# ---- design 1 ----
### M2 wires, design 1

Drawn at 2 px/um.
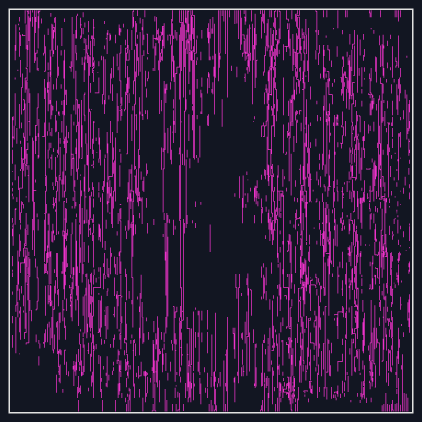

`src/rtl/br_lite_ni_if.sv`:
```
// BrLite flit/service types and the PE/NoC signal bundle of one br_lite_ni.
// slave is the NI's own view; master is the PE plus the NoC local port.
package br_pkg;
  typedef enum logic [1:0] {
    SVC_ALL = 2'd0,
    SVC_TGT = 2'd1,
    SVC_MON = 2'd2,
    SVC_CLR = 2'd3
  } br_svc_t;

  typedef struct packed {
    br_svc_t     service;
    logic [15:0] source;
    logic [15:0] target;
    logic [4:0]  id;
    logic [31:0] payload;
  } br_data_t;
endpackage

interface br_lite_ni_if;
  import br_pkg::*;

  logic        tx_valid_i;
  logic        tx_ready_o;
  logic [31:0] tx_payload_i;
  logic [15:0] tx_target_i;
  br_svc_t     tx_svc_i;

  br_data_t    noc_flit_o;
  logic        noc_req_o;
  logic        noc_ack_i;
  logic        noc_busy_i;

  br_data_t    noc_flit_i;
  logic        noc_req_i;
  logic        noc_ack_o;

  logic        rx_valid_o;
  logic        rx_ready_i;
  logic [31:0] rx_payload_o;
  logic [15:0] rx_src_o;
  br_svc_t     rx_svc_o;
  logic [4:0]  rx_id_o;

  modport slave (
    input  tx_valid_i, tx_payload_i, tx_target_i, tx_svc_i,
    output tx_ready_o,
    output noc_flit_o, noc_req_o,
    input  noc_ack_i, noc_busy_i,
    input  noc_flit_i, noc_req_i,
    output noc_ack_o,
    output rx_valid_o, rx_payload_o, rx_src_o, rx_svc_o, rx_id_o,
    input  rx_ready_i
  );

  modport master (
    output tx_valid_i, tx_payload_i, tx_target_i, tx_svc_i,
    input  tx_ready_o,
    input  noc_flit_o, noc_req_o,
    output noc_ack_i, noc_busy_i,
    output noc_flit_i, noc_req_i,
    input  noc_ack_o,
    input  rx_valid_o, rx_payload_o, rx_src_o, rx_svc_o, rx_id_o,
    output rx_ready_i
  );
endinterface

```
`src/rtl/br_lite_ni.sv`:
```
// PE-side network interface for a BrLite local port: TX FIFO + 4-phase injector,
// 4-phase receiver + RX FIFO presented to the PE over valid/ready.
module br_lite_ni
  import br_pkg::*;
#(
  parameter int X_CNT    = 4,
  parameter int Y_CNT    = 4,
  parameter int PE_ID    = 0,
  parameter int TX_DEPTH = 4,
  parameter int RX_DEPTH = 4
) (
  input  logic        clk,
  input  logic        rst_n,
  br_lite_ni_if.slave ni
);

  localparam int TXW = $clog2(TX_DEPTH);
  localparam int RXW = $clog2(RX_DEPTH);

  function automatic logic [15:0] idx2xy(input logic [31:0] idx);
    logic [7:0] x;
    logic [7:0] y;
    x = 8'(idx % X_CNT);
    y = 8'(idx / X_CNT);
    return {x, y};
  endfunction

  function automatic logic [15:0] xy2idx(input logic [15:0] xy);
    return 16'(32'(xy[15:8]) + 32'(xy[7:0]) * X_CNT);
  endfunction

  localparam logic [15:0] SRC_XY = idx2xy(32'(PE_ID % (X_CNT * Y_CNT)));

  typedef struct packed {
    br_svc_t     svc;
    logic [15:0] tgt;
    logic [31:0] payload;
  } tx_ent_t;

  typedef struct packed {
    br_svc_t     svc;
    logic [4:0]  id;
    logic [15:0] src;
    logic [31:0] payload;
  } rx_ent_t;

  typedef enum logic [1:0] {TX_IDLE, TX_REQ, TX_REL} tx_state_t;

  tx_ent_t        tx_mem [TX_DEPTH];
  logic [TXW-1:0] tx_wr_q, tx_rd_q;
  logic [TXW:0]   tx_cnt_q;
  logic           tx_full, tx_empty, tx_push, tx_pop;
  tx_ent_t        tx_head;

  tx_state_t      tx_state_q, tx_state_d;
  br_data_t       flit_q, flit_d;
  logic           req_q, req_d;
  logic [4:0]     id_q, id_d;

  assign tx_full  = (tx_cnt_q == (TXW+1)'(TX_DEPTH));
  assign tx_empty = (tx_cnt_q == '0);
  assign tx_push  = ni.tx_valid_i && !tx_full;
  assign tx_head  = tx_mem[tx_rd_q];

  assign ni.tx_ready_o = !tx_full;
  assign ni.noc_flit_o = flit_q;
  assign ni.noc_req_o  = req_q;

  // Target is converted to XY at push; the id is only bound at launch.
  always_ff @(posedge clk) begin
    if (tx_push) tx_mem[tx_wr_q] <= '{svc: ni.tx_svc_i, tgt: idx2xy(32'(ni.tx_target_i)),
                                      payload: ni.tx_payload_i};
  end

  always_comb begin
    tx_state_d = tx_state_q;
    flit_d     = flit_q;
    req_d      = req_q;
    id_d       = id_q;
    tx_pop     = 1'b0;
    unique case (tx_state_q)
      TX_IDLE: begin
        if (!tx_empty && !ni.noc_busy_i) begin
          flit_d     = '{service: tx_head.svc, source: SRC_XY, target: tx_head.tgt,
                         id: id_q, payload: tx_head.payload};
          req_d      = 1'b1;
          tx_state_d = TX_REQ;
        end
      end
      TX_REQ: begin
        if (ni.noc_ack_i) begin
          req_d      = 1'b0;
          tx_pop     = 1'b1;
          id_d       = id_q + 5'd1;
          tx_state_d = TX_REL;
        end
      end
      TX_REL: begin
        if (!ni.noc_ack_i) tx_state_d = TX_IDLE;
      end
      default: tx_state_d = TX_IDLE;
    endcase
  end

  always_ff @(posedge clk or negedge rst_n) begin
    if (!rst_n) begin
      tx_state_q <= TX_IDLE;
      flit_q     <= '0;
      req_q      <= 1'b0;
      id_q       <= '0;
      tx_wr_q    <= '0;
      tx_rd_q    <= '0;
      tx_cnt_q   <= '0;
    end else begin
      tx_state_q <= tx_state_d;
      flit_q     <= flit_d;
      req_q      <= req_d;
      id_q       <= id_d;
      tx_wr_q    <= tx_wr_q + TXW'(tx_push);
      tx_rd_q    <= tx_rd_q + TXW'(tx_pop);
      tx_cnt_q   <= tx_cnt_q + (TXW+1)'(tx_push) - (TXW+1)'(tx_pop);
    end
  end

  rx_ent_t        rx_mem [RX_DEPTH];
  logic [RXW-1:0] rx_wr_q, rx_rd_q;
  logic [RXW:0]   rx_cnt_q;
  logic           rx_full, rx_empty, rx_push, rx_pop;
  logic           ack_q, ack_d;
  rx_ent_t        rx_head;
  logic           unused_flit_target;

  assign rx_full  = (rx_cnt_q == (RXW+1)'(RX_DEPTH));
  assign rx_empty = (rx_cnt_q == '0);
  // Full is the registered occupancy, so a same-cycle pop defers the write one cycle.
  assign rx_push  = ni.noc_req_i && !ack_q && !rx_full;
  assign rx_pop   = !rx_empty && ni.rx_ready_i;
  assign rx_head  = rx_empty ? '0 : rx_mem[rx_rd_q];

  assign unused_flit_target = ^ni.noc_flit_i.target;

  always_comb begin
    ack_d = ack_q;
    if (rx_push)             ack_d = 1'b1;
    else if (!ni.noc_req_i)  ack_d = 1'b0;
  end

  always_ff @(posedge clk) begin
    if (rx_push) rx_mem[rx_wr_q] <= '{svc: ni.noc_flit_i.service, id: ni.noc_flit_i.id,
                                      src: xy2idx(ni.noc_flit_i.source),
                                      payload: ni.noc_flit_i.payload};
  end

  always_ff @(posedge clk or negedge rst_n) begin
    if (!rst_n) begin
      ack_q    <= 1'b0;
      rx_wr_q  <= '0;
      rx_rd_q  <= '0;
      rx_cnt_q <= '0;
    end else begin
      ack_q    <= ack_d;
      rx_wr_q  <= rx_wr_q + RXW'(rx_push);
      rx_rd_q  <= rx_rd_q + RXW'(rx_pop);
      rx_cnt_q <= rx_cnt_q + (RXW+1)'(rx_push) - (RXW+1)'(rx_pop);
    end
  end

  assign ni.noc_ack_o   = ack_q;
  assign ni.rx_valid_o  = !rx_empty;
  assign ni.rx_payload_o = rx_head.payload;
  assign ni.rx_src_o    = rx_head.src;
  assign ni.rx_svc_o    = rx_head.svc;
  assign ni.rx_id_o     = rx_head.id;

endmodule

```
`src/flat_wrapper.sv`:
```
// flat-port wrapper written by rule: the top's interface ports become plain ports
module br_lite_ni_flat import br_pkg::*;
#(
  parameter int X_CNT    = 4,
  parameter int Y_CNT    = 4,
  parameter int PE_ID    = 0,
  parameter int TX_DEPTH = 4,
  parameter int RX_DEPTH = 4
)
  (clk, rst_n, ni_tx_valid_i, ni_tx_payload_i, ni_tx_target_i, ni_tx_svc_i, ni_tx_ready_o, ni_noc_flit_o, ni_noc_req_o, ni_noc_ack_i, ni_noc_busy_i, ni_noc_flit_i, ni_noc_req_i, ni_noc_ack_o, ni_rx_valid_o, ni_rx_payload_o, ni_rx_src_o, ni_rx_svc_o, ni_rx_id_o, ni_rx_ready_i);
  br_lite_ni_if ni_i ();
  input  logic clk;
  input  logic rst_n;
  input wire logic [$bits(ni_i.tx_valid_i)-1:0] ni_tx_valid_i;
  input wire logic [$bits(ni_i.tx_payload_i)-1:0] ni_tx_payload_i;
  input wire logic [$bits(ni_i.tx_target_i)-1:0] ni_tx_target_i;
  input wire logic [$bits(ni_i.tx_svc_i)-1:0] ni_tx_svc_i;
  output wire logic [$bits(ni_i.tx_ready_o)-1:0] ni_tx_ready_o;
  output wire logic [$bits(ni_i.noc_flit_o)-1:0] ni_noc_flit_o;
  output wire logic [$bits(ni_i.noc_req_o)-1:0] ni_noc_req_o;
  input wire logic [$bits(ni_i.noc_ack_i)-1:0] ni_noc_ack_i;
  input wire logic [$bits(ni_i.noc_busy_i)-1:0] ni_noc_busy_i;
  input wire logic [$bits(ni_i.noc_flit_i)-1:0] ni_noc_flit_i;
  input wire logic [$bits(ni_i.noc_req_i)-1:0] ni_noc_req_i;
  output wire logic [$bits(ni_i.noc_ack_o)-1:0] ni_noc_ack_o;
  output wire logic [$bits(ni_i.rx_valid_o)-1:0] ni_rx_valid_o;
  output wire logic [$bits(ni_i.rx_payload_o)-1:0] ni_rx_payload_o;
  output wire logic [$bits(ni_i.rx_src_o)-1:0] ni_rx_src_o;
  output wire logic [$bits(ni_i.rx_svc_o)-1:0] ni_rx_svc_o;
  output wire logic [$bits(ni_i.rx_id_o)-1:0] ni_rx_id_o;
  input wire logic [$bits(ni_i.rx_ready_i)-1:0] ni_rx_ready_i;
  assign ni_i.tx_valid_i = ni_tx_valid_i;
  assign ni_i.tx_payload_i = ni_tx_payload_i;
  assign ni_i.tx_target_i = ni_tx_target_i;
  assign ni_i.tx_svc_i = ni_tx_svc_i;
  assign ni_tx_ready_o = ni_i.tx_ready_o;
  assign ni_noc_flit_o = ni_i.noc_flit_o;
  assign ni_noc_req_o = ni_i.noc_req_o;
  assign ni_i.noc_ack_i = ni_noc_ack_i;
  assign ni_i.noc_busy_i = ni_noc_busy_i;
  assign ni_i.noc_flit_i = ni_noc_flit_i;
  assign ni_i.noc_req_i = ni_noc_req_i;
  assign ni_noc_ack_o = ni_i.noc_ack_o;
  assign ni_rx_valid_o = ni_i.rx_valid_o;
  assign ni_rx_payload_o = ni_i.rx_payload_o;
  assign ni_rx_src_o = ni_i.rx_src_o;
  assign ni_rx_svc_o = ni_i.rx_svc_o;
  assign ni_rx_id_o = ni_i.rx_id_o;
  assign ni_i.rx_ready_i = ni_rx_ready_i;
  br_lite_ni #(.X_CNT(X_CNT), .Y_CNT(Y_CNT), .PE_ID(PE_ID), .TX_DEPTH(TX_DEPTH), .RX_DEPTH(RX_DEPTH)) u_core (.clk(clk), .rst_n(rst_n), .ni(ni_i));
endmodule
```
`config.mk`:
```
export PLATFORM = sky130hd
export DESIGN_NAME = br_lite_ni_flat
export DESIGN_NICKNAME = d
export VERILOG_FILES = /design/src/rtl/br_lite_ni_if.sv /design/src/rtl/br_lite_ni.sv /design/src/flat_wrapper.sv
export SDC_FILE = /design/constraint.sdc
export NUM_CORES = 1
export LEC_CHECK = 0
export CORE_MARGIN = 2
export CORE_UTILIZATION = 45
export CTS_BUF_LIST = sky130_fd_sc_hd__clkbuf_4
export DETAILED_ROUTE_END_ITERATION = 16
export MAX_ROUTING_LAYER = met4
export PLACE_DENSITY = 0.68
export SETUP_SLACK_MARGIN = 0.2
export SYNTH_ARGS = -nofsm -noshare
export SYNTH_HDL_FRONTEND = slang
export SYNTH_SLANG_ARGS = --single-unit
```
`constraint.sdc`:
```
create_clock -name clk -period 8.6 [get_ports clk]
set_input_delay 1.29 -clock clk [delete_from_list [all_inputs] [get_ports clk]]
set_output_delay 1.29 -clock clk [all_outputs]
set_load 0.05 [all_outputs]
```
# ---- design 2 ----
<file path="config.mk">
export PLATFORM = sky130hd
export DESIGN_NAME = demux4_stream_sched_flat
export DESIGN_NICKNAME = d
export VERILOG_FILES = /design/src/rtl/demux4_stream_sched_pkg.sv /design/src/rtl/demux4_stream_sched_if.sv /design/src/rtl/demux4_stream_sched_onehot.sv /design/src/rtl/demux4_stream_sched.sv /design/src/flat_wrapper.sv
export SDC_FILE = /design/constraint.sdc
export NUM_CORES = 1
export LEC_CHECK = 0
export ABC_AREA = 1
export CAP_MARGIN = 20
export CORE_MARGIN = 4
export CORE_UTILIZATION = 37
export DETAILED_ROUTE_END_ITERATION = 16
export HOLD_SLACK_MARGIN = 0.02
export PLACE_DENSITY = 0.76
export SYNTH_ARGS = -nofsm -noshare
export SYNTH_HDL_FRONTEND = slang
export SYNTH_HIERARCHICAL = 1
export SYNTH_SLANG_ARGS = --single-unit
export TNS_END_PERCENT = 20
</file>
<file path="constraint.sdc">
create_clock -name clk -period 1.9 [get_ports clk]
set_clock_uncertainty 0.2 [all_clocks]
set_input_delay 0.475 -clock clk [delete_from_list [all_inputs] [get_ports clk]]
set_output_delay 0.475 -clock clk [all_outputs]
set_load 0.005 [all_outputs]
</file>
<file path="src/rtl/demux4_stream_sched_pkg.sv">
// Shared definitions for the demux4_stream_sched block: channel count,
// FSM state encoding, destination modes and the round-robin step helper.
package demux4_stream_sched_pkg;

   localparam int N_CH = 4;

   typedef enum logic {
      ST_EMPTY = 1'b0,
      ST_FULL  = 1'b1
   } state_t;

   localparam logic MODE_RR   = 1'b0;
   localparam logic MODE_DEST = 1'b1;

   // Next round-robin channel; 2-bit arithmetic gives the 3 -> 0 wrap.
   function automatic logic [1:0] next_ch(input logic [1:0] ch);
      return ch + 2'd1;
   endfunction

endpackage

</file>
<file path="src/rtl/demux4_stream_sched_if.sv">
// Stream-side signals of demux4_stream_sched: upstream valid/ready word,
// destination control, and the shared 1-to-4 downstream bus.
// slave = the scheduler, master = the producer/consumer environment.
interface demux4_stream_sched_if #(
   parameter int DATA_W = 8
);
   logic              mode;
   logic              in_valid;
   logic [DATA_W-1:0] in_data;
   logic [1:0]        in_dest;
   logic              in_ready;
   logic [3:0]        out_valid;
   logic [DATA_W-1:0] out_data;
   logic [3:0]        out_ready;
   logic [1:0]        sel;
   logic              busy;

   modport slave (
      input  mode, in_valid, in_data, in_dest, out_ready,
      output in_ready, out_valid, out_data, sel, busy
   );

   modport master (
      output mode, in_valid, in_data, in_dest, out_ready,
      input  in_ready, out_valid, out_data, sel, busy
   );
endinterface

</file>
<file path="src/rtl/demux4_stream_sched_onehot.sv">
// demux_onehot4: enable-gated 2-to-4 one-hot decoder. Used for the
// per-channel out_valid and for the per-channel counter increment enable.
module demux_onehot4 (
   input  logic       en,
   input  logic [1:0] idx,
   output logic [3:0] onehot
);

   // Decode idx to a single set bit, all zero when disabled.
   always_comb begin
      onehot = '0;
      if (en) onehot[idx] = 1'b1;
   end

endmodule

</file>
<file path="src/rtl/demux4_stream_sched.sv">
// demux4_stream_sched: single-entry scheduler for a shared 1-to-4 demux.
// Holds one word, steers it to a round-robin or tagged channel, and
// releases it when that channel is ready. Back-to-back transfers run at
// one word per cycle because in_ready passes out_ready[sel] straight through.
// Optional per-channel drain counters: define DEMUX_SCHED_STATS_EN.
//
//  state    | meaning
//  ---------+------------------------------------------------
//  ST_EMPTY | no word held, in_ready=1
//  ST_FULL  | word held for channel sel, waiting for out_ready[sel]
import demux4_stream_sched_pkg::*;

module demux4_stream_sched #(
   parameter int DATA_W = 8,
   parameter int CNT_W  = 8
) (
   input  logic                   clk,
   input  logic                   rst,
   demux4_stream_sched_if.slave   bus
`ifdef DEMUX_SCHED_STATS_EN
   ,
   input  logic                   stats_clr,
   output logic [4*CNT_W-1:0]     stats_cnt
`endif
);

   state_t            state;
   logic [DATA_W-1:0] data_q;
   logic [1:0]        sel_q;
   logic [1:0]        rr_ptr;
   logic              busy;
   logic              in_ready;
   logic              accept;
   logic              drain;
   logic [1:0]        dest_d;
   logic [3:0]        valid_oh;

   assign busy     = (state == ST_FULL);
   assign in_ready = !busy || bus.out_ready[sel_q];
   assign accept   = bus.in_valid && in_ready;
   assign drain    = busy && bus.out_ready[sel_q];
   assign dest_d   = (bus.mode == MODE_RR) ? rr_ptr : bus.in_dest;

   // Sequencer: state, held word, its channel and the round-robin pointer.
   // In FULL an accept can only happen together with a drain, so FULL
   // stays FULL on accept and falls to EMPTY only on a bare drain.
   always_ff @(posedge clk or posedge rst) begin
      if (rst) begin
         state  <= ST_EMPTY;
         data_q <= '0;
         sel_q  <= '0;
         rr_ptr <= '0;
      end else begin
         if (accept) begin
            data_q <= bus.in_data;
            sel_q  <= dest_d;
            if (bus.mode == MODE_RR) rr_ptr <= next_ch(rr_ptr);
         end
         case (state)
            ST_EMPTY: if (accept) state <= ST_FULL;
            ST_FULL:  if (drain && !accept) state <= ST_EMPTY;
            default:  state <= ST_EMPTY;
         endcase
      end
   end

   demux_onehot4 u_valid_dec (
      .en     (busy),
      .idx    (sel_q),
      .onehot (valid_oh)
   );

   assign bus.in_ready  = in_ready;
   assign bus.out_valid = valid_oh;
   assign bus.out_data  = data_q;
   assign bus.sel       = sel_q;
   assign bus.busy      = busy;

`ifdef DEMUX_SCHED_STATS_EN
   logic [3:0]       inc_oh;
   logic [CNT_W-1:0] cnt [N_CH];

   demux_onehot4 u_inc_dec (
      .en     (drain),
      .idx    (sel_q),
      .onehot (inc_oh)
   );

   // Saturating drain counters; a clear wins over a same-cycle increment.
   always_ff @(posedge clk or posedge rst) begin
      if (rst) begin
         for (int k = 0; k < N_CH; k++) cnt[k] <= '0;
      end else if (stats_clr) begin
         for (int k = 0; k < N_CH; k++) cnt[k] <= '0;
      end else begin
         for (int k = 0; k < N_CH; k++)
            if (inc_oh[k] && (cnt[k] != {CNT_W{1'b1}})) cnt[k] <= cnt[k] + 1'b1;
      end
   end

   // Flatten the counters onto the packed statistics bus.
   always_comb begin
      stats_cnt = '0;
      for (int k = 0; k < N_CH; k++) stats_cnt[k*CNT_W +: CNT_W] = cnt[k];
   end
`endif

endmodule

</file>
<file path="src/flat_wrapper.sv">
// flat-port wrapper written by rule: the top's interface ports become plain ports
module demux4_stream_sched_flat 
#(
   parameter int DATA_W = 8,
   parameter int CNT_W  = 8
)
  (clk, rst, bus_mode, bus_in_valid, bus_in_data, bus_in_dest, bus_out_ready, bus_in_ready, bus_out_valid, bus_out_data, bus_sel, bus_busy);
  demux4_stream_sched_if #(.DATA_W(DATA_W)) bus_i ();
  input  logic clk;
  input  logic rst;
  input wire logic [$bits(bus_i.mode)-1:0] bus_mode;
  input wire logic [$bits(bus_i.in_valid)-1:0] bus_in_valid;
  input wire logic [$bits(bus_i.in_data)-1:0] bus_in_data;
  input wire logic [$bits(bus_i.in_dest)-1:0] bus_in_dest;
  input wire logic [$bits(bus_i.out_ready)-1:0] bus_out_ready;
  output wire logic [$bits(bus_i.in_ready)-1:0] bus_in_ready;
  output wire logic [$bits(bus_i.out_valid)-1:0] bus_out_valid;
  output wire logic [$bits(bus_i.out_data)-1:0] bus_out_data;
  output wire logic [$bits(bus_i.sel)-1:0] bus_sel;
  output wire logic [$bits(bus_i.busy)-1:0] bus_busy;
  assign bus_i.mode = bus_mode;
  assign bus_i.in_valid = bus_in_valid;
  assign bus_i.in_data = bus_in_data;
  assign bus_i.in_dest = bus_in_dest;
  assign bus_i.out_ready = bus_out_ready;
  assign bus_in_ready = bus_i.in_ready;
  assign bus_out_valid = bus_i.out_valid;
  assign bus_out_data = bus_i.out_data;
  assign bus_sel = bus_i.sel;
  assign bus_busy = bus_i.busy;
  demux4_stream_sched #(.DATA_W(DATA_W), .CNT_W(CNT_W)) u_core (.clk(clk), .rst(rst), .bus(bus_i));
endmodule
</file>
# ---- design 3 ----
## src/rtl/dr_pkg.sv

```systemverilog
// rtl/dr_pkg.sv - shared rail indices, encodings and FSM states for the dual-rail sink
package dr_pkg;

   localparam int RAIL_NUM = 2;
   localparam int RAIL0    = 0;
   localparam int RAIL1    = 1;

   typedef logic [RAIL_NUM-1:0] dr_bit_t;

   localparam logic [15:0] ENC_TP = "TP";
   localparam logic [15:0] ENC_FP = "FP";

   typedef enum logic [1:0] {
      WAIT_DATA   = 2'd0,
      ACK         = 2'd1,
      WAIT_SPACER = 2'd2
   } dr_sink_state_t;

endpackage

```

## src/rtl/sync_fifo.sv

```systemverilog
// rtl/sync_fifo.sv - small synchronous FIFO with registered head and same-cycle push/pop
module sync_fifo #(
   parameter int WIDTH = 32,
   parameter int DEPTH = 4
) (
   input  logic             clk,
   input  logic             rst,
   input  logic             push,
   input  logic [WIDTH-1:0] push_data,
   input  logic             pop,
   output logic [WIDTH-1:0] head,
   output logic             full,
   output logic             empty
);
   localparam int AW = (DEPTH > 1) ? $clog2(DEPTH) : 1;

   logic [WIDTH-1:0] mem [DEPTH];
   logic [AW-1:0]    wr_ptr;
   logic [AW-1:0]    rd_ptr;
   logic [AW-1:0]    rd_ptr_n;
   logic [AW:0]      count;
   logic             do_push;
   logic             do_pop;

   assign empty    = (count == '0);
   assign full     = (count == (AW+1)'(DEPTH));
   assign do_pop   = pop && !empty;
   assign do_push  = push && (!full || do_pop);
   assign rd_ptr_n = do_pop ? rd_ptr + AW'(1) : rd_ptr;

   always_ff @(posedge clk or posedge rst) begin
      if (rst) begin
         for (int k = 0; k < DEPTH; k++) mem[k] <= '0;
         wr_ptr <= '0;
         rd_ptr <= '0;
         count  <= '0;
         head   <= '0;
      end else begin
         if (do_push) begin
            mem[wr_ptr] <= push_data;
            wr_ptr      <= wr_ptr + AW'(1);
         end
         rd_ptr <= rd_ptr_n;
         count  <= count + (AW+1)'(do_push) - (AW+1)'(do_pop);
         // Write-through when the incoming word becomes the new head.
         head   <= (do_push && (wr_ptr == rd_ptr_n)) ? push_data : mem[rd_ptr_n];
      end
   end

endmodule

```

## src/rtl/dr_sync_sink.sv

```systemverilog
// rtl/dr_sync_sink.sv - synchronizes a dual-rail token link, confirms completion and
// queues decoded words; the producer ack is withheld while the FIFO cannot accept.
module dr_sync_sink
   import dr_pkg::*;
#(
   parameter logic [15:0] ENC         = ENC_TP,
   parameter int          WIDTH       = 32,
   parameter int          DEPTH       = 4,
   parameter int          SYNC_STAGES = 2
) (
   input  logic                  clk,
   input  logic                  rst,
   input  logic [WIDTH-1:0][1:0] in,
   output logic                  ack_o,
   output logic [WIDTH-1:0]      out_data,
   output logic                  out_valid,
   input  logic                  out_ready,
   output logic [15:0]           tok_cnt
);
   localparam bit IS_TP = (ENC == ENC_TP);

   dr_bit_t [SYNC_STAGES-1:0][WIDTH-1:0] sync_q;
   dr_bit_t [WIDTH-1:0]                  s;

   dr_sink_state_t   state;
   dr_sink_state_t   state_n;
   logic             phase;
   logic             phase_n;
   logic             ack_n;
   logic [WIDTH-1:0] prev_r1;
   logic [WIDTH-1:0] rail1;
   logic [WIDTH-1:0] bit_done;
   logic [WIDTH-1:0] spacer_bits;
   logic [WIDTH-1:0] decoded;
   logic [WIDTH-1:0] cap_q;
   logic             word_done;
   logic             spacer;
   logic             done_q;
   logic             spacer_q;
   logic             capture;
   logic             push;
   logic             load_prev;
   logic             pop;
   logic             push_ok;
   logic             fifo_full;
   logic             fifo_empty;

   always_ff @(posedge clk or posedge rst) begin
      if (rst) begin
         sync_q <= '0;
      end else begin
         sync_q[0] <= in;
         for (int k = 1; k < SYNC_STAGES; k++) sync_q[k] <= sync_q[k-1];
      end
   end

   assign s = sync_q[SYNC_STAGES-1];

   always_comb begin
      bit_done    = '0;
      spacer_bits = '0;
      decoded     = '0;
      rail1       = '0;
      for (int i = 0; i < WIDTH; i++) begin
         rail1[i]       = s[i][RAIL1];
         spacer_bits[i] = ~(s[i][RAIL1] | s[i][RAIL0]);
         if (IS_TP) begin
            bit_done[i] = (s[i][RAIL1] ^ s[i][RAIL0]) != phase;
            decoded[i]  = s[i][RAIL1] ^ prev_r1[i];
         end else begin
            bit_done[i] = s[i][RAIL1] ^ s[i][RAIL0];
            decoded[i]  = s[i][RAIL1];
         end
      end
   end

   assign word_done = &bit_done;
   assign spacer    = &spacer_bits;

   assign out_valid = ~fifo_empty;
   assign pop       = out_valid && out_ready;
   assign push_ok   = !fifo_full || pop;

   always_comb begin
      state_n   = state;
      ack_n     = ack_o;
      phase_n   = phase;
      capture   = 1'b0;
      push      = 1'b0;
      load_prev = 1'b0;
      case (state)
         WAIT_DATA: begin
            // done_q demands the word be complete on the previous cycle too.
            if (word_done && done_q && push_ok) begin
               capture = 1'b1;
               state_n = ACK;
            end
         end
         ACK: begin
            push = 1'b1;
            if (IS_TP) begin
               ack_n     = ~ack_o;
               phase_n   = ~phase;
               load_prev = 1'b1;
               state_n   = WAIT_DATA;
            end else begin
               ack_n   = 1'b1;
               state_n = WAIT_SPACER;
            end
         end
         WAIT_SPACER: begin
            if (spacer && spacer_q) begin
               ack_n   = 1'b0;
               state_n = WAIT_DATA;
            end
         end
         default: state_n = WAIT_DATA;
      endcase
   end

   always_ff @(posedge clk or posedge rst) begin
      if (rst) begin
         state    <= WAIT_DATA;
         ack_o    <= 1'b0;
         phase    <= 1'b0;
         prev_r1  <= '0;
         done_q   <= 1'b0;
         spacer_q <= 1'b0;
         cap_q    <= '0;
         tok_cnt  <= '0;
      end else begin
         state    <= state_n;
         ack_o    <= ack_n;
         phase    <= phase_n;
         done_q   <= (state == WAIT_DATA) && word_done;
         spacer_q <= (state == WAIT_SPACER) && spacer;
         if (load_prev) prev_r1 <= rail1;
         if (capture) begin
            cap_q   <= decoded;
            tok_cnt <= tok_cnt + 16'd1;
         end
      end
   end

   sync_fifo #(
      .WIDTH (WIDTH),
      .DEPTH (DEPTH)
   ) u_fifo (
      .clk       (clk),
      .rst       (rst),
      .push      (push),
      .push_data (cap_q),
      .pop       (pop),
      .head      (out_data),
      .full      (fifo_full),
      .empty     (fifo_empty)
   );

endmodule
```

## config.mk

```make
export PLATFORM = sky130hd
export DESIGN_NAME = dr_sync_sink
export DESIGN_NICKNAME = d
export VERILOG_FILES = /design/src/rtl/dr_pkg.sv /design/src/rtl/sync_fifo.sv /design/src/rtl/dr_sync_sink.sv
export SDC_FILE = /design/constraint.sdc
export NUM_CORES = 1
export LEC_CHECK = 0
export CAP_MARGIN = 30
export CORE_MARGIN = 3
export CORE_UTILIZATION = 60
export DETAILED_ROUTE_END_ITERATION = 12
export HOLD_SLACK_MARGIN = 0.05
export PLACE_DENSITY = 0.82
export SYNTH_ARGS = -nofsm -noshare
export SYNTH_HDL_FRONTEND = slang
export SYNTH_HIERARCHICAL = 1
export SYNTH_SLANG_ARGS = --single-unit
export TNS_END_PERCENT = 5
```

## constraint.sdc

```tcl
create_clock -name clk -period 18.93 [get_ports clk]
set_input_delay 3.786 -clock clk [delete_from_list [all_inputs] [get_ports clk]]
set_output_delay 3.786 -clock clk [all_outputs]
set_load 0.02 [all_outputs]
```


==> gallery <==
Placement density heat map.
(a)
Drawn at 2 px/um. The die is cut into 16 by 16 equal tiles; black is low, pale yellow is high, 0 to 100% covered.
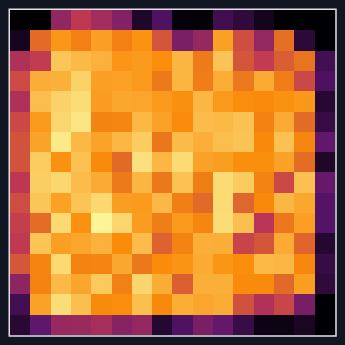
(b)
Drawn at 2 px/um. The die is cut into 20 by 20 equal tiles; black is low, pale yellow is high, 0 to 100% covered.
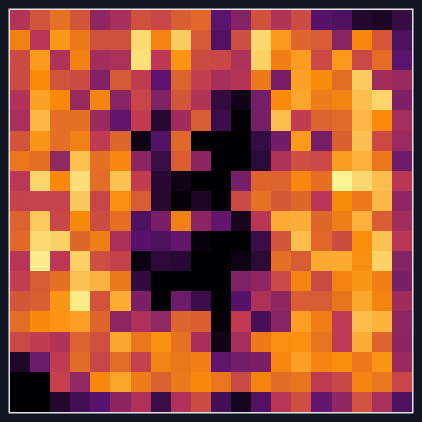
(c)
Drawn at 8 px/um. The die is cut into 10 by 10 equal tiles; black is low, pale yellow is high, 0 to 100% covered.
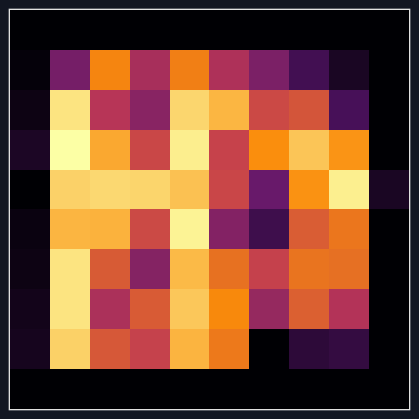
| from | picture |
|---|---|
| design 1 | (b) |
| design 3 | (a) |
| design 2 | (c) |
The one with the largest die is (b).
The one with the smallest die is (c).

### The clock network, design 1

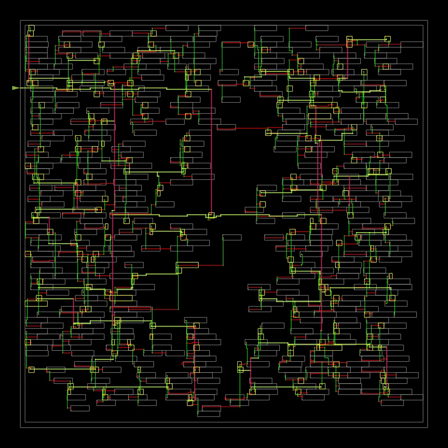
clock buffer count: 172
TritonCTS Buffers: 112
flop count: 448
clk ins delay skew pair: 0.79 ns
TritonCTS Sinks: 448

## Picture notes: 'M2 wires' of design 1
The layer carries 16,100 um of wire. The layer holds 49% of the routed length. 1,138 nets have wire on it.

==> impl_metrics.toml, design 1 <==
# yosys + openroad results
[pwr]
group_drawing_the_most_power = "combinational logic"
max-vdd-ir-drop_uv = 254
pwr.group.combinational_mw = 3.29
netSwitchingPower_mw = 3.01
clk_pwr_share = 0.231
power_frac_comb = 0.395
powerSeq_mw = 3.12
clk-power_mw = 1.92

[synthesis]
async_flop_share = 0.161
netlist-cell-type-count = 43
yosys_warnings = 0
enable_flop_cells = 376
yosys-dominant-comb-family = "multiplexers"
postSynthSeqShare = 0.750
numSynthFlops = 448

[cells_and_area]
fraction_of_area_in_non_clock_buffers = 0.101
clock_cell_area_share = 0.0743
final_layout_size_suffix_gt1_frac = 0.292
multi_input_comb_cells = 311
synthToLayoutAreaGrowth_pct = 23.9
mi_logic_area_um2 = 4020
final-instance-count-excl-fill = 1729

[run_status]
outcome = "completed"

[setup_path]
reg2regPathDepth = 4
timing.rr.start = "u_core.tx_cnt_q[1]$_DFF_PN0_"
required_worst_endpoint_ns = 7.31

[drt]
wl_per_cell_um = 19.2
remaining_drc_errors = 0

[clock_tree]
cts_htree_levels = 3
cts_hold_buf = 0
postCtsSetupRepairBufs = 0

[final_timing]
transition_time_at_the_pin_with_the_least_slew_margin_ns = 0.963
skew_ns = 0.0507
fmax_mhz = 205

[floorplanning]
tap-cell-count = 518
fp_util = 0.454
num_io_pins = 258
core_area_um2 = 38500

[global_routing]
global_route.usage.met2 = 0.269

[placed_design]
io_buffer_count = 208

[min_path]
min-delay-path-class = "input port to asynchronous set/reset pin"
## design 1: stage by stage
step | cell area, um^2 | setup WS (ns) | hold WS, ns | util
2_1_floorplan | 17600 | 2.93 | 0.440 | -
3_3_place_gp | 20000 | 4.41 | 0.455 | 0.520
3_5_place_dp | 20000 | 4.43 | 0.464 | 0.520
4_1_cts | 21600 | 3.55 | 0.307 | 0.562
5_1_grt | 21600 | 3.46 | 0.336 | 0.562
6_report | 21600 | 3.72 | 0.401 | 0.562
## design 1: critical path, cell delays in order, from the launching register on
cell and delay [ns]:
sky130_fd_sc_hd__dfrtp_4 0.57, sky130_fd_sc_hd__buf_4 0.71, sky130_fd_sc_hd__mux4_2 0.58, sky130_fd_sc_hd__and2_1 0.17
sky130_fd_sc_hd__clkdlybuf4s50_1 0.75
## design 1: cells in the mapped netlist (all sizes together) (5+ instances only)
library cell    n  area, um^2
mux4           94        2130
o21ai           5        25.0
xor2            6        52.6
and2           50         313
a21oi           6        30.0
mux2           50         713
inv            14        52.6
dfrtp          72        1800
buf            50         385
nor2            5        21.3
nand2           7        26.3
edfxtp        376       11300
xnor2          11        96.3
ha             13         163
clkbuf         10        37.5
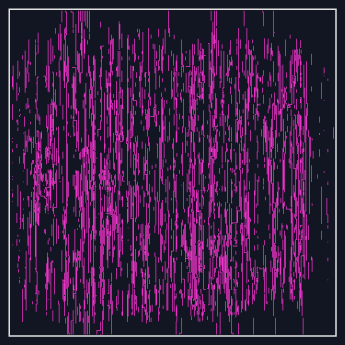
*M2 wires, design 3*
Drawn at 2 px/um.
The layer holds 50% of the routed length. The longest straight run is 70.4 um. 1,042 nets have wire on it. The wires run mostly vertical.

==> impl_metrics.toml, design 3 <==
# yosys + openroad results
[run_status]
outcome = "completed"

[global_routing]
number_of_antenna_violations_at_the_first_check_in_global_routing = 0
grt_first_pass_wirelength_um = 46100
grt_util_all_layers = 0.222

[setup_path]
worstPathArrival_ns = 6.96
cp-endpoint = "u_fifo/head[31]$_DFF_PP0_"
cp_slowest_cell = "sky130_fd_sc_hd__xnor2_4"
rrSetupSlack_ns = 15.56
reg2reg_to = "u_fifo/head[31]$_DFF_PP0_"
cp_cell_sequence = "clkdlybuf4s50_1 -> nor2b_1 -> o31ai_4 -> xnor2_4 -> nor3b_1 -> o21ai_4 -> buf_4 -> mux2_2"

[final_timing]
setup_slack_ns = 12.37
final-setup-viol-count = 0
fmax_mhz = 153
skew_ns = 0.0133

[pwr]
power_frac_comb = 0.186
powerSeq_mw = 0.894
power.leakage_nw = 8.60
power_density_nw_per_um2 = 115
power.share.sequential = 0.445

[run]
log.warning_count = 31

[min_path]
holdPathStages = 0

[synthesis]
dominantRegCellSynth = "sky130_fd_sc_hd__dfrtp_1"
ys_chip_area_um2 = 14700
postSynthSeqShare = 0.645

[floorplanning]
core_area_um2 = 23800

[clock_tree]
clock_tree_from_tritoncts = "done"
cts_max_path_buffers = 3
postCtsSetupRepairBufs = 0

[cells_and_area]
final_cell_mix = "sky130_fd_sc_hd__dfrtp_1 (378), sky130_fd_sc_hd__mux2_2 (173), sky130_fd_sc_hd__clkdlybuf4s50_1 (116)"
synthToLayoutAreaGrowth_pct = 18.4
final_layout_size_suffix_gt1_frac = 0.226
n_clock_buffer = 58

[placed_design]
io_buffer_count = 116
[design 3: cell families after synthesis]
family / share of synthesized area
flops: 0.645
mux: 0.197
simple gates: 0.0404
buf+inv: 0.0281
xor+xnor: 0.0523
compound gates: 0.0303
fa+ha+maj: 0.00732
[design 3: per-layer routing]
layer / vias up / wire [um]
met4: 0 / 524
met1: 4116 / 12300
met2: 194 / 14000
met5: - / 0
met3: 44 / 1410
li1: 3680 / -
[design 3: per-stage QoR]
step / std cells / cell area, um^2 / util / hold slack [ns]
after floorplan: 989 / 14700 / - / 0.331
after global placement: 1391 / 16100 / 0.679 / 0.332
after detailed placement: 1392 / 16100 / 0.680 / 0.335
after CTS: 1459 / 17400 / 0.733 / 0.346
after global routing: 1459 / 17400 / 0.733 / 0.349
final: 1459 / 17400 / 0.733 / 0.345
[design 3: sequential cells by signal, summed over array words and instances, names as in the netlist]
register	count
ack_o	1
cap_q	32
done_q	1
phase	1
prev_r1	32
rail1	32
s	32
state	1
sync_q	64
tok_cnt	16
u_fifo/count	3
u_fifo/head	32
u_fifo/mem	128
u_fifo/rd_ptr	2
u_fifo/wr_ptr	2
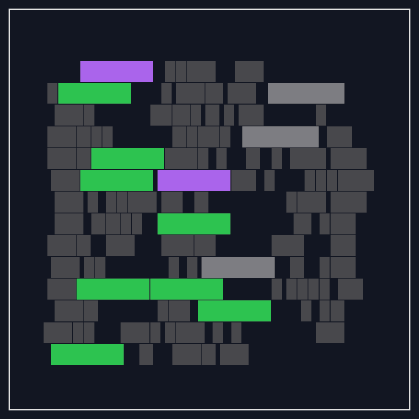
*Register map, names as in the netlist, design 2*
Drawn at 8 px/um. Other sequential cells in the stronger grey, the rest of the logic in the fainter grey.
u_core/rr_ptr: drawn in purple, placed flops 2. u_core/bus.out_data: drawn in green, placed flops 8.

==> impl_metrics.toml, design 2 <==
# yosys + openroad results
[synthesis]
post_synth_mux_area_share = 0
yosys-dominant-comb-family = "simple AND/OR/NAND/NOR gates"
post-synth-top-count-cell = "sky130_fd_sc_hd__nand2_1"
syn-instance-count = 81
post_synth_xor_area_fraction = 0
netlist.top_cell.by_area = "sky130_fd_sc_hd__dfrtp_1"
netlist.area_leader.share = 0.502
synth.cellmix.compoundShare = 0.0425

[cells_and_area]
inverter_count_of_the_layout_excluding_clock_inverters = 9
antennaDiodeCount = 0
n_clock_buffer = 4
finished_core_util = 0.646
fraction_of_area_in_non_clock_buffers = 0.334
synthToLayoutAreaGrowth_pct = 57.1
layout.cells.largest_class = "non-clock buffers"
clock_cell_area_share = 0.0258

[final_timing]
slew-limit-headroom = 0.679
report.final.hold_viol_count = 0
fmax_mhz = 544

[drt]
totalWireLength_um = 1540
drt_pass1_iterations = 4
detailroute.via_count = 640
route.layer.met1.wl_um = 648
routed.top_layer = "met4"
drtIter0Drc = 13

[setup_path]
setup.worst_path.start_class = "register"
cp_cell_sequence = "nand2_1 -> nand3_2 -> nand2_2 -> nand2_4 -> buf_6"
cp_num_buf_inv = 1
crit_path_max_fanout = 7

[run]
log.warning_count = 27

[placed_design]
routabilityCongestion = 0.675
dp.cells = 129
placedInstanceArea_um2 = 990

[run_status]
outcome = "completed"

[min_path]
min-delay-path-class = "register to register"

[floorplanning]
placementRows = 14
die_h_um = 49.9
die_w_um = 49.9

[global_routing]
met3_usage = 0.0482
grt_util_all_layers = 0.134

[clock_tree]
numClockSinks = 13
clock_tree_from_tritoncts = "done"
cts_htree_levels = 1
cts_max_path_buffers = 2
postCtsSetupRepairBufs = 0
==> design 2: worst paths after layout <==
path	slack, ns	startpoint	cells past startpoint	to
min	0.27	u_core/bus.out_data[2]$_DFFE_PP0P_	2	u_core/bus.out_data[2]$_DFFE_PP0P_
max	0.06	u_core/bus.sel[0]$_DFFE_PP0P_	5	bus_in_ready
max in group asynchronous	0.83	rst	2	u_core/bus.sel[1]$_DFFE_PP0P_
min in group asynchronous	0.32	rst	2	u_core/bus.out_data[2]$_DFFE_PP0P_
max reg2reg	0.33	u_core/bus.sel[0]$_DFFE_PP0P_	9	u_core/bus.sel[1]$_DFFE_PP0P_
min reg2reg	0.27	u_core/bus.out_data[2]$_DFFE_PP0P_	2	u_core/bus.out_data[2]$_DFFE_PP0P_
==> design 2: sequential cells by signal (all words and copies together), names as in the netlist <==
signal	flops
u_core/bus.sel	2
u_core/bus.out_data	8
u_core/bus.busy	1
u_core/rr_ptr	2
==> design 2: report_power, final <==
group,total [mW],switching [mW],internal [mW]
Clock,0.165,0.0838,0.0812
Combinational,0.724,0.339,0.385
Sequential,0.516,0.102,0.414
Total,1.41,0.525,0.881

# ---- design 4 ----
### Placement density heat map, design 4

Drawn at 2 px/um. The die is cut into 19 by 19 equal tiles; black is low, pale yellow is high, 0 to 100% covered.
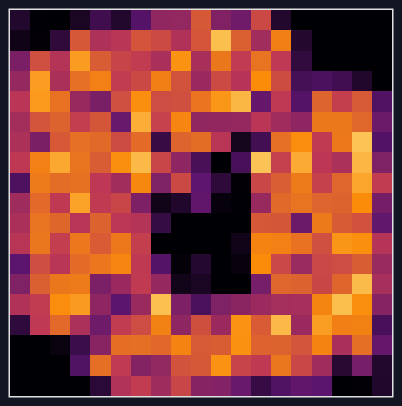

$ cat src/rtl/instr_fetch_unit.sv
// rtl/instr_fetch_unit.sv - fetch PC, single-outstanding word reads, instruction FIFO to decode
// Optional IFU_BYPASS_EN: empty-FIFO read data is forwarded to ir in the cycle it returns.
module instr_fetch_unit #(
  parameter int ADDR_W = 32,
  parameter int DATA_W = 32,
  parameter int DEPTH = 4,
  parameter logic [ADDR_W-1:0] RESET_PC = '0
) (
  input  logic              clk,
  input  logic              rst,
  output logic              mem_req,
  output logic [ADDR_W-1:0] mem_addr,
  input  logic              mem_gnt,
  input  logic              mem_rvalid,
  input  logic [DATA_W-1:0] mem_rdata,
  input  logic              redirect,
  input  logic [ADDR_W-1:0] redirect_pc,
  output logic              ir_valid,
  input  logic              ir_ready,
  output logic [DATA_W-1:0] ir,
  output logic [ADDR_W-1:0] ir_pc
);
  localparam int PW = (DEPTH > 1) ? $clog2(DEPTH) : 1;
  localparam int CW = PW + 1;
  localparam logic [CW-1:0] FULL_CNT = CW'(DEPTH);

  typedef enum logic [2:0] {S_IDLE, S_REQ, S_WAIT, S_FULL, S_DROP} state_e;

  state_e            state_q, state_d;
  logic [ADDR_W-1:0] fetch_pc_q, fetch_pc_d;
  logic [PW-1:0]     wr_ptr_q, wr_ptr_d;
  logic [PW-1:0]     rd_ptr_q, rd_ptr_d;
  logic [CW-1:0]     count_q, count_d;
  logic [DATA_W-1:0] buf_data_q [DEPTH];
  logic [DATA_W-1:0] buf_data_d [DEPTH];
  logic [ADDR_W-1:0] buf_pc_q [DEPTH];
  logic [ADDR_W-1:0] buf_pc_d [DEPTH];

  logic rsp_take;
  logic bypass;
  logic push;
  logic pop;

  assign mem_req  = (state_q == S_REQ);
  assign mem_addr = fetch_pc_q;

  always_comb begin
    rsp_take = (state_q == S_WAIT) && mem_rvalid && !redirect;
`ifdef IFU_BYPASS_EN
    bypass = rsp_take && (count_q == '0);
`else
    bypass = 1'b0;
`endif
    ir_valid = (count_q != '0) || bypass;
    ir       = bypass ? mem_rdata : buf_data_q[rd_ptr_q];
    ir_pc    = bypass ? fetch_pc_q : buf_pc_q[rd_ptr_q];
    pop      = (count_q != '0) && ir_ready && !redirect;
    // A bypassed word taken by decode never occupies a FIFO slot
    push     = rsp_take && !(bypass && ir_ready);
  end

  always_comb begin
    state_d    = state_q;
    fetch_pc_d = fetch_pc_q;
    wr_ptr_d   = wr_ptr_q;
    rd_ptr_d   = rd_ptr_q;
    buf_data_d = buf_data_q;
    buf_pc_d   = buf_pc_q;

    if (push) begin
      buf_data_d[wr_ptr_q] = mem_rdata;
      buf_pc_d[wr_ptr_q]   = fetch_pc_q;
      wr_ptr_d             = wr_ptr_q + PW'(1);
    end
    if (pop) begin
      rd_ptr_d = rd_ptr_q + PW'(1);
    end
    count_d = count_q + CW'(push) - CW'(pop);
    if (rsp_take) begin
      fetch_pc_d = fetch_pc_q + ADDR_W'(1);
    end

    unique case (state_q)
      S_IDLE: state_d = S_REQ;
      S_REQ:  if (mem_gnt) state_d = S_WAIT;
      S_WAIT: if (mem_rvalid) state_d = (count_d < FULL_CNT) ? S_REQ : S_FULL;
      S_FULL: if (count_d < FULL_CNT) state_d = S_REQ;
      S_DROP: if (mem_rvalid) state_d = S_REQ;
      default: state_d = S_IDLE;
    endcase

    // Redirect wins; a request already granted still owes one response
    if (redirect) begin
      fetch_pc_d = redirect_pc;
      wr_ptr_d   = '0;
      rd_ptr_d   = '0;
      count_d    = '0;
      unique case (state_q)
        S_REQ:          state_d = mem_gnt ? S_DROP : S_REQ;
        S_WAIT, S_DROP: state_d = mem_rvalid ? S_REQ : S_DROP;
        default:        state_d = S_REQ;
      endcase
    end
  end

  always_ff @(posedge clk or negedge rst) begin
    if (!rst) begin
      state_q    <= S_IDLE;
      fetch_pc_q <= RESET_PC;
      wr_ptr_q   <= '0;
      rd_ptr_q   <= '0;
      count_q    <= '0;
      for (int i = 0; i < DEPTH; i++) begin
        buf_data_q[i] <= '0;
        buf_pc_q[i]   <= '0;
      end
    end else begin
      state_q    <= state_d;
      fetch_pc_q <= fetch_pc_d;
      wr_ptr_q   <= wr_ptr_d;
      rd_ptr_q   <= rd_ptr_d;
      count_q    <= count_d;
      for (int i = 0; i < DEPTH; i++) begin
        buf_data_q[i] <= buf_data_d[i];
        buf_pc_q[i]   <= buf_pc_d[i];
      end
    end
  end

endmodule

$ cat config.mk
export PLATFORM = sky130hd
export DESIGN_NAME = instr_fetch_unit
export DESIGN_NICKNAME = d
export VERILOG_FILES = /design/src/rtl/instr_fetch_unit.sv
export SDC_FILE = /design/constraint.sdc
export NUM_CORES = 1
export LEC_CHECK = 0
export CAP_MARGIN = 20
export CORE_AREA = 2 2 189 191
export DETAILED_ROUTE_END_ITERATION = 12
export DIE_AREA = 0 0 191 193
export PLACE_DENSITY = 0.63
export SLEW_MARGIN = 10
export SYNTH_ARGS = -nofsm -noshare
export SYNTH_HDL_FRONTEND = slang
export SYNTH_SLANG_ARGS = --single-unit
$ cat constraint.sdc
create_clock -name clk -period 4.4 [get_ports clk]
set_clock_uncertainty 0.15 [all_clocks]
set_input_delay 0.88 -clock clk [delete_from_list [all_inputs] [get_ports clk]]
set_output_delay 0.88 -clock clk [all_outputs]
set_load 0.01 [all_outputs]
# ---- design 5 ----
**src/rtl/sb_rr_arbiter.sv**
```systemverilog
// rtl/sb_rr_arbiter.sv - packet-aware round-robin merge of N switchboard streams
//
// Merges N data/dest/last streams into one registered output stream. The grant
// is held from the first flit of a packet until its last flit is accepted, so
// packets never interleave. Priority rotates to the input after the one that
// just finished a packet.
//
// Ports:
//   clk, rst        clock (rising edge), asynchronous active-high reset
//   in_data         N*DW   input data, stream i at [i*DW +: DW]
//   in_dest         N*32   input destination, stream i at [i*32 +: 32]
//   in_last         N      end-of-packet per stream
//   in_valid        N      flit present per stream
//   in_ready        N      per-stream accept (combinational)
//   out_data/dest/last/valid   registered output flit
//   out_ready       consumer accept
//   out_src         index of the input that supplied the current output flit
module sb_rr_arbiter #(
    parameter int N  = 2,
    parameter int DW = 416,
    localparam int SW = (N > 1) ? $clog2(N) : 1
) (
    input  logic            clk,
    input  logic            rst,
    input  logic [N*DW-1:0] in_data,
    input  logic [N*32-1:0] in_dest,
    input  logic [N-1:0]    in_last,
    input  logic [N-1:0]    in_valid,
    output logic [N-1:0]    in_ready,
    output logic [DW-1:0]   out_data,
    output logic [31:0]     out_dest,
    output logic            out_last,
    output logic            out_valid,
    input  logic            out_ready,
    output logic [SW-1:0]   out_src
);

    typedef enum logic {
        S_IDLE,
        S_LOCKED
    } state_t;

    state_t          r_state;
    logic [SW-1:0]   r_ptr;
    logic [SW-1:0]   r_lock_id;
    logic [DW-1:0]   r_out_data;
    logic [31:0]     r_out_dest;
    logic            r_out_last;
    logic            r_out_valid;
    logic [SW-1:0]   r_out_src;

    logic            w_load;
    logic            w_have;
    logic            w_xfer;
    logic [SW-1:0]   w_sel;
    logic [SW-1:0]   w_ptr_nxt;
    int              w_idx;

    // The output register can take a flit when empty or being drained.
    assign w_load = !r_out_valid || out_ready;

    // Pick the input to serve. While locked the owner keeps the grant even if
    // it drops valid; otherwise scan from ptr upward with wrap. The scan runs
    // from lowest to highest priority so the last hit is the winner.
    always_comb begin
        w_sel  = r_lock_id;
        w_have = 1'b0;
        w_idx  = 0;
        if (r_state == S_LOCKED) begin
            w_sel  = r_lock_id;
            w_have = 1'b1;
        end else begin
            for (int i = N - 1; i >= 0; i--) begin
                w_idx = (int'(r_ptr) + i) % N;
                if (in_valid[w_idx]) begin
                    w_sel  = SW'(w_idx);
                    w_have = 1'b1;
                end
            end
        end
    end

    always_comb begin
        in_ready = '0;
        if (w_have && w_load && !rst) begin
            in_ready[w_sel] = 1'b1;
        end
    end

    assign w_xfer    = w_have && w_load && in_valid[w_sel] && !rst;
    assign w_ptr_nxt = (w_sel == SW'(N - 1)) ? '0 : w_sel + 1'b1;

    always_ff @(posedge clk or posedge rst) begin
        if (rst) begin
            r_state     <= S_IDLE;
            r_ptr       <= '0;
            r_lock_id   <= '0;
            r_out_data  <= '0;
            r_out_dest  <= '0;
            r_out_last  <= 1'b0;
            r_out_valid <= 1'b0;
            r_out_src   <= '0;
        end else if (w_xfer) begin
            r_out_data  <= in_data[w_sel*DW +: DW];
            r_out_dest  <= in_dest[w_sel*32 +: 32];
            r_out_last  <= in_last[w_sel];
            r_out_valid <= 1'b1;
            r_out_src   <= w_sel;
            if (in_last[w_sel]) begin
                // Priority rotates only at packet boundaries.
                r_state <= S_IDLE;
                r_ptr   <= w_ptr_nxt;
            end else begin
                r_state   <= S_LOCKED;
                r_lock_id <= w_sel;
            end
        end else if (out_ready) begin
            r_out_valid <= 1'b0;
        end
    end

    assign out_data  = r_out_data;
    assign out_dest  = r_out_dest;
    assign out_last  = r_out_last;
    assign out_valid = r_out_valid;
    assign out_src   = r_out_src;

endmodule

```
**config.mk**
```make
export PLATFORM = sky130hd
export DESIGN_NAME = sb_rr_arbiter
export DESIGN_NICKNAME = d
export VERILOG_FILES = /design/src/rtl/sb_rr_arbiter.sv
export SDC_FILE = /design/constraint.sdc
export NUM_CORES = 1
export LEC_CHECK = 0
export CORE_AREA = 2 2 523 525
export DETAILED_ROUTE_END_ITERATION = 8
export DIE_AREA = 0 0 525 527
export PLACE_DENSITY = 0.3
export SETUP_SLACK_MARGIN = 0.05
export SLEW_MARGIN = 20
export SYNTH_ARGS = -nofsm -noshare
export SYNTH_HDL_FRONTEND = slang
export SYNTH_SLANG_ARGS = --single-unit
export TNS_END_PERCENT = 30
```
**constraint.sdc**
```tcl
create_clock -name clk -period 13.3 [get_ports clk]
set_input_delay 1.33 -clock clk [delete_from_list [all_inputs] [get_ports clk]]
set_output_delay 1.33 -clock clk [all_outputs]
set_load 0.005 [all_outputs]
```
# ---- design 6 ----
===== src/rtl/calc_pkg.sv =====
// Shared calculator definitions: BCD digit type, operation priority codes and a
// constant-width helper used to size digit counters.
package calc_pkg;

  localparam int         BCD_W   = 4;
  localparam logic [3:0] BCD_MAX = 4'd9;

  typedef logic [BCD_W-1:0] bcd_digit_t;

  // Decoded operation for the cycle, listed highest priority first.
  typedef enum logic [2:0] {
    OP_NONE,
    OP_CLR,
    OP_LOAD,
    OP_BKSP,
    OP_KEY
`ifdef BCD_SIGN_EN
    ,
    OP_SIGN
`endif
  } op_e;

  // Number of bits needed to represent values 0..value-1.
  function automatic int clog2(input int value);
    int r;
    r = 0;
    for (int i = 0; i < 31; i++) begin
      if ((1 << i) < value) r = i + 1;
    end
    return r;
  endfunction

endpackage


===== src/rtl/bcd_msd_finder.sv =====
// Combinational scan of a packed BCD word: significant-digit count (index of the
// most-significant nonzero digit plus one) and a flag for any nibble above 9.
module bcd_msd_finder
  import calc_pkg::*;
#(
  parameter int NDIGITS = 3,
  parameter int CW      = 2
) (
  input  logic [BCD_W*NDIGITS-1:0] value_i,
  output logic [CW-1:0]            count_o,
  output logic                     invalid_o
);

  bcd_digit_t nib;

  always_comb begin
    count_o   = '0;
    invalid_o = 1'b0;
    nib       = '0;
    // Ascending scan: the last nonzero digit seen is the most significant one.
    for (int i = 0; i < NDIGITS; i++) begin
      nib = value_i[i*BCD_W +: BCD_W];
      if (nib != '0) count_o = CW'(i + 1);
      if (nib > BCD_MAX) invalid_o = 1'b1;
    end
  end

endmodule


===== src/rtl/bcd_entry_reg.sv =====
// N-digit BCD operand entry register: keypad append, backspace, clear, parallel load.
// Signed-operand ports and state are added when BCD_SIGN_EN is defined.
module bcd_entry_reg
  import calc_pkg::*;
#(
  parameter  int NDIGITS       = 3,
  parameter  int BLANK_LEADING = 1,
  localparam int CW            = clog2(NDIGITS + 1),
  localparam int DW            = BCD_W * NDIGITS
) (
  input  logic               clock,
  input  logic               reset,
  input  logic [BCD_W-1:0]   digit,
  input  logic               keystrobe,
  input  logic               bksp,
  input  logic               clear,
  input  logic               load_en,
  input  logic [DW-1:0]      load_value,
`ifdef BCD_SIGN_EN
  input  logic               sign_toggle,
  input  logic               load_sign,
  output logic               sign,
`endif
  output logic [DW-1:0]      bcd_out,
  output logic [CW-1:0]      count,
  output logic               full,
  output logic               empty,
  output logic               reject,
  output logic [NDIGITS-1:0] blank_mask
);

  // Positions at or above the digit count are blank, except the units digit.
  function automatic logic [NDIGITS-1:0] blank_of(input logic [CW-1:0] c);
    logic [NDIGITS-1:0] m;
    m = '0;
    for (int i = 1; i < NDIGITS; i++) begin
      m[i] = (BLANK_LEADING != 0) && (i >= int'(c));
    end
    return m;
  endfunction

  logic [DW-1:0]      bcd_q, bcd_d;
  logic [CW-1:0]      count_q, count_d;
  logic               full_q, full_d;
  logic               empty_q, empty_d;
  logic               reject_q, reject_d;
  logic [NDIGITS-1:0] blank_q, blank_d;
`ifdef BCD_SIGN_EN
  logic               sign_q, sign_d;
`endif

  logic [CW-1:0]      ld_count;
  logic               ld_invalid;
  op_e                op;

  bcd_msd_finder #(
    .NDIGITS (NDIGITS),
    .CW      (CW)
  ) u_ld_scan (
    .value_i   (load_value),
    .count_o   (ld_count),
    .invalid_o (ld_invalid)
  );

  always_comb begin
    op = OP_NONE;
    if (clear)          op = OP_CLR;
    else if (load_en)   op = OP_LOAD;
    else if (bksp)      op = OP_BKSP;
    else if (keystrobe) op = OP_KEY;
`ifdef BCD_SIGN_EN
    else if (sign_toggle) op = OP_SIGN;
`endif
  end

  always_comb begin
    bcd_d    = bcd_q;
    count_d  = count_q;
    reject_d = 1'b0;
`ifdef BCD_SIGN_EN
    sign_d   = sign_q;
`endif
    case (op)
      OP_CLR: begin
        bcd_d   = '0;
        count_d = '0;
`ifdef BCD_SIGN_EN
        sign_d  = 1'b0;
`endif
      end
      OP_LOAD: begin
        if (ld_invalid) begin
          reject_d = 1'b1;
        end else begin
          bcd_d   = load_value;
          count_d = ld_count;
`ifdef BCD_SIGN_EN
          sign_d  = load_sign && (ld_count != '0);
`endif
        end
      end
      OP_BKSP: begin
        if (!empty_q) begin
          bcd_d   = bcd_q >> BCD_W;
          count_d = count_q - CW'(1);
`ifdef BCD_SIGN_EN
          if (count_q == CW'(1)) sign_d = 1'b0;
`endif
        end
      end
      OP_KEY: begin
        if (full_q || (digit > BCD_MAX)) begin
          reject_d = 1'b1;
        end else if (!(empty_q && (digit == '0))) begin
          // Leading zeros are swallowed so count tracks significant digits only.
          bcd_d   = (bcd_q << BCD_W) | DW'(digit);
          count_d = count_q + CW'(1);
        end
      end
`ifdef BCD_SIGN_EN
      OP_SIGN: begin
        if (empty_q) reject_d = 1'b1;
        else         sign_d   = ~sign_q;
      end
`endif
      default: ;
    endcase
    full_d  = (count_d == CW'(NDIGITS));
    empty_d = (count_d == '0);
    blank_d = blank_of(count_d);
  end

  always_ff @(posedge clock or posedge reset) begin
    if (reset) begin
      bcd_q    <= '0;
      count_q  <= '0;
      full_q   <= 1'b0;
      empty_q  <= 1'b1;
      reject_q <= 1'b0;
      blank_q  <= blank_of('0);
    end else begin
      bcd_q    <= bcd_d;
      count_q  <= count_d;
      full_q   <= full_d;
      empty_q  <= empty_d;
      reject_q <= reject_d;
      blank_q  <= blank_d;
    end
  end

`ifdef BCD_SIGN_EN
  always_ff @(posedge clock or posedge reset) begin
    if (reset) sign_q <= 1'b0;
    else       sign_q <= sign_d;
  end

  assign sign = sign_q;
`endif

  assign bcd_out    = bcd_q;
  assign count      = count_q;
  assign full       = full_q;
  assign empty      = empty_q;
  assign reject     = reject_q;
  assign blank_mask = blank_q;

endmodule


===== config.mk =====
export PLATFORM = sky130hd
export DESIGN_NAME = bcd_entry_reg
export DESIGN_NICKNAME = d
export VERILOG_FILES = /design/src/rtl/calc_pkg.sv /design/src/rtl/bcd_msd_finder.sv /design/src/rtl/bcd_entry_reg.sv
export SDC_FILE = /design/constraint.sdc
export NUM_CORES = 1
export LEC_CHECK = 0
export CAP_MARGIN = 25
export CORE_MARGIN = 3
export CORE_UTILIZATION = 47
export CTS_CLUSTER_DIAMETER = 120
export DETAILED_ROUTE_END_ITERATION = 7
export HOLD_SLACK_MARGIN = 0.12
export PLACE_DENSITY_LB_ADDON = 0.15
export SETUP_SLACK_MARGIN = 0.4
export SYNTH_ARGS = -nofsm -noshare
export SYNTH_HDL_FRONTEND = slang
export SYNTH_HIERARCHICAL = 1
export SYNTH_SLANG_ARGS = --single-unit

===== constraint.sdc =====
create_clock -name clock -period 3.8 [get_ports clock]
set_input_delay 0.76 -clock clock [delete_from_list [all_inputs] [get_ports clock]]
set_output_delay 0.76 -clock clock [all_outputs]
set_load 0.1 [all_outputs]

### Power grid, design 4

Drawn at 2 px/um. Pins as bars on the die edge.
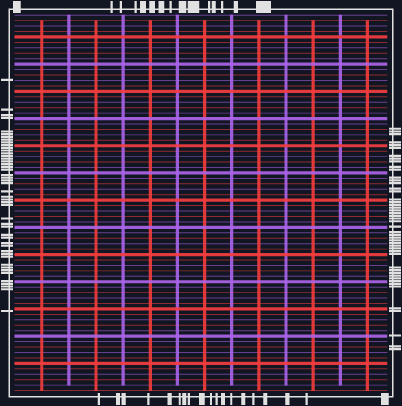
VDD: drawn in purple. VSS: drawn in red.
The core has 69 rows. 13 straps on met5.
worst supply voltage drop on vdd: 297 uV
horizontal extent of the die: 191 um

About 'Placement density heat map' of design 4:
8.9% of the tiles are over 75% full. 12% of the tiles are nearly empty. The mean over all tiles is 44%. The fullest tile reaches 87%.

==> impl_metrics.toml, design 4 <==
# yosys + openroad results
[synthesis]
netlist.top_cell.by_area = "sky130_fd_sc_hd__dfrtp_1"

[floorplanning]
placementRows = 69
fp_util = 0.385

[clock_tree]
numClockSinks = 298

[min_path]
min-delay-path-class = "input port to asynchronous set/reset pin"

[setup_path]
setup.worst_path.class = "register to primary output"
rrSetupSlack_ns = 1.51
wp_depth = 3
timing.rr.start = "state_q[2]$_DFFE_PN0P_"
cp_cell_sequence = "buf_4 -> mux4_2 -> clkdlybuf4s50_1"
cp-endpoint = "ir[12]"

[cells_and_area]
finished_core_util = 0.480
final_layout_size_suffix_gt1_frac = 0.366
layout.cells.most_common = "sky130_fd_sc_hd__dfrtp_1"

[global_routing]
grt_util_all_layers = 0.174

[drt]
wl_per_cell_um = 19.9

[run_status]
outcome = "completed"

[placed_design]
routabilityCongestion = 0.751
==> design 4: area by class of cell <==
| cell class | instances | share of cell area |
|---|---|---|
| sequential | 298 | 0.445 |
| clock buffer | 55 | 0.0622 |
| antenna | 1 | 0.000149 |
| timing repair buffer | 188 | 0.115 |
| clock inverter | 7 | 0.00268 |
| tap | 461 | 0.0344 |
| inverter | 8 | 0.00179 |
| multi-input combinational | 533 | 0.339 |
==> design 4: kinds of logic after synthesis <==
group	share of synthesized area
AND-OR/OR-AND	0.0280
XOR/XNOR	0.00845
adder cells (fa/ha/maj)	0.00799
buffers and inverters	0.0263
flip-flops	0.553
multiplexers	0.322
AND/OR/NAND/NOR	0.0541
==> design 4: metal layers <==
metal	wire length [um]	part of all wire	GRT usage	vias up
met3	1620	0.052	0.0331	45
met4	554	0.018	0.0444	2
met2	14500	0.47	0.281	189
met5	16	0.00052	0	-
li1	-	-	-	3716
met1	14200	0.46	0.242	4387
==> design 4: power by group through the flow <==
stage	registers (mW)	clock network (mW)	logic, mW
global route	3.40	2.92	2.52
CTS	3.35	2.82	2.39
finish	3.35	2.73	2.33
global placement	3.38	0	2.36
detailed placement	3.39	0	2.38
floorplan	3.28	0	1.30
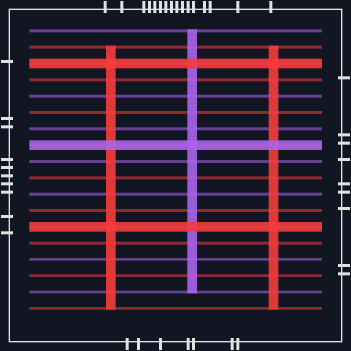
*Power grid, design 6*
Drawn at 6 px/um. Pins as bars on the die edge.
VSS: drawn in red. VDD: drawn in purple.
3 straps on met4. 3 straps on met5. The core has 17 rows.
horizontal extent of the die: 55.2 um
worst supply voltage drop on vdd: 683 uV
total core area: 2250 um^2
vertical die dimension: 55.2 um

==> impl_metrics.toml, design 6 <==
# yosys + openroad results
[drt]
route.layer.met1.wl_um = 1280
dr_wl_met2_um = 1440

[setup_path]
cp-endpoint = "bcd_out[6]$_DFFE_PP0P_"
reg2reg_to = "bcd_out[6]$_DFFE_PP0P_"

[synthesis]
yosys-dominant-comb-family = "AND-OR/OR-AND gates"
synth.avg_cell_area_um2 = 10.1
syn-instance-count = 113
postSynthSeqShare = 0.422
post_synth_mux_area_share = 0.152
async_flop_share = 1.00
synthesis.area_um2 = 1140

[clock_tree]
numClockSinks = 19
cts_max_path_buffers = 2
postCtsResizedCells = 0
clock_tree_from_tritoncts = "done"

[pwr]
clk-power_mw = 0.103
power_density_nw_per_um2 = 608

[cells_and_area]
fin_area_um2 = 1570
n_clock_buffer = 4
nNonClkBuffers = 42

[global_routing]
met3_usage = 0.0349

[final_timing]
setup_slack_ns = 0.978
skew_ns = 0.00193

[run_status]
outcome = "completed"

[min_path]
min-delay-path-class = "register to register"
## design 6: synthesized netlist by cell type (2+ instances only)
master / n / share of area
sky130_fd_sc_hd__nand2_1: 21 / 0.069
sky130_fd_sc_hd__dfrtp_1: 16 / 0.35
sky130_fd_sc_hd__mux2_4: 10 / 0.13
sky130_fd_sc_hd__a22oi_1: 8 / 0.053
sky130_fd_sc_hd__o21ai_0: 7 / 0.031
sky130_fd_sc_hd__inv_1: 5 / 0.017
sky130_fd_sc_hd__a22o_1: 4 / 0.031
sky130_fd_sc_hd__buf_4: 3 / 0.020
sky130_fd_sc_hd__dfstp_2: 3 / 0.069
sky130_fd_sc_hd__nand3_1: 3 / 0.013
sky130_fd_sc_hd__nor2_1: 3 / 0.0099
sky130_fd_sc_hd__nor4_1: 3 / 0.017
sky130_fd_sc_hd__buf_2: 2 / 0.0088
sky130_fd_sc_hd__mux2_2: 2 / 0.020
sky130_fd_sc_hd__nor2b_1: 2 / 0.011
## design 6: state kept, by name, indices dropped and copies added (netlist names)
register,count
bcd_out,12
full,1
count,2
empty,1
reject,1
blank_mask,2
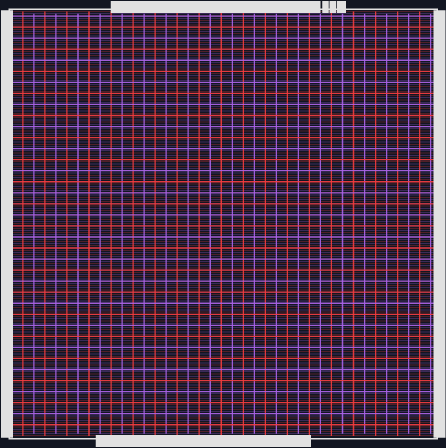
*Power grid, design 5*
Pins as bars on the die edge.
VSS: drawn in red. VDD: drawn in purple.
38 straps on met4. The core has 192 rows.

==> impl_metrics.toml, design 5 <==
# yosys + openroad results
[run_status]
outcome = "completed"

[floorplanning]
die_area_um2 = 277000
fp_util = 0.0746

[drt]
drtIter0Drc = 1252
totalWireLength_um = 192000
wl_per_cell_um = 29.6
routed-wl-met3_um = 27000
route.layer.met1.wl_um = 75200

[clock_tree]
cts_root_buffer = "sky130_fd_sc_hd__clkbuf_16"
postCtsSetupRepairBufs = 0
cts_hold_buf = 0
cts_inserted_buffers = 71

[pwr]
pwr.group.combinational_mw = 4.11
clk_pwr_share = 0.225
power_frac_comb = 0.470
powerSeq_mw = 2.67

[setup_path]
required_worst_endpoint_ns = 11.97
slowest_stage_delay_on_critical_path_ns = 0.80
timing.rr.start = "r_state$_DFFE_PP0P_"
crit_path_max_fanout = 30
worst_setup_path_startpoint = "in_valid[1]"
cp_slowest_cell = "sky130_fd_sc_hd__clkdlybuf4s50_1"

[synthesis]
netlist-cell-type-count = 27
yosys-dominant-comb-family = "AND-OR/OR-AND gates"
post-synth-top-count-cell = "sky130_fd_sc_hd__dfrtp_1"
post_synth_mux_area_share = 0.00161
netlist.top_cell.by_area = "sky130_fd_sc_hd__dfrtp_1"

[run]
log.warning_count = 36

[final_timing]
setup_slack_ns = 7.65
finalWorstPathRequiredPeriod_ns = 5.65
fmax_mhz = 177
slew-limit-headroom = 0.263
final-setup-viol-count = 0

[min_path]
min-delay-path-class = "register to register"
startpoint_of_the_most_critical_hold_path = "out_src$_DFFE_PP0P_"

[placed_design]
dp_worst_setup_slack_ns = 7.18

[cells_and_area]
largest_register_ffs = 416
antennaDiodeCount = 15
design 5: cells in the final DEF, fill, tap and decap left out, types with 2 or more instances in the layout:
cell                              count
sky130_fd_sc_hd__buf_4               26
sky130_fd_sc_hd__clkbuf_8            20
sky130_fd_sc_hd__nand2_1              4
sky130_fd_sc_hd__and2_1               2
sky130_fd_sc_hd__dfrtp_1            454
sky130_fd_sc_hd__clkbuf_1            17
sky130_fd_sc_hd__buf_12               6
sky130_fd_sc_hd__nor2_1               3
sky130_fd_sc_hd__diode_2             15
sky130_fd_sc_hd__o221a_1              3
sky130_fd_sc_hd__nor2b_1              2
sky130_fd_sc_hd__clkinv_2             4
sky130_fd_sc_hd__nor2b_2              2
sky130_fd_sc_hd__clkinv_8             2
sky130_fd_sc_hd__clkbuf_16           72
sky130_fd_sc_hd__clkinvlp_4           4
sky130_fd_sc_hd__clkdlybuf4s50_1   1355
sky130_fd_sc_hd__o221a_2            446
sky130_fd_sc_hd__or3_1              449
design 5: stage by stage:
step,hold slack (ns),total power [mW]
floorplan,0.474,3.75
global placement,0.466,6.98
detailed placement,0.474,6.96
CTS,0.487,9.05
global route,0.522,9.32
finish,0.486,8.75

# ---- design 7 ----
### Power grid, design 7

Drawn at 2 px/um. Pins as bars on the die edge.
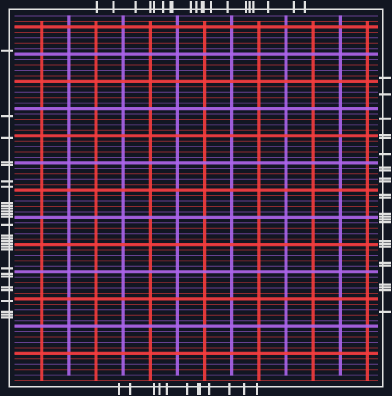

--- src/rtl/rng_stream_buf.sv ---
// Decimating sample buffer behind the LFSR core: samples the parallel word
// every div_i+1 enabled cycles into a show-ahead FIFO with a valid/ready output.
module rng_stream_buf #(
    parameter int DATA_WIDTH = 32,
    parameter int DEPTH      = 8,
    parameter int DIV_WIDTH  = 8
) (
    input  logic                      clk_i,
    input  logic                      rst_i,
    input  logic                      en_i,
    input  logic [DIV_WIDTH-1:0]      div_i,
    input  logic                      flush_i,
    input  logic [DATA_WIDTH-1:0]     rng_dat_i,
    output logic [DATA_WIDTH-1:0]     dat_o,
    output logic                      valid_o,
    input  logic                      ready_i,
    output logic [$clog2(DEPTH):0]    level_o,
    output logic                      full_o,
    output logic                      empty_o,
    output logic                      ovf_o,
    input  logic                      ovf_clr_i
);

    localparam int AW = $clog2(DEPTH);
    localparam int PW = AW + 1;

    logic [DIV_WIDTH-1:0]  cnt_q, cnt_d;
    logic [PW-1:0]         wr_ptr_q, wr_ptr_d;
    logic [PW-1:0]         rd_ptr_q, rd_ptr_d;
    logic                  ovf_q, ovf_d;
    logic [DATA_WIDTH-1:0] mem_q [DEPTH];

    logic          samp, pop, push, drop;
    logic [PW-1:0] level;

    // Pointers carry a wrap bit, so the difference is the true fill level.
    assign level   = wr_ptr_q - rd_ptr_q;
    assign level_o = level;
    assign full_o  = (level == PW'(DEPTH));
    assign empty_o = (level == '0);
    assign valid_o = !empty_o;
    assign dat_o   = empty_o ? '0 : mem_q[rd_ptr_q[AW-1:0]];
    assign ovf_o   = ovf_q;

    assign samp = en_i && (cnt_q >= div_i);
    assign pop  = valid_o && ready_i;
    assign push = samp && (!full_o || pop);
    assign drop = samp && full_o && !pop;

    always_comb begin
        cnt_d    = cnt_q;
        wr_ptr_d = wr_ptr_q;
        rd_ptr_d = rd_ptr_q;
        ovf_d    = ovf_q;
        if (en_i) begin
            cnt_d = samp ? '0 : cnt_q + 1'b1;
        end
        if (push) begin
            wr_ptr_d = wr_ptr_q + 1'b1;
        end
        if (pop) begin
            rd_ptr_d = rd_ptr_q + 1'b1;
        end
        if (drop) begin
            ovf_d = 1'b1;
        end else if (ovf_clr_i) begin
            ovf_d = 1'b0;
        end
        // Flush discards this cycle's sample and pop but leaves ovf alone.
        if (flush_i) begin
            cnt_d    = '0;
            wr_ptr_d = '0;
            rd_ptr_d = '0;
        end
    end

    always_ff @(posedge clk_i) begin
        if (rst_i) begin
            cnt_q    <= '0;
            wr_ptr_q <= '0;
            rd_ptr_q <= '0;
            ovf_q    <= 1'b0;
        end else begin
            cnt_q    <= cnt_d;
            wr_ptr_q <= wr_ptr_d;
            rd_ptr_q <= rd_ptr_d;
            ovf_q    <= ovf_d;
        end
    end

    always_ff @(posedge clk_i) begin
        if (push && !flush_i && !rst_i) begin
            mem_q[wr_ptr_q[AW-1:0]] <= rng_dat_i;
        end
    end

endmodule
--- config.mk ---
export PLATFORM = sky130hd
export DESIGN_NAME = rng_stream_buf
export DESIGN_NICKNAME = d
export VERILOG_FILES = /design/src/rtl/rng_stream_buf.sv
export SDC_FILE = /design/constraint.sdc
export NUM_CORES = 1
export LEC_CHECK = 0
export ABC_AREA = 1
export CORE_AREA = 2 2 184 186
export CTS_CLUSTER_DIAMETER = 50
export CTS_CLUSTER_SIZE = 14
export DETAILED_ROUTE_END_ITERATION = 6
export DIE_AREA = 0 0 186 188
export HOLD_SLACK_MARGIN = 0.1
export PLACE_DENSITY_LB_ADDON = 0.3
export REMOVE_ABC_BUFFERS = 1
export SETUP_SLACK_MARGIN = 0.5
export SYNTH_ARGS = -nofsm -noshare
export SYNTH_HDL_FRONTEND = slang
export SYNTH_SLANG_ARGS = --single-unit
--- constraint.sdc ---
create_clock -name clk_i -period 5.7 [get_ports clk_i]
set_input_delay 1.71 -clock clk_i [delete_from_list [all_inputs] [get_ports clk_i]]
set_output_delay 1.71 -clock clk_i [all_outputs]
set_load 0.01 [all_outputs]
# ---- design 8 ----
## src/rtl/mem_stage.sv

```systemverilog
// ---------------------------------------------------------------------------
// mem_stage
//
// Memory-access pipeline stage that sits directly after the execute unit.
// It registers the EX results and handles non-memory instructions in one
// cycle. Loads and stores go out on a req/ack data-memory bus. The stage
// aligns stores into byte lanes, extracts loads from byte lanes with sign
// or zero extension, flags misaligned accesses, and aborts an access that
// never receives an ack.
//
// Ports:
//   clk, rst_n      clock and synchronous active-low reset
//   valid_i         EX presents a valid instruction
//   ready_o         stage can accept (high only while IDLE)
//   alu_out_i       ALU result / effective address
//   rs2_data_i      store data
//   opcode_i        instruction opcode
//   funct3_i        instruction funct3
//   rd_i            destination register
//   dmem_*          data-memory bus (req/we/addr/be/wdata out, rdata/ack in)
//   wb_valid        one-cycle pulse per retired instruction
//   wb_we           register-file write enable
//   wb_rd           destination register (0 whenever wb_we is 0)
//   wb_data         write-back value, also the EX/MEM forwarding source
//   misalign_o      one-cycle pulse on a misaligned access
//   bus_err_o       one-cycle pulse on an ack timeout
// ---------------------------------------------------------------------------
module mem_stage #(
    parameter int TIMEOUT = 16
) (
    input  logic        clk,
    input  logic        rst_n,
    input  logic        valid_i,
    output logic        ready_o,
    input  logic [31:0] alu_out_i,
    input  logic [31:0] rs2_data_i,
    input  logic [6:0]  opcode_i,
    input  logic [2:0]  funct3_i,
    input  logic [4:0]  rd_i,
    output logic        dmem_req,
    output logic        dmem_we,
    output logic [31:0] dmem_addr,
    output logic [3:0]  dmem_be,
    output logic [31:0] dmem_wdata,
    input  logic [31:0] dmem_rdata,
    input  logic        dmem_ack,
    output logic        wb_valid,
    output logic        wb_we,
    output logic [4:0]  wb_rd,
    output logic [31:0] wb_data,
    output logic        misalign_o,
    output logic        bus_err_o
);

    localparam logic [6:0] OP_LOAD   = 7'b0000011;
    localparam logic [6:0] OP_STORE  = 7'b0100011;
    localparam logic [6:0] OP_REG    = 7'b0110011;
    localparam logic [6:0] OP_IMM    = 7'b0010011;
    localparam logic [6:0] OP_LUI    = 7'b0110111;
    localparam logic [6:0] OP_AUIPC  = 7'b0010111;
    localparam logic [6:0] OP_JAL    = 7'b1101111;
    localparam logic [6:0] OP_JALR   = 7'b1100111;

    // The timeout counter's final value. The counter is already 0 in the
    // first request cycle, so expiry happens when it reaches TIMEOUT-1.
    localparam logic [7:0] TMO_LAST = 8'(TIMEOUT - 1);

    typedef enum logic {
        IDLE = 1'b0,
        BUSY = 1'b1
    } state_t;

    state_t      state;
    logic [7:0]  tmo_cnt;
    logic [2:0]  f3_q;
    logic [1:0]  lane_q;
    logic [4:0]  rd_q;

    logic        is_load;
    logic        is_store;
    logic        f3_legal;
    logic        misaligned;
    logic        alu_we;
    logic [3:0]  store_be;
    logic [31:0] store_wdata;
    logic [31:0] load_value;

    assign ready_o = (state == IDLE);

    // Classify the incoming instruction. Alignment is judged only for legal
    // funct3 codes; an illegal funct3 retires as a plain no-op.
    always_comb begin
        is_load    = (opcode_i == OP_LOAD);
        is_store   = (opcode_i == OP_STORE);
        f3_legal   = 1'b0;
        misaligned = 1'b0;
        if (is_load) begin
            case (funct3_i)
                3'b000, 3'b001, 3'b010, 3'b100, 3'b101: f3_legal = 1'b1;
                default:                                f3_legal = 1'b0;
            endcase
        end else if (is_store) begin
            f3_legal = (funct3_i <= 3'b010);
        end
        case (funct3_i[1:0])
            2'b01:   misaligned = alu_out_i[0];
            2'b10:   misaligned = (alu_out_i[1:0] != 2'b00);
            default: misaligned = 1'b0;
        endcase
        case (opcode_i)
            OP_REG, OP_IMM, OP_LUI, OP_AUIPC, OP_JAL, OP_JALR:
                alu_we = (rd_i != 5'd0);
            default:
                alu_we = 1'b0;
        endcase
    end

    // Store lane formatting: data is replicated across lanes so the byte
    // enables alone select where the memory writes.
    always_comb begin
        store_be    = 4'b0000;
        store_wdata = rs2_data_i;
        case (funct3_i[1:0])
            2'b00: begin
                store_be    = 4'b0001 << alu_out_i[1:0];
                store_wdata = {4{rs2_data_i[7:0]}};
            end
            2'b01: begin
                store_be    = alu_out_i[1] ? 4'b1100 : 4'b0011;
                store_wdata = {2{rs2_data_i[15:0]}};
            end
            default: begin
                store_be    = 4'b1111;
                store_wdata = rs2_data_i;
            end
        endcase
    end

    // Load extraction uses the funct3 and address lane captured at accept,
    // because upstream may have moved on by the time the ack arrives.
    always_comb begin
        logic [7:0]  byte_val;
        logic [15:0] half_val;
        case (lane_q)
            2'd0:    byte_val = dmem_rdata[7:0];
            2'd1:    byte_val = dmem_rdata[15:8];
            2'd2:    byte_val = dmem_rdata[23:16];
            default: byte_val = dmem_rdata[31:24];
        endcase
        half_val = lane_q[1] ? dmem_rdata[31:16] : dmem_rdata[15:0];
        case (f3_q)
            3'b000:  load_value = {{24{byte_val[7]}}, byte_val};
            3'b001:  load_value = {{16{half_val[15]}}, half_val};
            3'b100:  load_value = {24'd0, byte_val};
            3'b101:  load_value = {16'd0, half_val};
            default: load_value = dmem_rdata;
        endcase
    end

    // Main FSM. IDLE retires non-memory, illegal and misaligned instructions
    // immediately, or launches a bus access. BUSY waits for the ack or the
    // timeout. The bus fields stay untouched during BUSY so they are stable
    // until the ack arrives. An ack wins over a timeout on the same edge.
    always_ff @(posedge clk) begin
        if (!rst_n) begin
            state      <= IDLE;
            tmo_cnt    <= 8'd0;
            f3_q       <= 3'd0;
            lane_q     <= 2'd0;
            rd_q       <= 5'd0;
            dmem_req   <= 1'b0;
            dmem_we    <= 1'b0;
            dmem_addr  <= 32'd0;
            dmem_be    <= 4'd0;
            dmem_wdata <= 32'd0;
            wb_valid   <= 1'b0;
            wb_we      <= 1'b0;
            wb_rd      <= 5'd0;
            wb_data    <= 32'd0;
            misalign_o <= 1'b0;
            bus_err_o  <= 1'b0;
        end else begin
            wb_valid   <= 1'b0;
            misalign_o <= 1'b0;
            bus_err_o  <= 1'b0;
            case (state)
                IDLE: begin
                    if (valid_i) begin
                        tmo_cnt <= 8'd0;
                        if ((is_load || is_store) && f3_legal && !misaligned) begin
                            state      <= BUSY;
                            dmem_req   <= 1'b1;
                            dmem_we    <= is_store;
                            dmem_addr  <= {alu_out_i[31:2], 2'b00};
                            dmem_be    <= is_store ? store_be : 4'b0000;
                            dmem_wdata <= is_store ? store_wdata : 32'd0;
                            f3_q       <= funct3_i;
                            lane_q     <= alu_out_i[1:0];
                            rd_q       <= rd_i;
                        end else if (is_load || is_store) begin
                            wb_valid   <= 1'b1;
                            wb_we      <= 1'b0;
                            wb_rd      <= 5'd0;
                            wb_data    <= alu_out_i;
                            misalign_o <= f3_legal && misaligned;
                        end else begin
                            wb_valid <= 1'b1;
                            wb_we    <= alu_we;
                            wb_rd    <= alu_we ? rd_i : 5'd0;
                            wb_data  <= alu_out_i;
                        end
                    end
                end
                BUSY: begin
                    if (dmem_ack) begin
                        state    <= IDLE;
                        dmem_req <= 1'b0;
                        wb_valid <= 1'b1;
                        if (dmem_we) begin
                            wb_we <= 1'b0;
                            wb_rd <= 5'd0;
                        end else begin
                            wb_we   <= (rd_q != 5'd0);
                            wb_rd   <= rd_q;
                            wb_data <= load_value;
                        end
                    end else if (tmo_cnt == TMO_LAST) begin
                        state     <= IDLE;
                        dmem_req  <= 1'b0;
                        wb_valid  <= 1'b1;
                        wb_we     <= 1'b0;
                        wb_rd     <= 5'd0;
                        bus_err_o <= 1'b1;
                    end else begin
                        tmo_cnt <= tmo_cnt + 8'd1;
                    end
                end
                default: state <= IDLE;
            endcase
        end
    end

endmodule

```

## config.mk

```make
export PLATFORM = sky130hd
export DESIGN_NAME = mem_stage
export DESIGN_NICKNAME = d
export VERILOG_FILES = /design/src/rtl/mem_stage.sv
export SDC_FILE = /design/constraint.sdc
export NUM_CORES = 1
export LEC_CHECK = 0
export CORE_MARGIN = 5
export CORE_UTILIZATION = 45
export CTS_CLUSTER_SIZE = 12
export DETAILED_ROUTE_END_ITERATION = 10
export GPL_TIMING_DRIVEN = 1
export PLACE_DENSITY_LB_ADDON = 0.25
export RECOVER_POWER = 25
export SLEW_MARGIN = 0
export SYNTH_ARGS = -nofsm -noshare
export SYNTH_HDL_FRONTEND = slang
export SYNTH_SLANG_ARGS = --single-unit
```

## constraint.sdc

```tcl
create_clock -name clk -period 5.5 [get_ports clk]
set_input_delay 0.55 -clock clk [delete_from_list [all_inputs] [get_ports clk]]
set_output_delay 0.55 -clock clk [all_outputs]
set_load 0.01 [all_outputs]
```

# ---- design 9 ----
## src/rtl/fifo_wptr_full_if.sv

```systemverilog
// Write-side bundle of an async FIFO: producer request, synchronised read
// pointer in, and RAM address / Gray pointer / status flags out.
interface fifo_wptr_full_if #(
    parameter int ADD_SIZE = 3
);
    logic                w_en;
    logic                ovf_clr;
    logic [ADD_SIZE:0]   rq2_rptr;
    logic [ADD_SIZE-1:0] w_add;
    logic [ADD_SIZE:0]   w_ptr;
    logic                w_accept;
    logic                w_full;
    logic                w_almost_full;
    logic [ADD_SIZE:0]   w_level;
    logic                w_overflow;

    modport master (
        output w_en, ovf_clr, rq2_rptr,
        input  w_add, w_ptr, w_accept, w_full, w_almost_full, w_level, w_overflow
    );

    modport slave (
        input  w_en, ovf_clr, rq2_rptr,
        output w_add, w_ptr, w_accept, w_full, w_almost_full, w_level, w_overflow
    );
endinterface

```

## src/rtl/fifo_wptr_full.sv

```systemverilog
// Async FIFO write-pointer and full-flag logic in the write clock domain.
// Flags are registered from the next pointer value, so they track accepts with no extra lag.
module fifo_wptr_full #(
    parameter int ADD_SIZE = 3,
    parameter int AF_LEVEL = 6
) (
    input  logic              w_clk,
    input  logic              rst,
    fifo_wptr_full_if.slave   bus
);

    localparam logic [ADD_SIZE:0] AF_THR    = (ADD_SIZE + 1)'(AF_LEVEL);
    // Full when the write pointer is exactly one lap ahead: top two Gray bits inverted.
    localparam logic [ADD_SIZE:0] FULL_MASK = {2'b11, {(ADD_SIZE - 1){1'b0}}};

    function automatic logic [ADD_SIZE:0] bin2gray(input logic [ADD_SIZE:0] b);
        return b ^ (b >> 1);
    endfunction

    function automatic logic [ADD_SIZE:0] gray2bin(input logic [ADD_SIZE:0] g);
        logic [ADD_SIZE:0] b;
        b           = '0;
        b[ADD_SIZE] = g[ADD_SIZE];
        for (int i = ADD_SIZE - 1; i >= 0; i--) begin
            b[i] = b[i + 1] ^ g[i];
        end
        return b;
    endfunction

    logic [ADD_SIZE:0] r_bin;
    logic [ADD_SIZE:0] r_ptr;
    logic              r_full;
    logic              r_af;
    logic [ADD_SIZE:0] r_level;
    logic              r_ovf;

    logic              w_acc;
    logic [ADD_SIZE:0] w_bin_next;
    logic [ADD_SIZE:0] w_gray_next;
    logic [ADD_SIZE:0] w_rbin;
    logic [ADD_SIZE:0] w_level_next;
    logic              w_full_next;
    logic              w_af_next;
    logic              w_ovf_next;

    // Reset also gates the RAM write so nothing lands in storage during reset.
    always_comb begin
        w_acc        = bus.w_en & ~r_full & ~rst;
        w_bin_next   = r_bin + {{ADD_SIZE{1'b0}}, w_acc};
        w_gray_next  = bin2gray(w_bin_next);
        w_rbin       = gray2bin(bus.rq2_rptr);
        w_level_next = w_bin_next - w_rbin;
        w_full_next  = (w_gray_next == (bus.rq2_rptr ^ FULL_MASK));
        w_af_next    = (w_level_next >= AF_THR);
        w_ovf_next   = r_ovf;
        if (bus.w_en && r_full) begin
            w_ovf_next = 1'b1;
        end else if (bus.ovf_clr) begin
            w_ovf_next = 1'b0;
        end
    end

    always_ff @(posedge w_clk) begin
        if (rst) begin
            r_bin   <= '0;
            r_ptr   <= '0;
            r_full  <= 1'b0;
            r_af    <= 1'b0;
            r_level <= '0;
            r_ovf   <= 1'b0;
        end else begin
            r_bin   <= w_bin_next;
            r_ptr   <= w_gray_next;
            r_full  <= w_full_next;
            r_af    <= w_af_next;
            r_level <= w_level_next;
            r_ovf   <= w_ovf_next;
        end
    end

    assign bus.w_add         = r_bin[ADD_SIZE-1:0];
    assign bus.w_ptr         = r_ptr;
    assign bus.w_accept      = w_acc;
    assign bus.w_full        = r_full;
    assign bus.w_almost_full = r_af;
    assign bus.w_level       = r_level;
    assign bus.w_overflow    = r_ovf;

endmodule

```

## src/flat_wrapper.sv

```systemverilog
// flat-port wrapper written by rule: the top's interface ports become plain ports
module fifo_wptr_full_flat 
#(
    parameter int ADD_SIZE = 3,
    parameter int AF_LEVEL = 6
)
  (w_clk, rst, bus_w_en, bus_ovf_clr, bus_rq2_rptr, bus_w_add, bus_w_ptr, bus_w_accept, bus_w_full, bus_w_almost_full, bus_w_level, bus_w_overflow);
  fifo_wptr_full_if #(.ADD_SIZE(ADD_SIZE)) bus_i ();
  input  logic w_clk;
  input  logic rst;
  input wire logic [$bits(bus_i.w_en)-1:0] bus_w_en;
  input wire logic [$bits(bus_i.ovf_clr)-1:0] bus_ovf_clr;
  input wire logic [$bits(bus_i.rq2_rptr)-1:0] bus_rq2_rptr;
  output wire logic [$bits(bus_i.w_add)-1:0] bus_w_add;
  output wire logic [$bits(bus_i.w_ptr)-1:0] bus_w_ptr;
  output wire logic [$bits(bus_i.w_accept)-1:0] bus_w_accept;
  output wire logic [$bits(bus_i.w_full)-1:0] bus_w_full;
  output wire logic [$bits(bus_i.w_almost_full)-1:0] bus_w_almost_full;
  output wire logic [$bits(bus_i.w_level)-1:0] bus_w_level;
  output wire logic [$bits(bus_i.w_overflow)-1:0] bus_w_overflow;
  assign bus_i.w_en = bus_w_en;
  assign bus_i.ovf_clr = bus_ovf_clr;
  assign bus_i.rq2_rptr = bus_rq2_rptr;
  assign bus_w_add = bus_i.w_add;
  assign bus_w_ptr = bus_i.w_ptr;
  assign bus_w_accept = bus_i.w_accept;
  assign bus_w_full = bus_i.w_full;
  assign bus_w_almost_full = bus_i.w_almost_full;
  assign bus_w_level = bus_i.w_level;
  assign bus_w_overflow = bus_i.w_overflow;
  fifo_wptr_full #(.ADD_SIZE(ADD_SIZE), .AF_LEVEL(AF_LEVEL)) u_core (.w_clk(w_clk), .rst(rst), .bus(bus_i));
endmodule
```

## config.mk

```make
export PLATFORM = sky130hd
export DESIGN_NAME = fifo_wptr_full_flat
export DESIGN_NICKNAME = d
export VERILOG_FILES = /design/src/rtl/fifo_wptr_full_if.sv /design/src/rtl/fifo_wptr_full.sv /design/src/flat_wrapper.sv
export SDC_FILE = /design/constraint.sdc
export NUM_CORES = 1
export LEC_CHECK = 0
export ABC_AREA = 1
export CAP_MARGIN = 20
export CORE_UTILIZATION = 48
export DETAILED_ROUTE_END_ITERATION = 6
export GPL_ROUTABILITY_DRIVEN = 0
export PLACE_DENSITY = 0.82
export SYNTH_ARGS = -nofsm -noshare
export SYNTH_HDL_FRONTEND = slang
export SYNTH_SLANG_ARGS = --single-unit
```

## constraint.sdc

```tcl
create_clock -name w_clk -period 3.5 [get_ports w_clk]
set_input_delay 0.7 -clock w_clk [delete_from_list [all_inputs] [get_ports w_clk]]
set_output_delay 0.7 -clock w_clk [all_outputs]
set_load 0.005 [all_outputs]
```

# ---- design 10 ----
--- src/rtl/obstacle_scroller_pkg.sv ---
// Shared definitions for the HEROE obstacle playfield: FSM states, default
// field geometry, LFSR feedback taps and the 4-bit to 0..9 type fold.
package obstacle_scroller_pkg;

    localparam int ROWS_DEF = 8;
    localparam int COLS_DEF = 7;

    typedef enum logic [1:0] {
        ST_IDLE = 2'd0,
        ST_RUN  = 2'd1,
        ST_OVER = 2'd2
    } state_e;

    // Feedback from bits 7,5,4,3 (x^8 + x^6 + x^5 + x^4 + 1, maximal length)
    localparam logic [7:0] LFSR_TAPS = 8'b1011_1000;

    function automatic logic [3:0] fold_type(input logic [3:0] n);
        return (n < 4'd10) ? n : n - 4'd6;
    endfunction

endpackage

--- src/rtl/obstacle_scroller_lfsr.sv ---
// Obstacle type generator: 8-bit Fibonacci LFSR whose low nibble is folded
// into an obstacle type 0..9 and held in a register between steps.
module obs_lfsr
    import obstacle_scroller_pkg::*;
#(
    parameter logic [7:0] SEED = 8'hA5
) (
    input  logic       clk,
    input  logic       rst_n,
    input  logic       step_i,
    input  logic       load_i,
    input  logic [7:0] seed_i,
    output logic [3:0] tipo_o
);

    logic [7:0] lfsr_q, lfsr_d;
    logic [3:0] tipo_q, tipo_d;

    always_comb begin
        lfsr_d = lfsr_q;
        if (load_i) begin
            lfsr_d = seed_i;
        end else if (step_i) begin
            lfsr_d = {lfsr_q[6:0], ^(lfsr_q & LFSR_TAPS)};
        end
        // Type register tracks the LFSR value it will hold after this edge
        tipo_d = fold_type(lfsr_d[3:0]);
    end

    always_ff @(posedge clk or negedge rst_n) begin
        if (!rst_n) begin
            lfsr_q <= SEED;
            tipo_q <= fold_type(SEED[3:0]);
        end else begin
            lfsr_q <= lfsr_d;
            tipo_q <= tipo_d;
        end
    end

    assign tipo_o = tipo_q;

endmodule

--- src/rtl/obstacle_scroller.sv ---
// HEROE obstacle playfield: game FSM, scrolling field shift register, gap
// counter between obstacle rows, bottom-row collision check and score.
module obstacle_scroller
    import obstacle_scroller_pkg::*;
#(
    parameter int         ROWS = ROWS_DEF,
    parameter int         COLS = COLS_DEF,
    parameter int         GAP  = 2,
    parameter logic [7:0] SEED = 8'hA5
) (
    input  logic                 clk,
    input  logic                 rst_n,
    input  logic                 start,
    input  logic                 tick,
    input  logic [2:0]           player_col,
    input  logic [COLS-1:0]      obstaculo,
    output logic [3:0]           tipo_obs,
    output logic [ROWS*COLS-1:0] field,
    output logic [15:0]          score,
    output logic                 running,
    output logic                 game_over
);

    localparam logic [3:0] COLS_L = 4'(COLS);
    localparam logic [3:0] GAP_L  = 4'(GAP);

    state_e                 state_q, state_d;
    logic [ROWS*COLS-1:0]   field_q, field_d;
    logic [15:0]            score_q, score_d;
    logic [3:0]             gap_q, gap_d;
    logic [COLS-1:0]        bottom_row, player_mask, row0;
    logic                   coll, lfsr_step, lfsr_load;

    assign bottom_row  = field_q[(ROWS-1)*COLS +: COLS];
    assign player_mask = {{(COLS-1){1'b0}}, 1'b1} << player_col;
    assign coll        = ({1'b0, player_col} < COLS_L) && |(bottom_row & player_mask);

    always_comb begin
        state_d   = state_q;
        field_d   = field_q;
        score_d   = score_q;
        gap_d     = gap_q;
        row0      = '0;
        lfsr_step = 1'b0;
        lfsr_load = 1'b0;

        if (start) begin
            state_d   = ST_RUN;
            field_d   = '0;
            score_d   = '0;
            gap_d     = '0;
            lfsr_load = 1'b1;
        end else if (state_q == ST_RUN) begin
            // A pending hit freezes the field on the edge that enters OVER
            if (coll) begin
                state_d = ST_OVER;
            end else if (tick) begin
                if (gap_q == 4'd0) begin
                    row0      = obstaculo;
                    gap_d     = GAP_L;
                    lfsr_step = 1'b1;
                end else begin
                    gap_d = gap_q - 4'd1;
                end
                field_d = {field_q[(ROWS-1)*COLS-1:0], row0};
                if (|bottom_row && score_q != 16'hFFFF) begin
                    score_d = score_q + 16'd1;
                end
            end
        end
    end

    always_ff @(posedge clk or negedge rst_n) begin
        if (!rst_n) begin
            state_q <= ST_IDLE;
            field_q <= '0;
            score_q <= '0;
            gap_q   <= '0;
        end else begin
            state_q <= state_d;
            field_q <= field_d;
            score_q <= score_d;
            gap_q   <= gap_d;
        end
    end

    obs_lfsr #(
        .SEED(SEED)
    ) u_lfsr (
        .clk   (clk),
        .rst_n (rst_n),
        .step_i(lfsr_step),
        .load_i(lfsr_load),
        .seed_i(SEED),
        .tipo_o(tipo_obs)
    );

    assign field     = field_q;
    assign score     = score_q;
    assign running   = (state_q == ST_RUN);
    assign game_over = (state_q == ST_OVER);

endmodule

--- config.mk ---
export PLATFORM = sky130hd
export DESIGN_NAME = obstacle_scroller
export DESIGN_NICKNAME = d
export VERILOG_FILES = /design/src/rtl/obstacle_scroller_pkg.sv /design/src/rtl/obstacle_scroller_lfsr.sv /design/src/rtl/obstacle_scroller.sv
export SDC_FILE = /design/constraint.sdc
export NUM_CORES = 1
export LEC_CHECK = 0
export ABC_CLOCK_PERIOD_IN_PS = 4210
export CAP_MARGIN = 30
export CORE_UTILIZATION = 40
export CTS_CLUSTER_SIZE = 20
export DETAILED_ROUTE_END_ITERATION = 6
export PLACE_DENSITY = 0.66
export SLEW_MARGIN = 20
export SYNTH_ARGS = -nofsm -noshare
export SYNTH_HDL_FRONTEND = slang
export SYNTH_HIERARCHICAL = 1
export SYNTH_SLANG_ARGS = --single-unit
--- constraint.sdc ---
create_clock -name clk -period 4.21 [get_ports clk]
set_input_delay 0.842 -clock clk [delete_from_list [all_inputs] [get_ports clk]]
set_output_delay 0.842 -clock clk [all_outputs]
set_load 0.05 [all_outputs]
# ---- design 11 ----
[src/rtl/ram_param_clr.sv]
// Parametrised Hack-style RAM: combinational read, clocked write, post-reset clear sweep.
// Optional even-parity protection per word is enabled by defining RAM_PARITY_EN.
module ram_param_clr #(
  parameter int WIDTH        = 16,
  parameter int ADDR_W       = 6,
  parameter int CLEAR_ON_RST = 1
) (
  input  logic              clk_i,
  input  logic              rst_i,
  input  logic [WIDTH-1:0]  in_i,
  input  logic              load_i,
  input  logic [ADDR_W-1:0] address_i,
  input  logic              inject_i,
  output logic [WIDTH-1:0]  out_o,
  output logic              ready_o,
  output logic              err_o
);

  localparam int DEPTH = 2 ** ADDR_W;

  typedef enum logic {S_CLEAR = 1'b0, S_READY = 1'b1} state_t;

  state_t            r_state;
  state_t            w_state_next;
  logic [ADDR_W-1:0] r_clr_addr;
  logic [ADDR_W-1:0] w_clr_addr_next;
  logic              r_ready;
  logic              w_clr_we;
  logic              w_usr_we;
  logic [WIDTH-1:0]  w_rd_word;

  logic [WIDTH-1:0]  r_mem [DEPTH];

  always_ff @(posedge clk_i) begin
    if (rst_i) begin
      r_state    <= (CLEAR_ON_RST != 0) ? S_CLEAR : S_READY;
      r_clr_addr <= '0;
      r_ready    <= 1'b0;
    end else begin
      r_state    <= w_state_next;
      r_clr_addr <= w_clr_addr_next;
      r_ready    <= (w_state_next == S_READY);
    end
  end

  // The sweep leaves CLEAR on the same edge that zeroes the last word.
  always_comb begin
    w_state_next    = r_state;
    w_clr_addr_next = r_clr_addr;
    case (r_state)
      S_CLEAR: begin
        w_clr_addr_next = r_clr_addr + 1'b1;
        if (&r_clr_addr) begin
          w_state_next = S_READY;
        end
      end
      default: begin
        w_state_next = S_READY;
      end
    endcase
  end

  always_comb begin
    w_clr_we = (r_state == S_CLEAR);
    w_usr_we = r_ready & load_i;
  end

  always_ff @(posedge clk_i) begin
    if (!rst_i) begin
      if (w_clr_we) begin
        r_mem[r_clr_addr] <= '0;
      end else if (w_usr_we) begin
        r_mem[address_i] <= in_i;
      end
    end
  end

  assign w_rd_word = r_mem[address_i];
  assign out_o     = r_ready ? w_rd_word : '0;
  assign ready_o   = r_ready;

`ifdef RAM_PARITY_EN
  logic r_par [DEPTH];

  always_ff @(posedge clk_i) begin
    if (!rst_i) begin
      if (w_clr_we) begin
        r_par[r_clr_addr] <= 1'b0;
      end else if (w_usr_we) begin
        r_par[address_i] <= (^in_i) ^ inject_i;
      end
    end
  end

  assign err_o = r_ready & ((^w_rd_word) != r_par[address_i]);
`else
  logic w_unused_inject;
  assign w_unused_inject = inject_i;
  assign err_o           = 1'b0;
`endif

endmodule

[config.mk]
export PLATFORM = sky130hd
export DESIGN_NAME = ram_param_clr
export DESIGN_NICKNAME = d
export VERILOG_FILES = /design/src/rtl/ram_param_clr.sv
export SDC_FILE = /design/constraint.sdc
export NUM_CORES = 1
export LEC_CHECK = 0
export ABC_AREA = 0
export CORE_MARGIN = 3
export CORE_UTILIZATION = 55
export DETAILED_ROUTE_END_ITERATION = 10
export MAX_ROUTING_LAYER = met4
export PLACE_DENSITY = 0.74
export RECOVER_POWER = 50
export SYNTH_ARGS = -nofsm -noshare
export SYNTH_HDL_FRONTEND = slang
export SYNTH_SLANG_ARGS = --single-unit
[constraint.sdc]
create_clock -name clk_i -period 2.68 [get_ports clk_i]
set_input_delay 0.536 -clock clk_i [delete_from_list [all_inputs] [get_ports clk_i]]
set_output_delay 0.536 -clock clk_i [all_outputs]
set_load 0.02 [all_outputs]
### M2 wires, design 7

Drawn at 2 px/um.
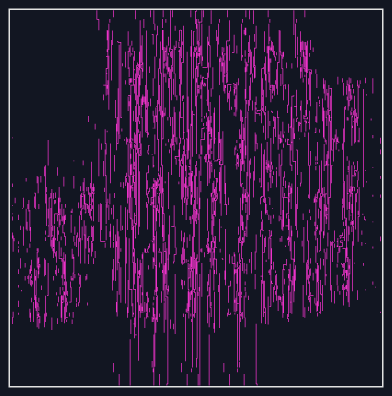
The layer carries 11,700 um of wire. The longest straight run is 61.4 um. The layer holds 47% of the routed length.
met2 layer usage reported by global route: 0.233
vias after detailed routing: 7,159

## Picture notes: 'Power grid' of design 7
VDD: drawn in purple. VSS: drawn in red.
68 met1 rails follow the rows. The core has 67 rows. 13 straps on met5. 86 signal pins sit on the boundary.

==> impl_metrics.toml, design 7 <==
# yosys + openroad results
[final_timing]
slew-limit-headroom = 0.420
skew_ns = 0.0126
hold_slack_ns = 0.472
final-setup-viol-count = 0

[min_path]
min-delay-path-class = "register to register"

[pwr]
power_frac_comb = 0.215

[setup_path]
required_worst_endpoint_ns = 3.99
setup.worst_path.class = "register to primary output"
cp_slowest_cell = "sky130_fd_sc_hd__clkdlybuf4s50_1"
rrSetupSlack_ns = 2.70

[placed_design]
placedInstanceArea_um2 = 12700
io_buffer_count = 85

[run_status]
outcome = "completed"

[run]
log.warning_count = 25

[synthesis]
ys_chip_area_um2 = 11300
yosys.area_share.simple = 0.125
netlist.top_cell.by_area = "sky130_fd_sc_hd__edfxtp_1"
yosys-dominant-comb-family = "simple AND/OR/NAND/NOR gates"
synth.avg_cell_area_um2 = 12.5
synth_adder_area_share = 0.0172
postSynthSeqShare = 0.713
post_synth_mux_area_share = 0.000883

[cells_and_area]
fin_area_um2 = 13600
antennaDiodeCount = 0
layout.cells.most_common = "sky130_fd_sc_hd__nand2_1"
-- design 7: final cells by class --
class / count / area [um^2]
tap: 448 / 561
clock inverter: 12 / 83.8
inverter: 31 / 118
fill: 3053 / 19500
sequential: 276 / 8100
clock buffer: 34 / 733
multi-input combinational: 548 / 2960
timing repair buffer: 109 / 1090
-- design 7: registers in the layout, indices dropped and copies added, names as in the netlist, named ones only --
register / flops
cnt_q: 8
wr_ptr_q: 4
rd_ptr_q: 4
mem_q: 256
ovf_o: 1
-- design 7: per-layer routing --
layer / share of wire / vias to the layer above
met3: 0.061 / 35
met2: 0.47 / 202
met4: 0.017 / 2
met1: 0.45 / 3484
li1: - / 3436
met5: 0.00064 / -
-- design 7: worst max path at each step --
| stage | end | slack (ns) | cells after the start |
|---|---|---|---|
| floorplan | dat_o[0] | -1.35 | 5 |
| global placement | empty_o | 0.97 | 9 |
| detailed placement | empty_o | 0.94 | 9 |
| CTS | empty_o | 0.56 | 9 |
| global route | dat_o[26] | 0.54 | 11 |
| finish | dat_o[30] | 0.70 | 11 |
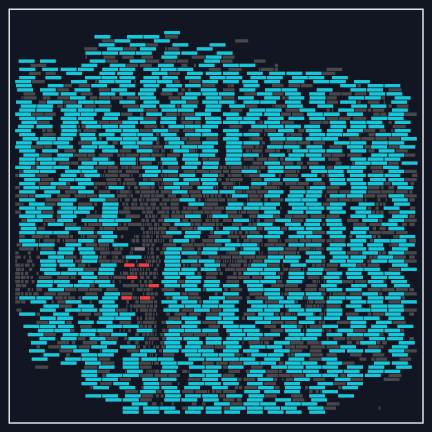
*Register map, names as in the netlist, design 11*
Drawn at 1.5 px/um. Other sequential cells in the stronger grey, the rest of the logic in the fainter grey.
r_clr_addr: drawn in red, placed flops 6. r_mem: drawn in cyan, placed flops 1,024, where spread over the die.
power in sequential cells: 17.5 mW
FF+latch area: 30,900 um^2

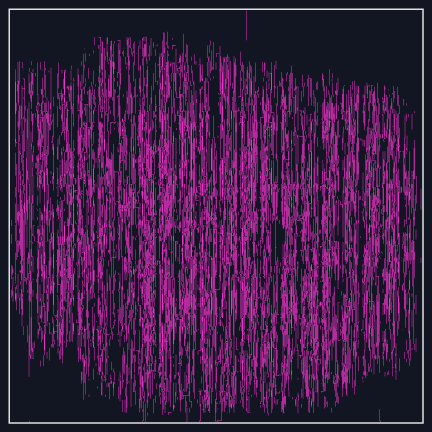
*M2 wires, design 11*
Drawn at 1.5 px/um.
The wires run mostly vertical. The longest straight run is 90.4 um. The layer holds 49% of the routed length. 2,100 nets have wire on it.

==> impl_metrics.toml, design 11 <==
# yosys + openroad results
[setup_path]
cp_top_family = "buffers and inverters"
reg2regPathDepth = 9
worst_setup_path_end_kind = "primary output"
setup.worst_path.start_class = "input port"

[placed_design]
dp_worst_setup_slack_ns = -1.27

[pwr]
power_frac_comb = 0.045
pwr.group.combinational_mw = 1.46
max-vdd-ir-drop_uv = 712
power.share.sequential = 0.537
power.leakage_nw = 17.8

[cells_and_area]
fin_area_um2 = 48800
layout.cells.largest_class = "flip-flops and latches"
final_cell_mix = "sky130_fd_sc_hd__edfxtp_1 (1,024), sky130_fd_sc_hd__mux4_2 (256), sky130_fd_sc_hd__buf_4 (184)"
layout.filler_cells = 4149
nNonClkBuffers = 368

[final_timing]
final-setup-viol-count = 67
setup_slack_ns = -0.441
slew_viol_final = 0
hold_slack_ns = 0.589
transition_time_at_the_pin_with_the_least_slew_margin_ns = 0.722
timing.final.crit_share = 1.16

[floorplanning]
num_io_pins = 44

[synthesis]
postSynthSeqShare = 0.777
netlist.area_leader.share = 0.773
synthesis.area_um2 = 39800

[clock_tree]
cts_max_path_buffers = 3

[drt]
antenna_violating_nets_post_route = 0
detailroute.via_count = 21200

[run_status]
violations = "setup timing"
outcome = "finished, violations left"
-- design 11: layer usage --
metal | share of wire | wire [um] | track usage
met3 | 0.10 | 11000 | 0.0549
met2 | 0.49 | 52100 | 0.464
met1 | 0.36 | 38200 | 0.393
met5 | 0 | 0 | -
met4 | 0.044 | 4620 | 0.111
-- design 11: how the worst min path moves through the flow --
stage,startpoint,endpoint,depth (start not counted),slack [ns]
3_3_place_gp,r_clr_addr[5]$_SDFFE_PP0N_,r_clr_addr[5]$_SDFFE_PP0N_,2,0.56
6_report,r_clr_addr[5]$_SDFFE_PP0N_,r_clr_addr[5]$_SDFFE_PP0N_,2,0.59
4_1_cts,r_clr_addr[5]$_SDFFE_PP0N_,r_clr_addr[5]$_SDFFE_PP0N_,2,0.58
3_5_place_dp,r_clr_addr[5]$_SDFFE_PP0N_,r_clr_addr[5]$_SDFFE_PP0N_,2,0.57
2_1_floorplan,r_clr_addr[5]$_SDFFE_PP0N_,r_clr_addr[5]$_SDFFE_PP0N_,2,0.51
5_1_grt,r_clr_addr[2]$_SDFFE_PP0N_,r_clr_addr[2]$_SDFFE_PP0N_,2,0.64
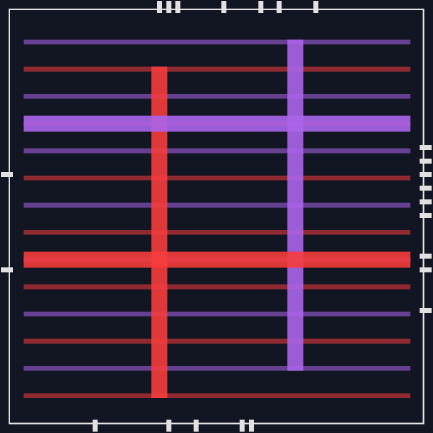
*Power grid, design 9*
Drawn at 10 px/um. Pins as bars on the die edge.
VSS: drawn in red. VDD: drawn in purple.
23 signal pins sit on the boundary. 2 straps on met5.
horizontal extent of the die: 41.3 um
worst supply voltage drop on vdd: 357 uV
vertical die dimension: 41.3 um
total core area: 1370 um^2

==> impl_metrics.toml, design 9 <==
# yosys + openroad results
[global_routing]
grt.overflow.total = 0

[floorplanning]
num_io_pins = 23

[pwr]
group_drawing_the_most_power = "sequential cells"
clk-power_mw = 0.118

[placed_design]
io_buffer_count = 22
dp.cells = 139

[cells_and_area]
comb_share = 0.407
layout.filler_cells = 111
mi_logic_area_um2 = 415
antennaDiodeCount = 0

[drt]
wl_per_cell_um = 10.5
drt_pass1_iterations = 4

[clock_tree]
worst_setup_hold_path_clk_slew_ns = 0.09
cts_root_buffer = "sky130_fd_sc_hd__clkbuf_4"
numClockSinks = 14

[synthesis]
post-synth-top-count-cell = "sky130_fd_sc_hd__nand2_1"
yosys.area_share.simple = 0.348
yosys_cells = 102
yosys_warnings = 0
dominantRegCellSynth = "sky130_fd_sc_hd__dfxtp_1"

[final_timing]
skew_ns = 0.00436

[setup_path]
slowest_stage_delay_on_critical_path_ns = 0.42

[run_status]
outcome = "completed"

[run]
log.warning_count = 26
design 9: metal layers:
metal,track usage,vias to the layer above,routed length (um)
li1,-,377,-
met1,0.285,306,694
met3,0.0326,2,101
met5,0,-,0
met4,0.0726,0,19
met2,0.336,26,685
design 9: cells by family after synthesis:
| kind of cell | count (synthesis) |
|---|---|
| buffers and inverters | 12 |
| flip-flops | 14 |
| AND-OR/OR-AND | 5 |
| XOR/XNOR | 4 |
| adder cells (fa/ha/maj) | 6 |
| AND/OR/NAND/NOR | 61 |
design 9: worst paths after layout:
path | start | to | slack [ns] | cells after the start
max | rst | u_core.bus.w_almost_full$_SDFF_PP0_ | 0.59 | 15
min | u_core.bus.w_overflow$_SDFFE_PP0P_ | u_core.bus.w_overflow$_SDFFE_PP0P_ | 0.47 | 2
max reg2reg | u_core.bus.w_full$_SDFF_PP0_ | u_core.bus.w_almost_full$_SDFF_PP0_ | 1.25 | 12
min reg2reg | u_core.bus.w_overflow$_SDFFE_PP0P_ | u_core.bus.w_overflow$_SDFFE_PP0P_ | 0.47 | 2
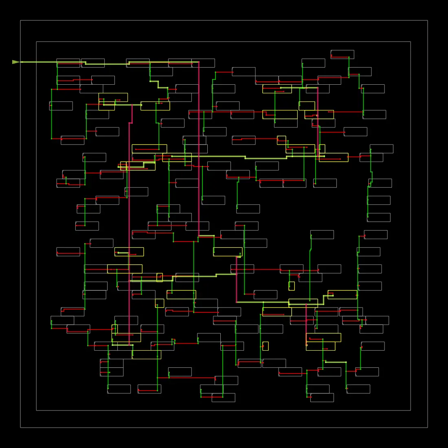
*The clock network, design 8*
flop count: 128
final setup skew: 0.00613 ns
Power Clock: 1.19 mW

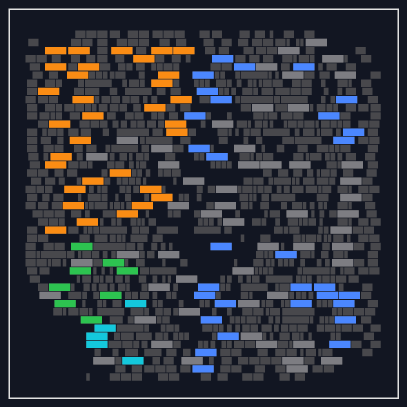
*Register map, names as in the netlist, design 8*
Drawn at 3 px/um. Other sequential cells in the stronger grey, the rest of the logic in the fainter grey.
tmo_cnt: drawn in green, placed flops 8. dmem_addr: drawn in blue, placed flops 30. dmem_wdata: drawn in orange, placed flops 32. wb_rd: drawn in cyan, placed flops 5, where lower left.

==> impl_metrics.toml, design 8 <==
# yosys + openroad results
[pwr]
power_frac_comb = 0.129
pwr.group.combinational_mw = 0.320

[run_status]
outcome = "completed"

[min_path]
startpoint_of_the_most_critical_hold_path = "wb_data[16]$_SDFFE_PN0P_"

[clock_tree]
cts_htree_levels = 4

[final_timing]
slew-limit-headroom = 0.222
setup_slack_ns = 1.65
slew_viol_final = 0
final-setup-viol-count = 0

[drt]
drt_pass1_iterations = 5

[synthesis]
synth.cellmix.compoundShare = 0.256
netlist-cell-type-count = 56

[setup_path]
rrSetupSlack_ns = 2.84
timing.rr.start = "state$_SDFF_PN0_"
setup.worst_path.start_class = "input port"

[cells_and_area]
synthToLayoutAreaGrowth_pct = 44.4
[design 8: metal layers]
metal / up-vias / global-route usage
met5: - / 0
met4: 0 / 0.0797
met3: 36 / 0.0618
met2: 334 / 0.408
met1: 3190 / 0.347
li1: 3120 / -
[design 8: through the flow]
stage	cell area [um^2]	power, mW
2_1_floorplan	6390	1.13
6_report	9230	2.48
4_1_cts	9230	2.49
3_3_place_gp	8610	1.30
3_5_place_dp	8610	1.30
5_1_grt	9230	2.55
[design 8: area by class of cell]
cell class	instances	area [um^2]	share of cell area
clock buffers	19	453	0.0491
clock inverters	12	165	0.0179
inverters	7	26.3	0.00285
multi-input cells	538	3480	0.377
flip-flops and latches	128	2560	0.278
well taps	180	225	0.0244
repair buffers	233	2320	0.251
[design 8: flip-flops by register name, indices dropped and copies added (netlist names)]
signal / cells
dmem_be: 4
wb_rd: 5
f3_q: 3
wb_valid: 1
state: 1
rd_q: 5
misalign_o: 1
dmem_req: 1
tmo_cnt: 8
dmem_we: 1
bus_err_o: 1
dmem_addr: 30
lane_q: 2
wb_data: 32
wb_we: 1
dmem_wdata: 32
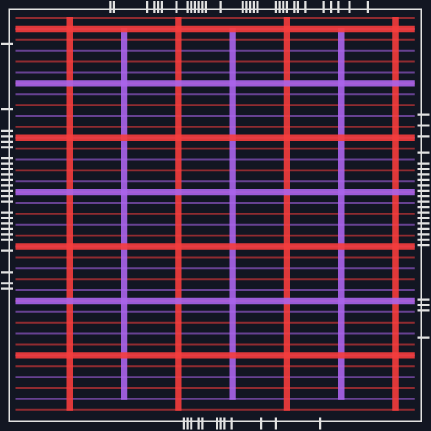
*Power grid, design 10*
Drawn at 4 px/um. Pins as bars on the die edge.
VSS: drawn in red. VDD: drawn in purple.
7 straps on met4. The core has 36 rows. 37 met1 rails follow the rows. 7 straps on met5.
worst supply voltage drop on vdd: 233 uV
vertical die dimension: 103 um

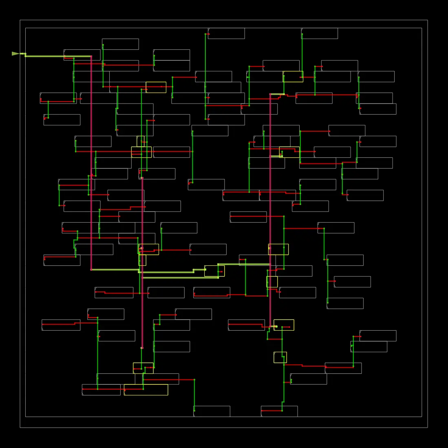
*The clock network, design 10*
clk ins delay skew pair: 0.36 ns
TritonCTS Sinks: 89

==> impl_metrics.toml, design 10 <==
# yosys + openroad results
[final_timing]
skew_ns = 0.00973
fmax_mhz = 265
finalWorstPathRequiredPeriod_ns = 3.78

[clock_tree]
cts_hold_buf = 0

[pwr]
pwr.group.combinational_mw = 0.241
power_density_nw_per_um2 = 325
powerSeq_mw = 0.907
netSwitchingPower_mw = 0.478
clk-power_mw = 0.567
clk_pwr_share = 0.330

[drt]
drtIter0Drc = 148
vias_per_cell = 5.13
totalWireLength_um = 9360
detailroute.via_count = 3368

[floorplanning]
die_area_um2 = 10500

[run_status]
outcome = "completed"

[setup_path]
cp_top_family = "multiplexers"
reg2regPathDepth = 9
cp_num_buf_inv = 2
wp_depth = 10

[placed_design]
routabilityCongestion = 0.771

[cells_and_area]
nNetsFinal = 539
final-instance-count-excl-fill = 657
fin_area_um2 = 5280
layout.cells.most_common = "sky130_fd_sc_hd__nand2_1"

[synthesis]
synthTopCellsByCount = "sky130_fd_sc_hd__nand2_1 (122), sky130_fd_sc_hd__dfrtp_1 (84), sky130_fd_sc_hd__a21oi_1 (67), sky130_fd_sc_hd__clkbuf_1 (22)"
syn-instance-count = 434
yosys_cells = 434
postSynthSeqShare = 0.551
synthesis.area_um2 = 4050
yosys_warnings = 6
numSynthFlops = 89

[global_routing]
first_global_vias = 3108
grt_start_max_net_pins = 94

[run]
log.warning_count = 27
-- design 10: kinds of logic after synthesis --
| group | after synthesis | synth area share |
|---|---|---|
| multiplexers | 15 | 0.0460 |
| buffers and inverters | 33 | 0.0364 |
| AND/OR/NAND/NOR | 193 | 0.213 |
| flip-flops | 89 | 0.551 |
| AND-OR/OR-AND | 88 | 0.118 |
| adder cells (fa/ha/maj) | 4 | 0.0123 |
| other | 2 | 0.00185 |
| XOR/XNOR | 10 | 0.0216 |
-- design 10: state kept, by name (all words and copies together), names as in the netlist --
signal	cells
field	56
gap_q	4
score	16
state_q	2
u_lfsr/lfsr_q	7
u_lfsr/tipo_o	4
-- design 10: routing by layer --
metal,wire [um],up-vias,track usage,share of wire
met3,420,15,0.0312,0.045
met5,0,-,0,0
met4,206,0,0.0956,0.022
met2,4300,79,0.285,0.46
li1,-,1639,-,-
met1,4430,1635,0.255,0.47
-- design 10: area by class of cell --
| type | count | area (um^2) |
|---|---|---|
| clock inverter | 5 | 56.3 |
| sequential | 89 | 2230 |
| clock buffer | 9 | 124 |
| tap | 133 | 166 |
| multi-input combinational | 318 | 1710 |
| timing repair buffer | 98 | 971 |
| inverter | 5 | 18.8 |
| fill | 925 | 4500 |

==> gallery <==
Placement density heat map.
shot_01.png
Drawn at 3 px/um. The die is cut into 13 by 13 equal tiles; black is low, pale yellow is high, 0 to 100% covered.
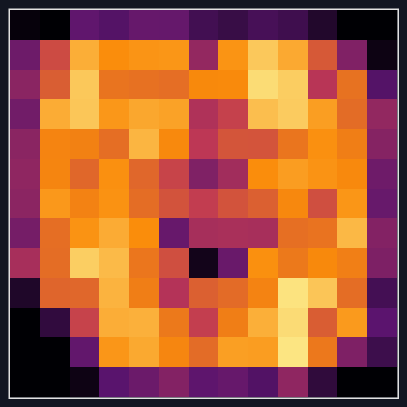
shot_02.png
Drawn at 10 px/um. The die is cut into 8 by 8 equal tiles; black is low, pale yellow is high, 0 to 100% covered.
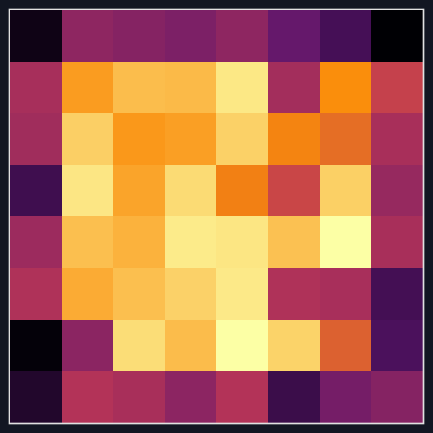
shot_03.png
Drawn at 2 px/um. The die is cut into 19 by 19 equal tiles; black is low, pale yellow is high, 0 to 100% covered.
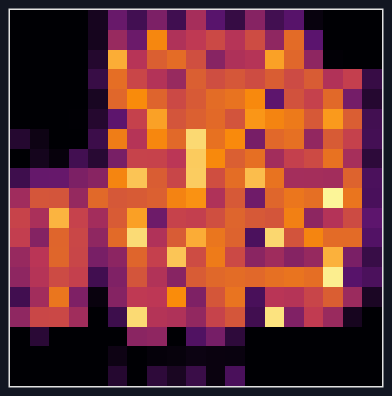
shot_04.png
Drawn at 4 px/um. The die is cut into 10 by 10 equal tiles; black is low, pale yellow is high, 0 to 100% covered.
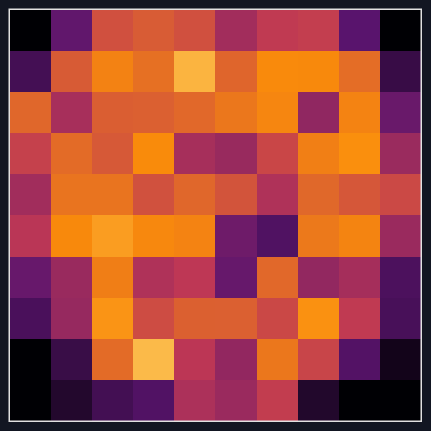
shot_05.png
Drawn at 1.5 px/um. The die is cut into 27 by 27 equal tiles; black is low, pale yellow is high, 0 to 100% covered.
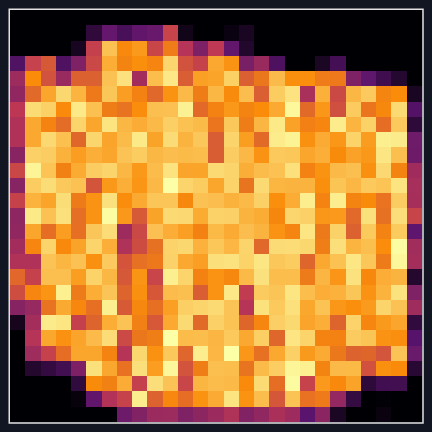
Design 9 is shot_02.png.
Design 11 is shot_05.png.
Design 10 is shot_04.png.
Design 8 is shot_01.png.
Design 7 is shot_03.png.

Key to shot_05.png:
The fullest tile reaches 100%. 52% of the tiles are over 75% full. The emptiest ninth of the die: upper right. The mean over all tiles is 63%. 13% of the tiles are nearly empty.



==> notes/layouts.md <==
Pictures saved along the way, in no particular order.

The clock network.
picture 1
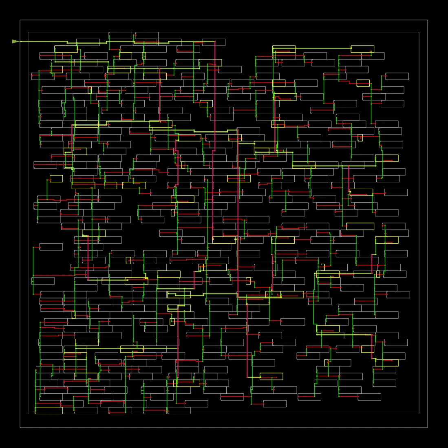
picture 2
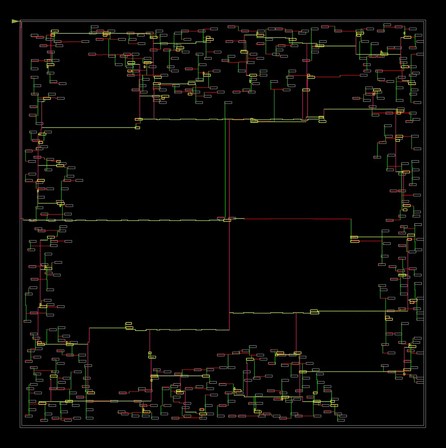
picture 3
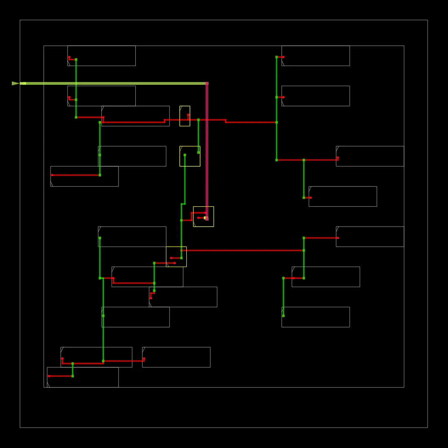
picture 4
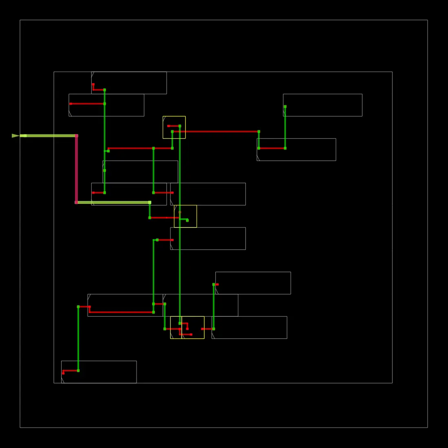
picture 5
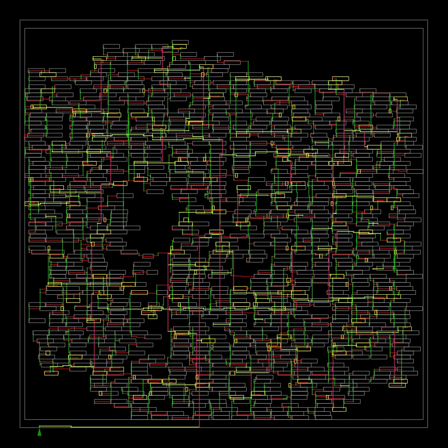
picture 6
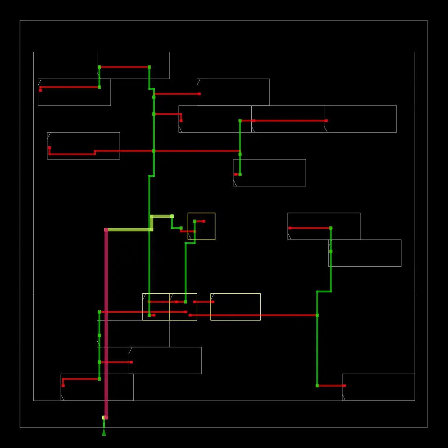
picture 3: design 6
picture 6: design 9
picture 5: design 11
picture 2: design 5
picture 1: design 3
picture 4: design 2
Of these, most sequential cells: picture 5


==> screenshots <==
Register map, names as in the netlist.
panel A
Drawn at 2 px/um. Other sequential cells in the stronger grey, the rest of the logic in the fainter grey.
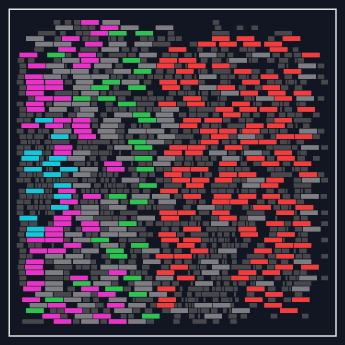
panel B
Drawn at 6 px/um. Other sequential cells in the stronger grey, the rest of the logic in the fainter grey.
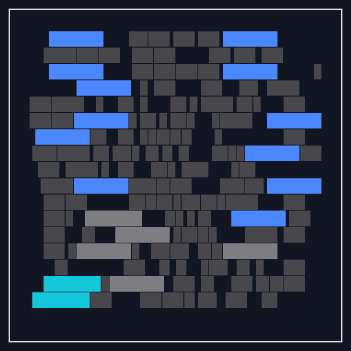
panel C
Drawn at 1 px/um. Other sequential cells in the stronger grey, the rest of the logic in the fainter grey.
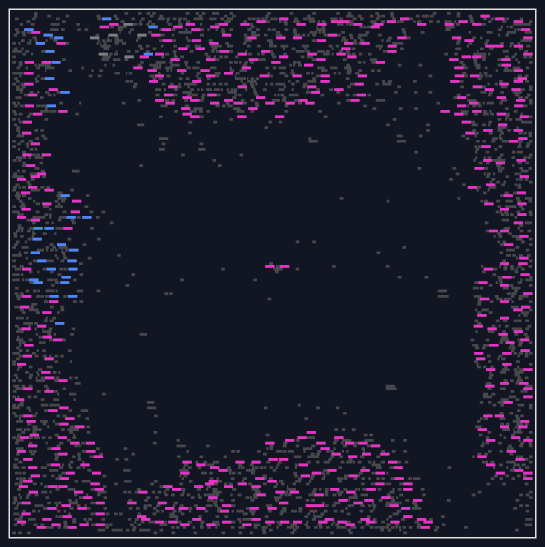
panel D
Drawn at 2 px/um. Other sequential cells in the stronger grey, the rest of the logic in the fainter grey.
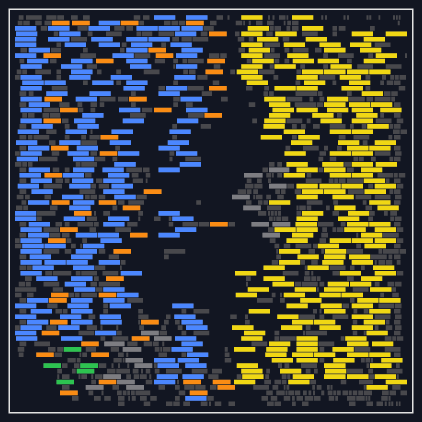
panel E
Drawn at 10 px/um. Other sequential cells in the stronger grey, the rest of the logic in the fainter grey.
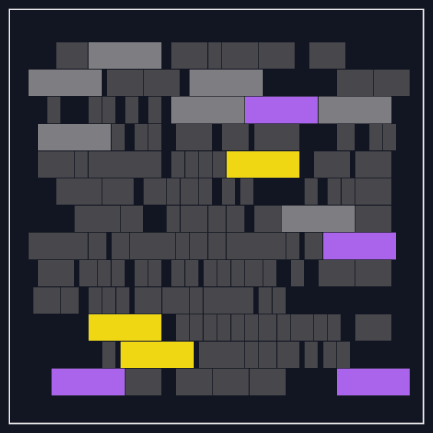
panel F
Drawn at 2 px/um. Other sequential cells in the stronger grey, the rest of the logic in the fainter grey.
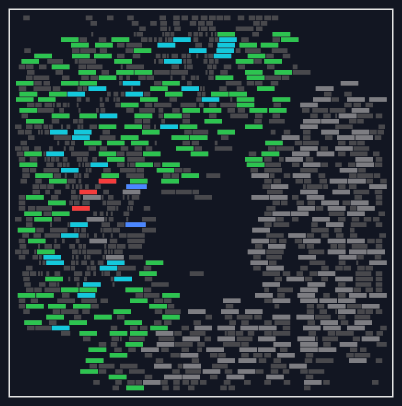
| from | picture |
|---|---|
| design 3 | panel A |
| design 9 | panel E |
| design 1 | panel D |
| design 5 | panel C |
| design 4 | panel F |
| design 6 | panel B |

Power figures rest on the tool's default switching activity, not on a simulated workload.
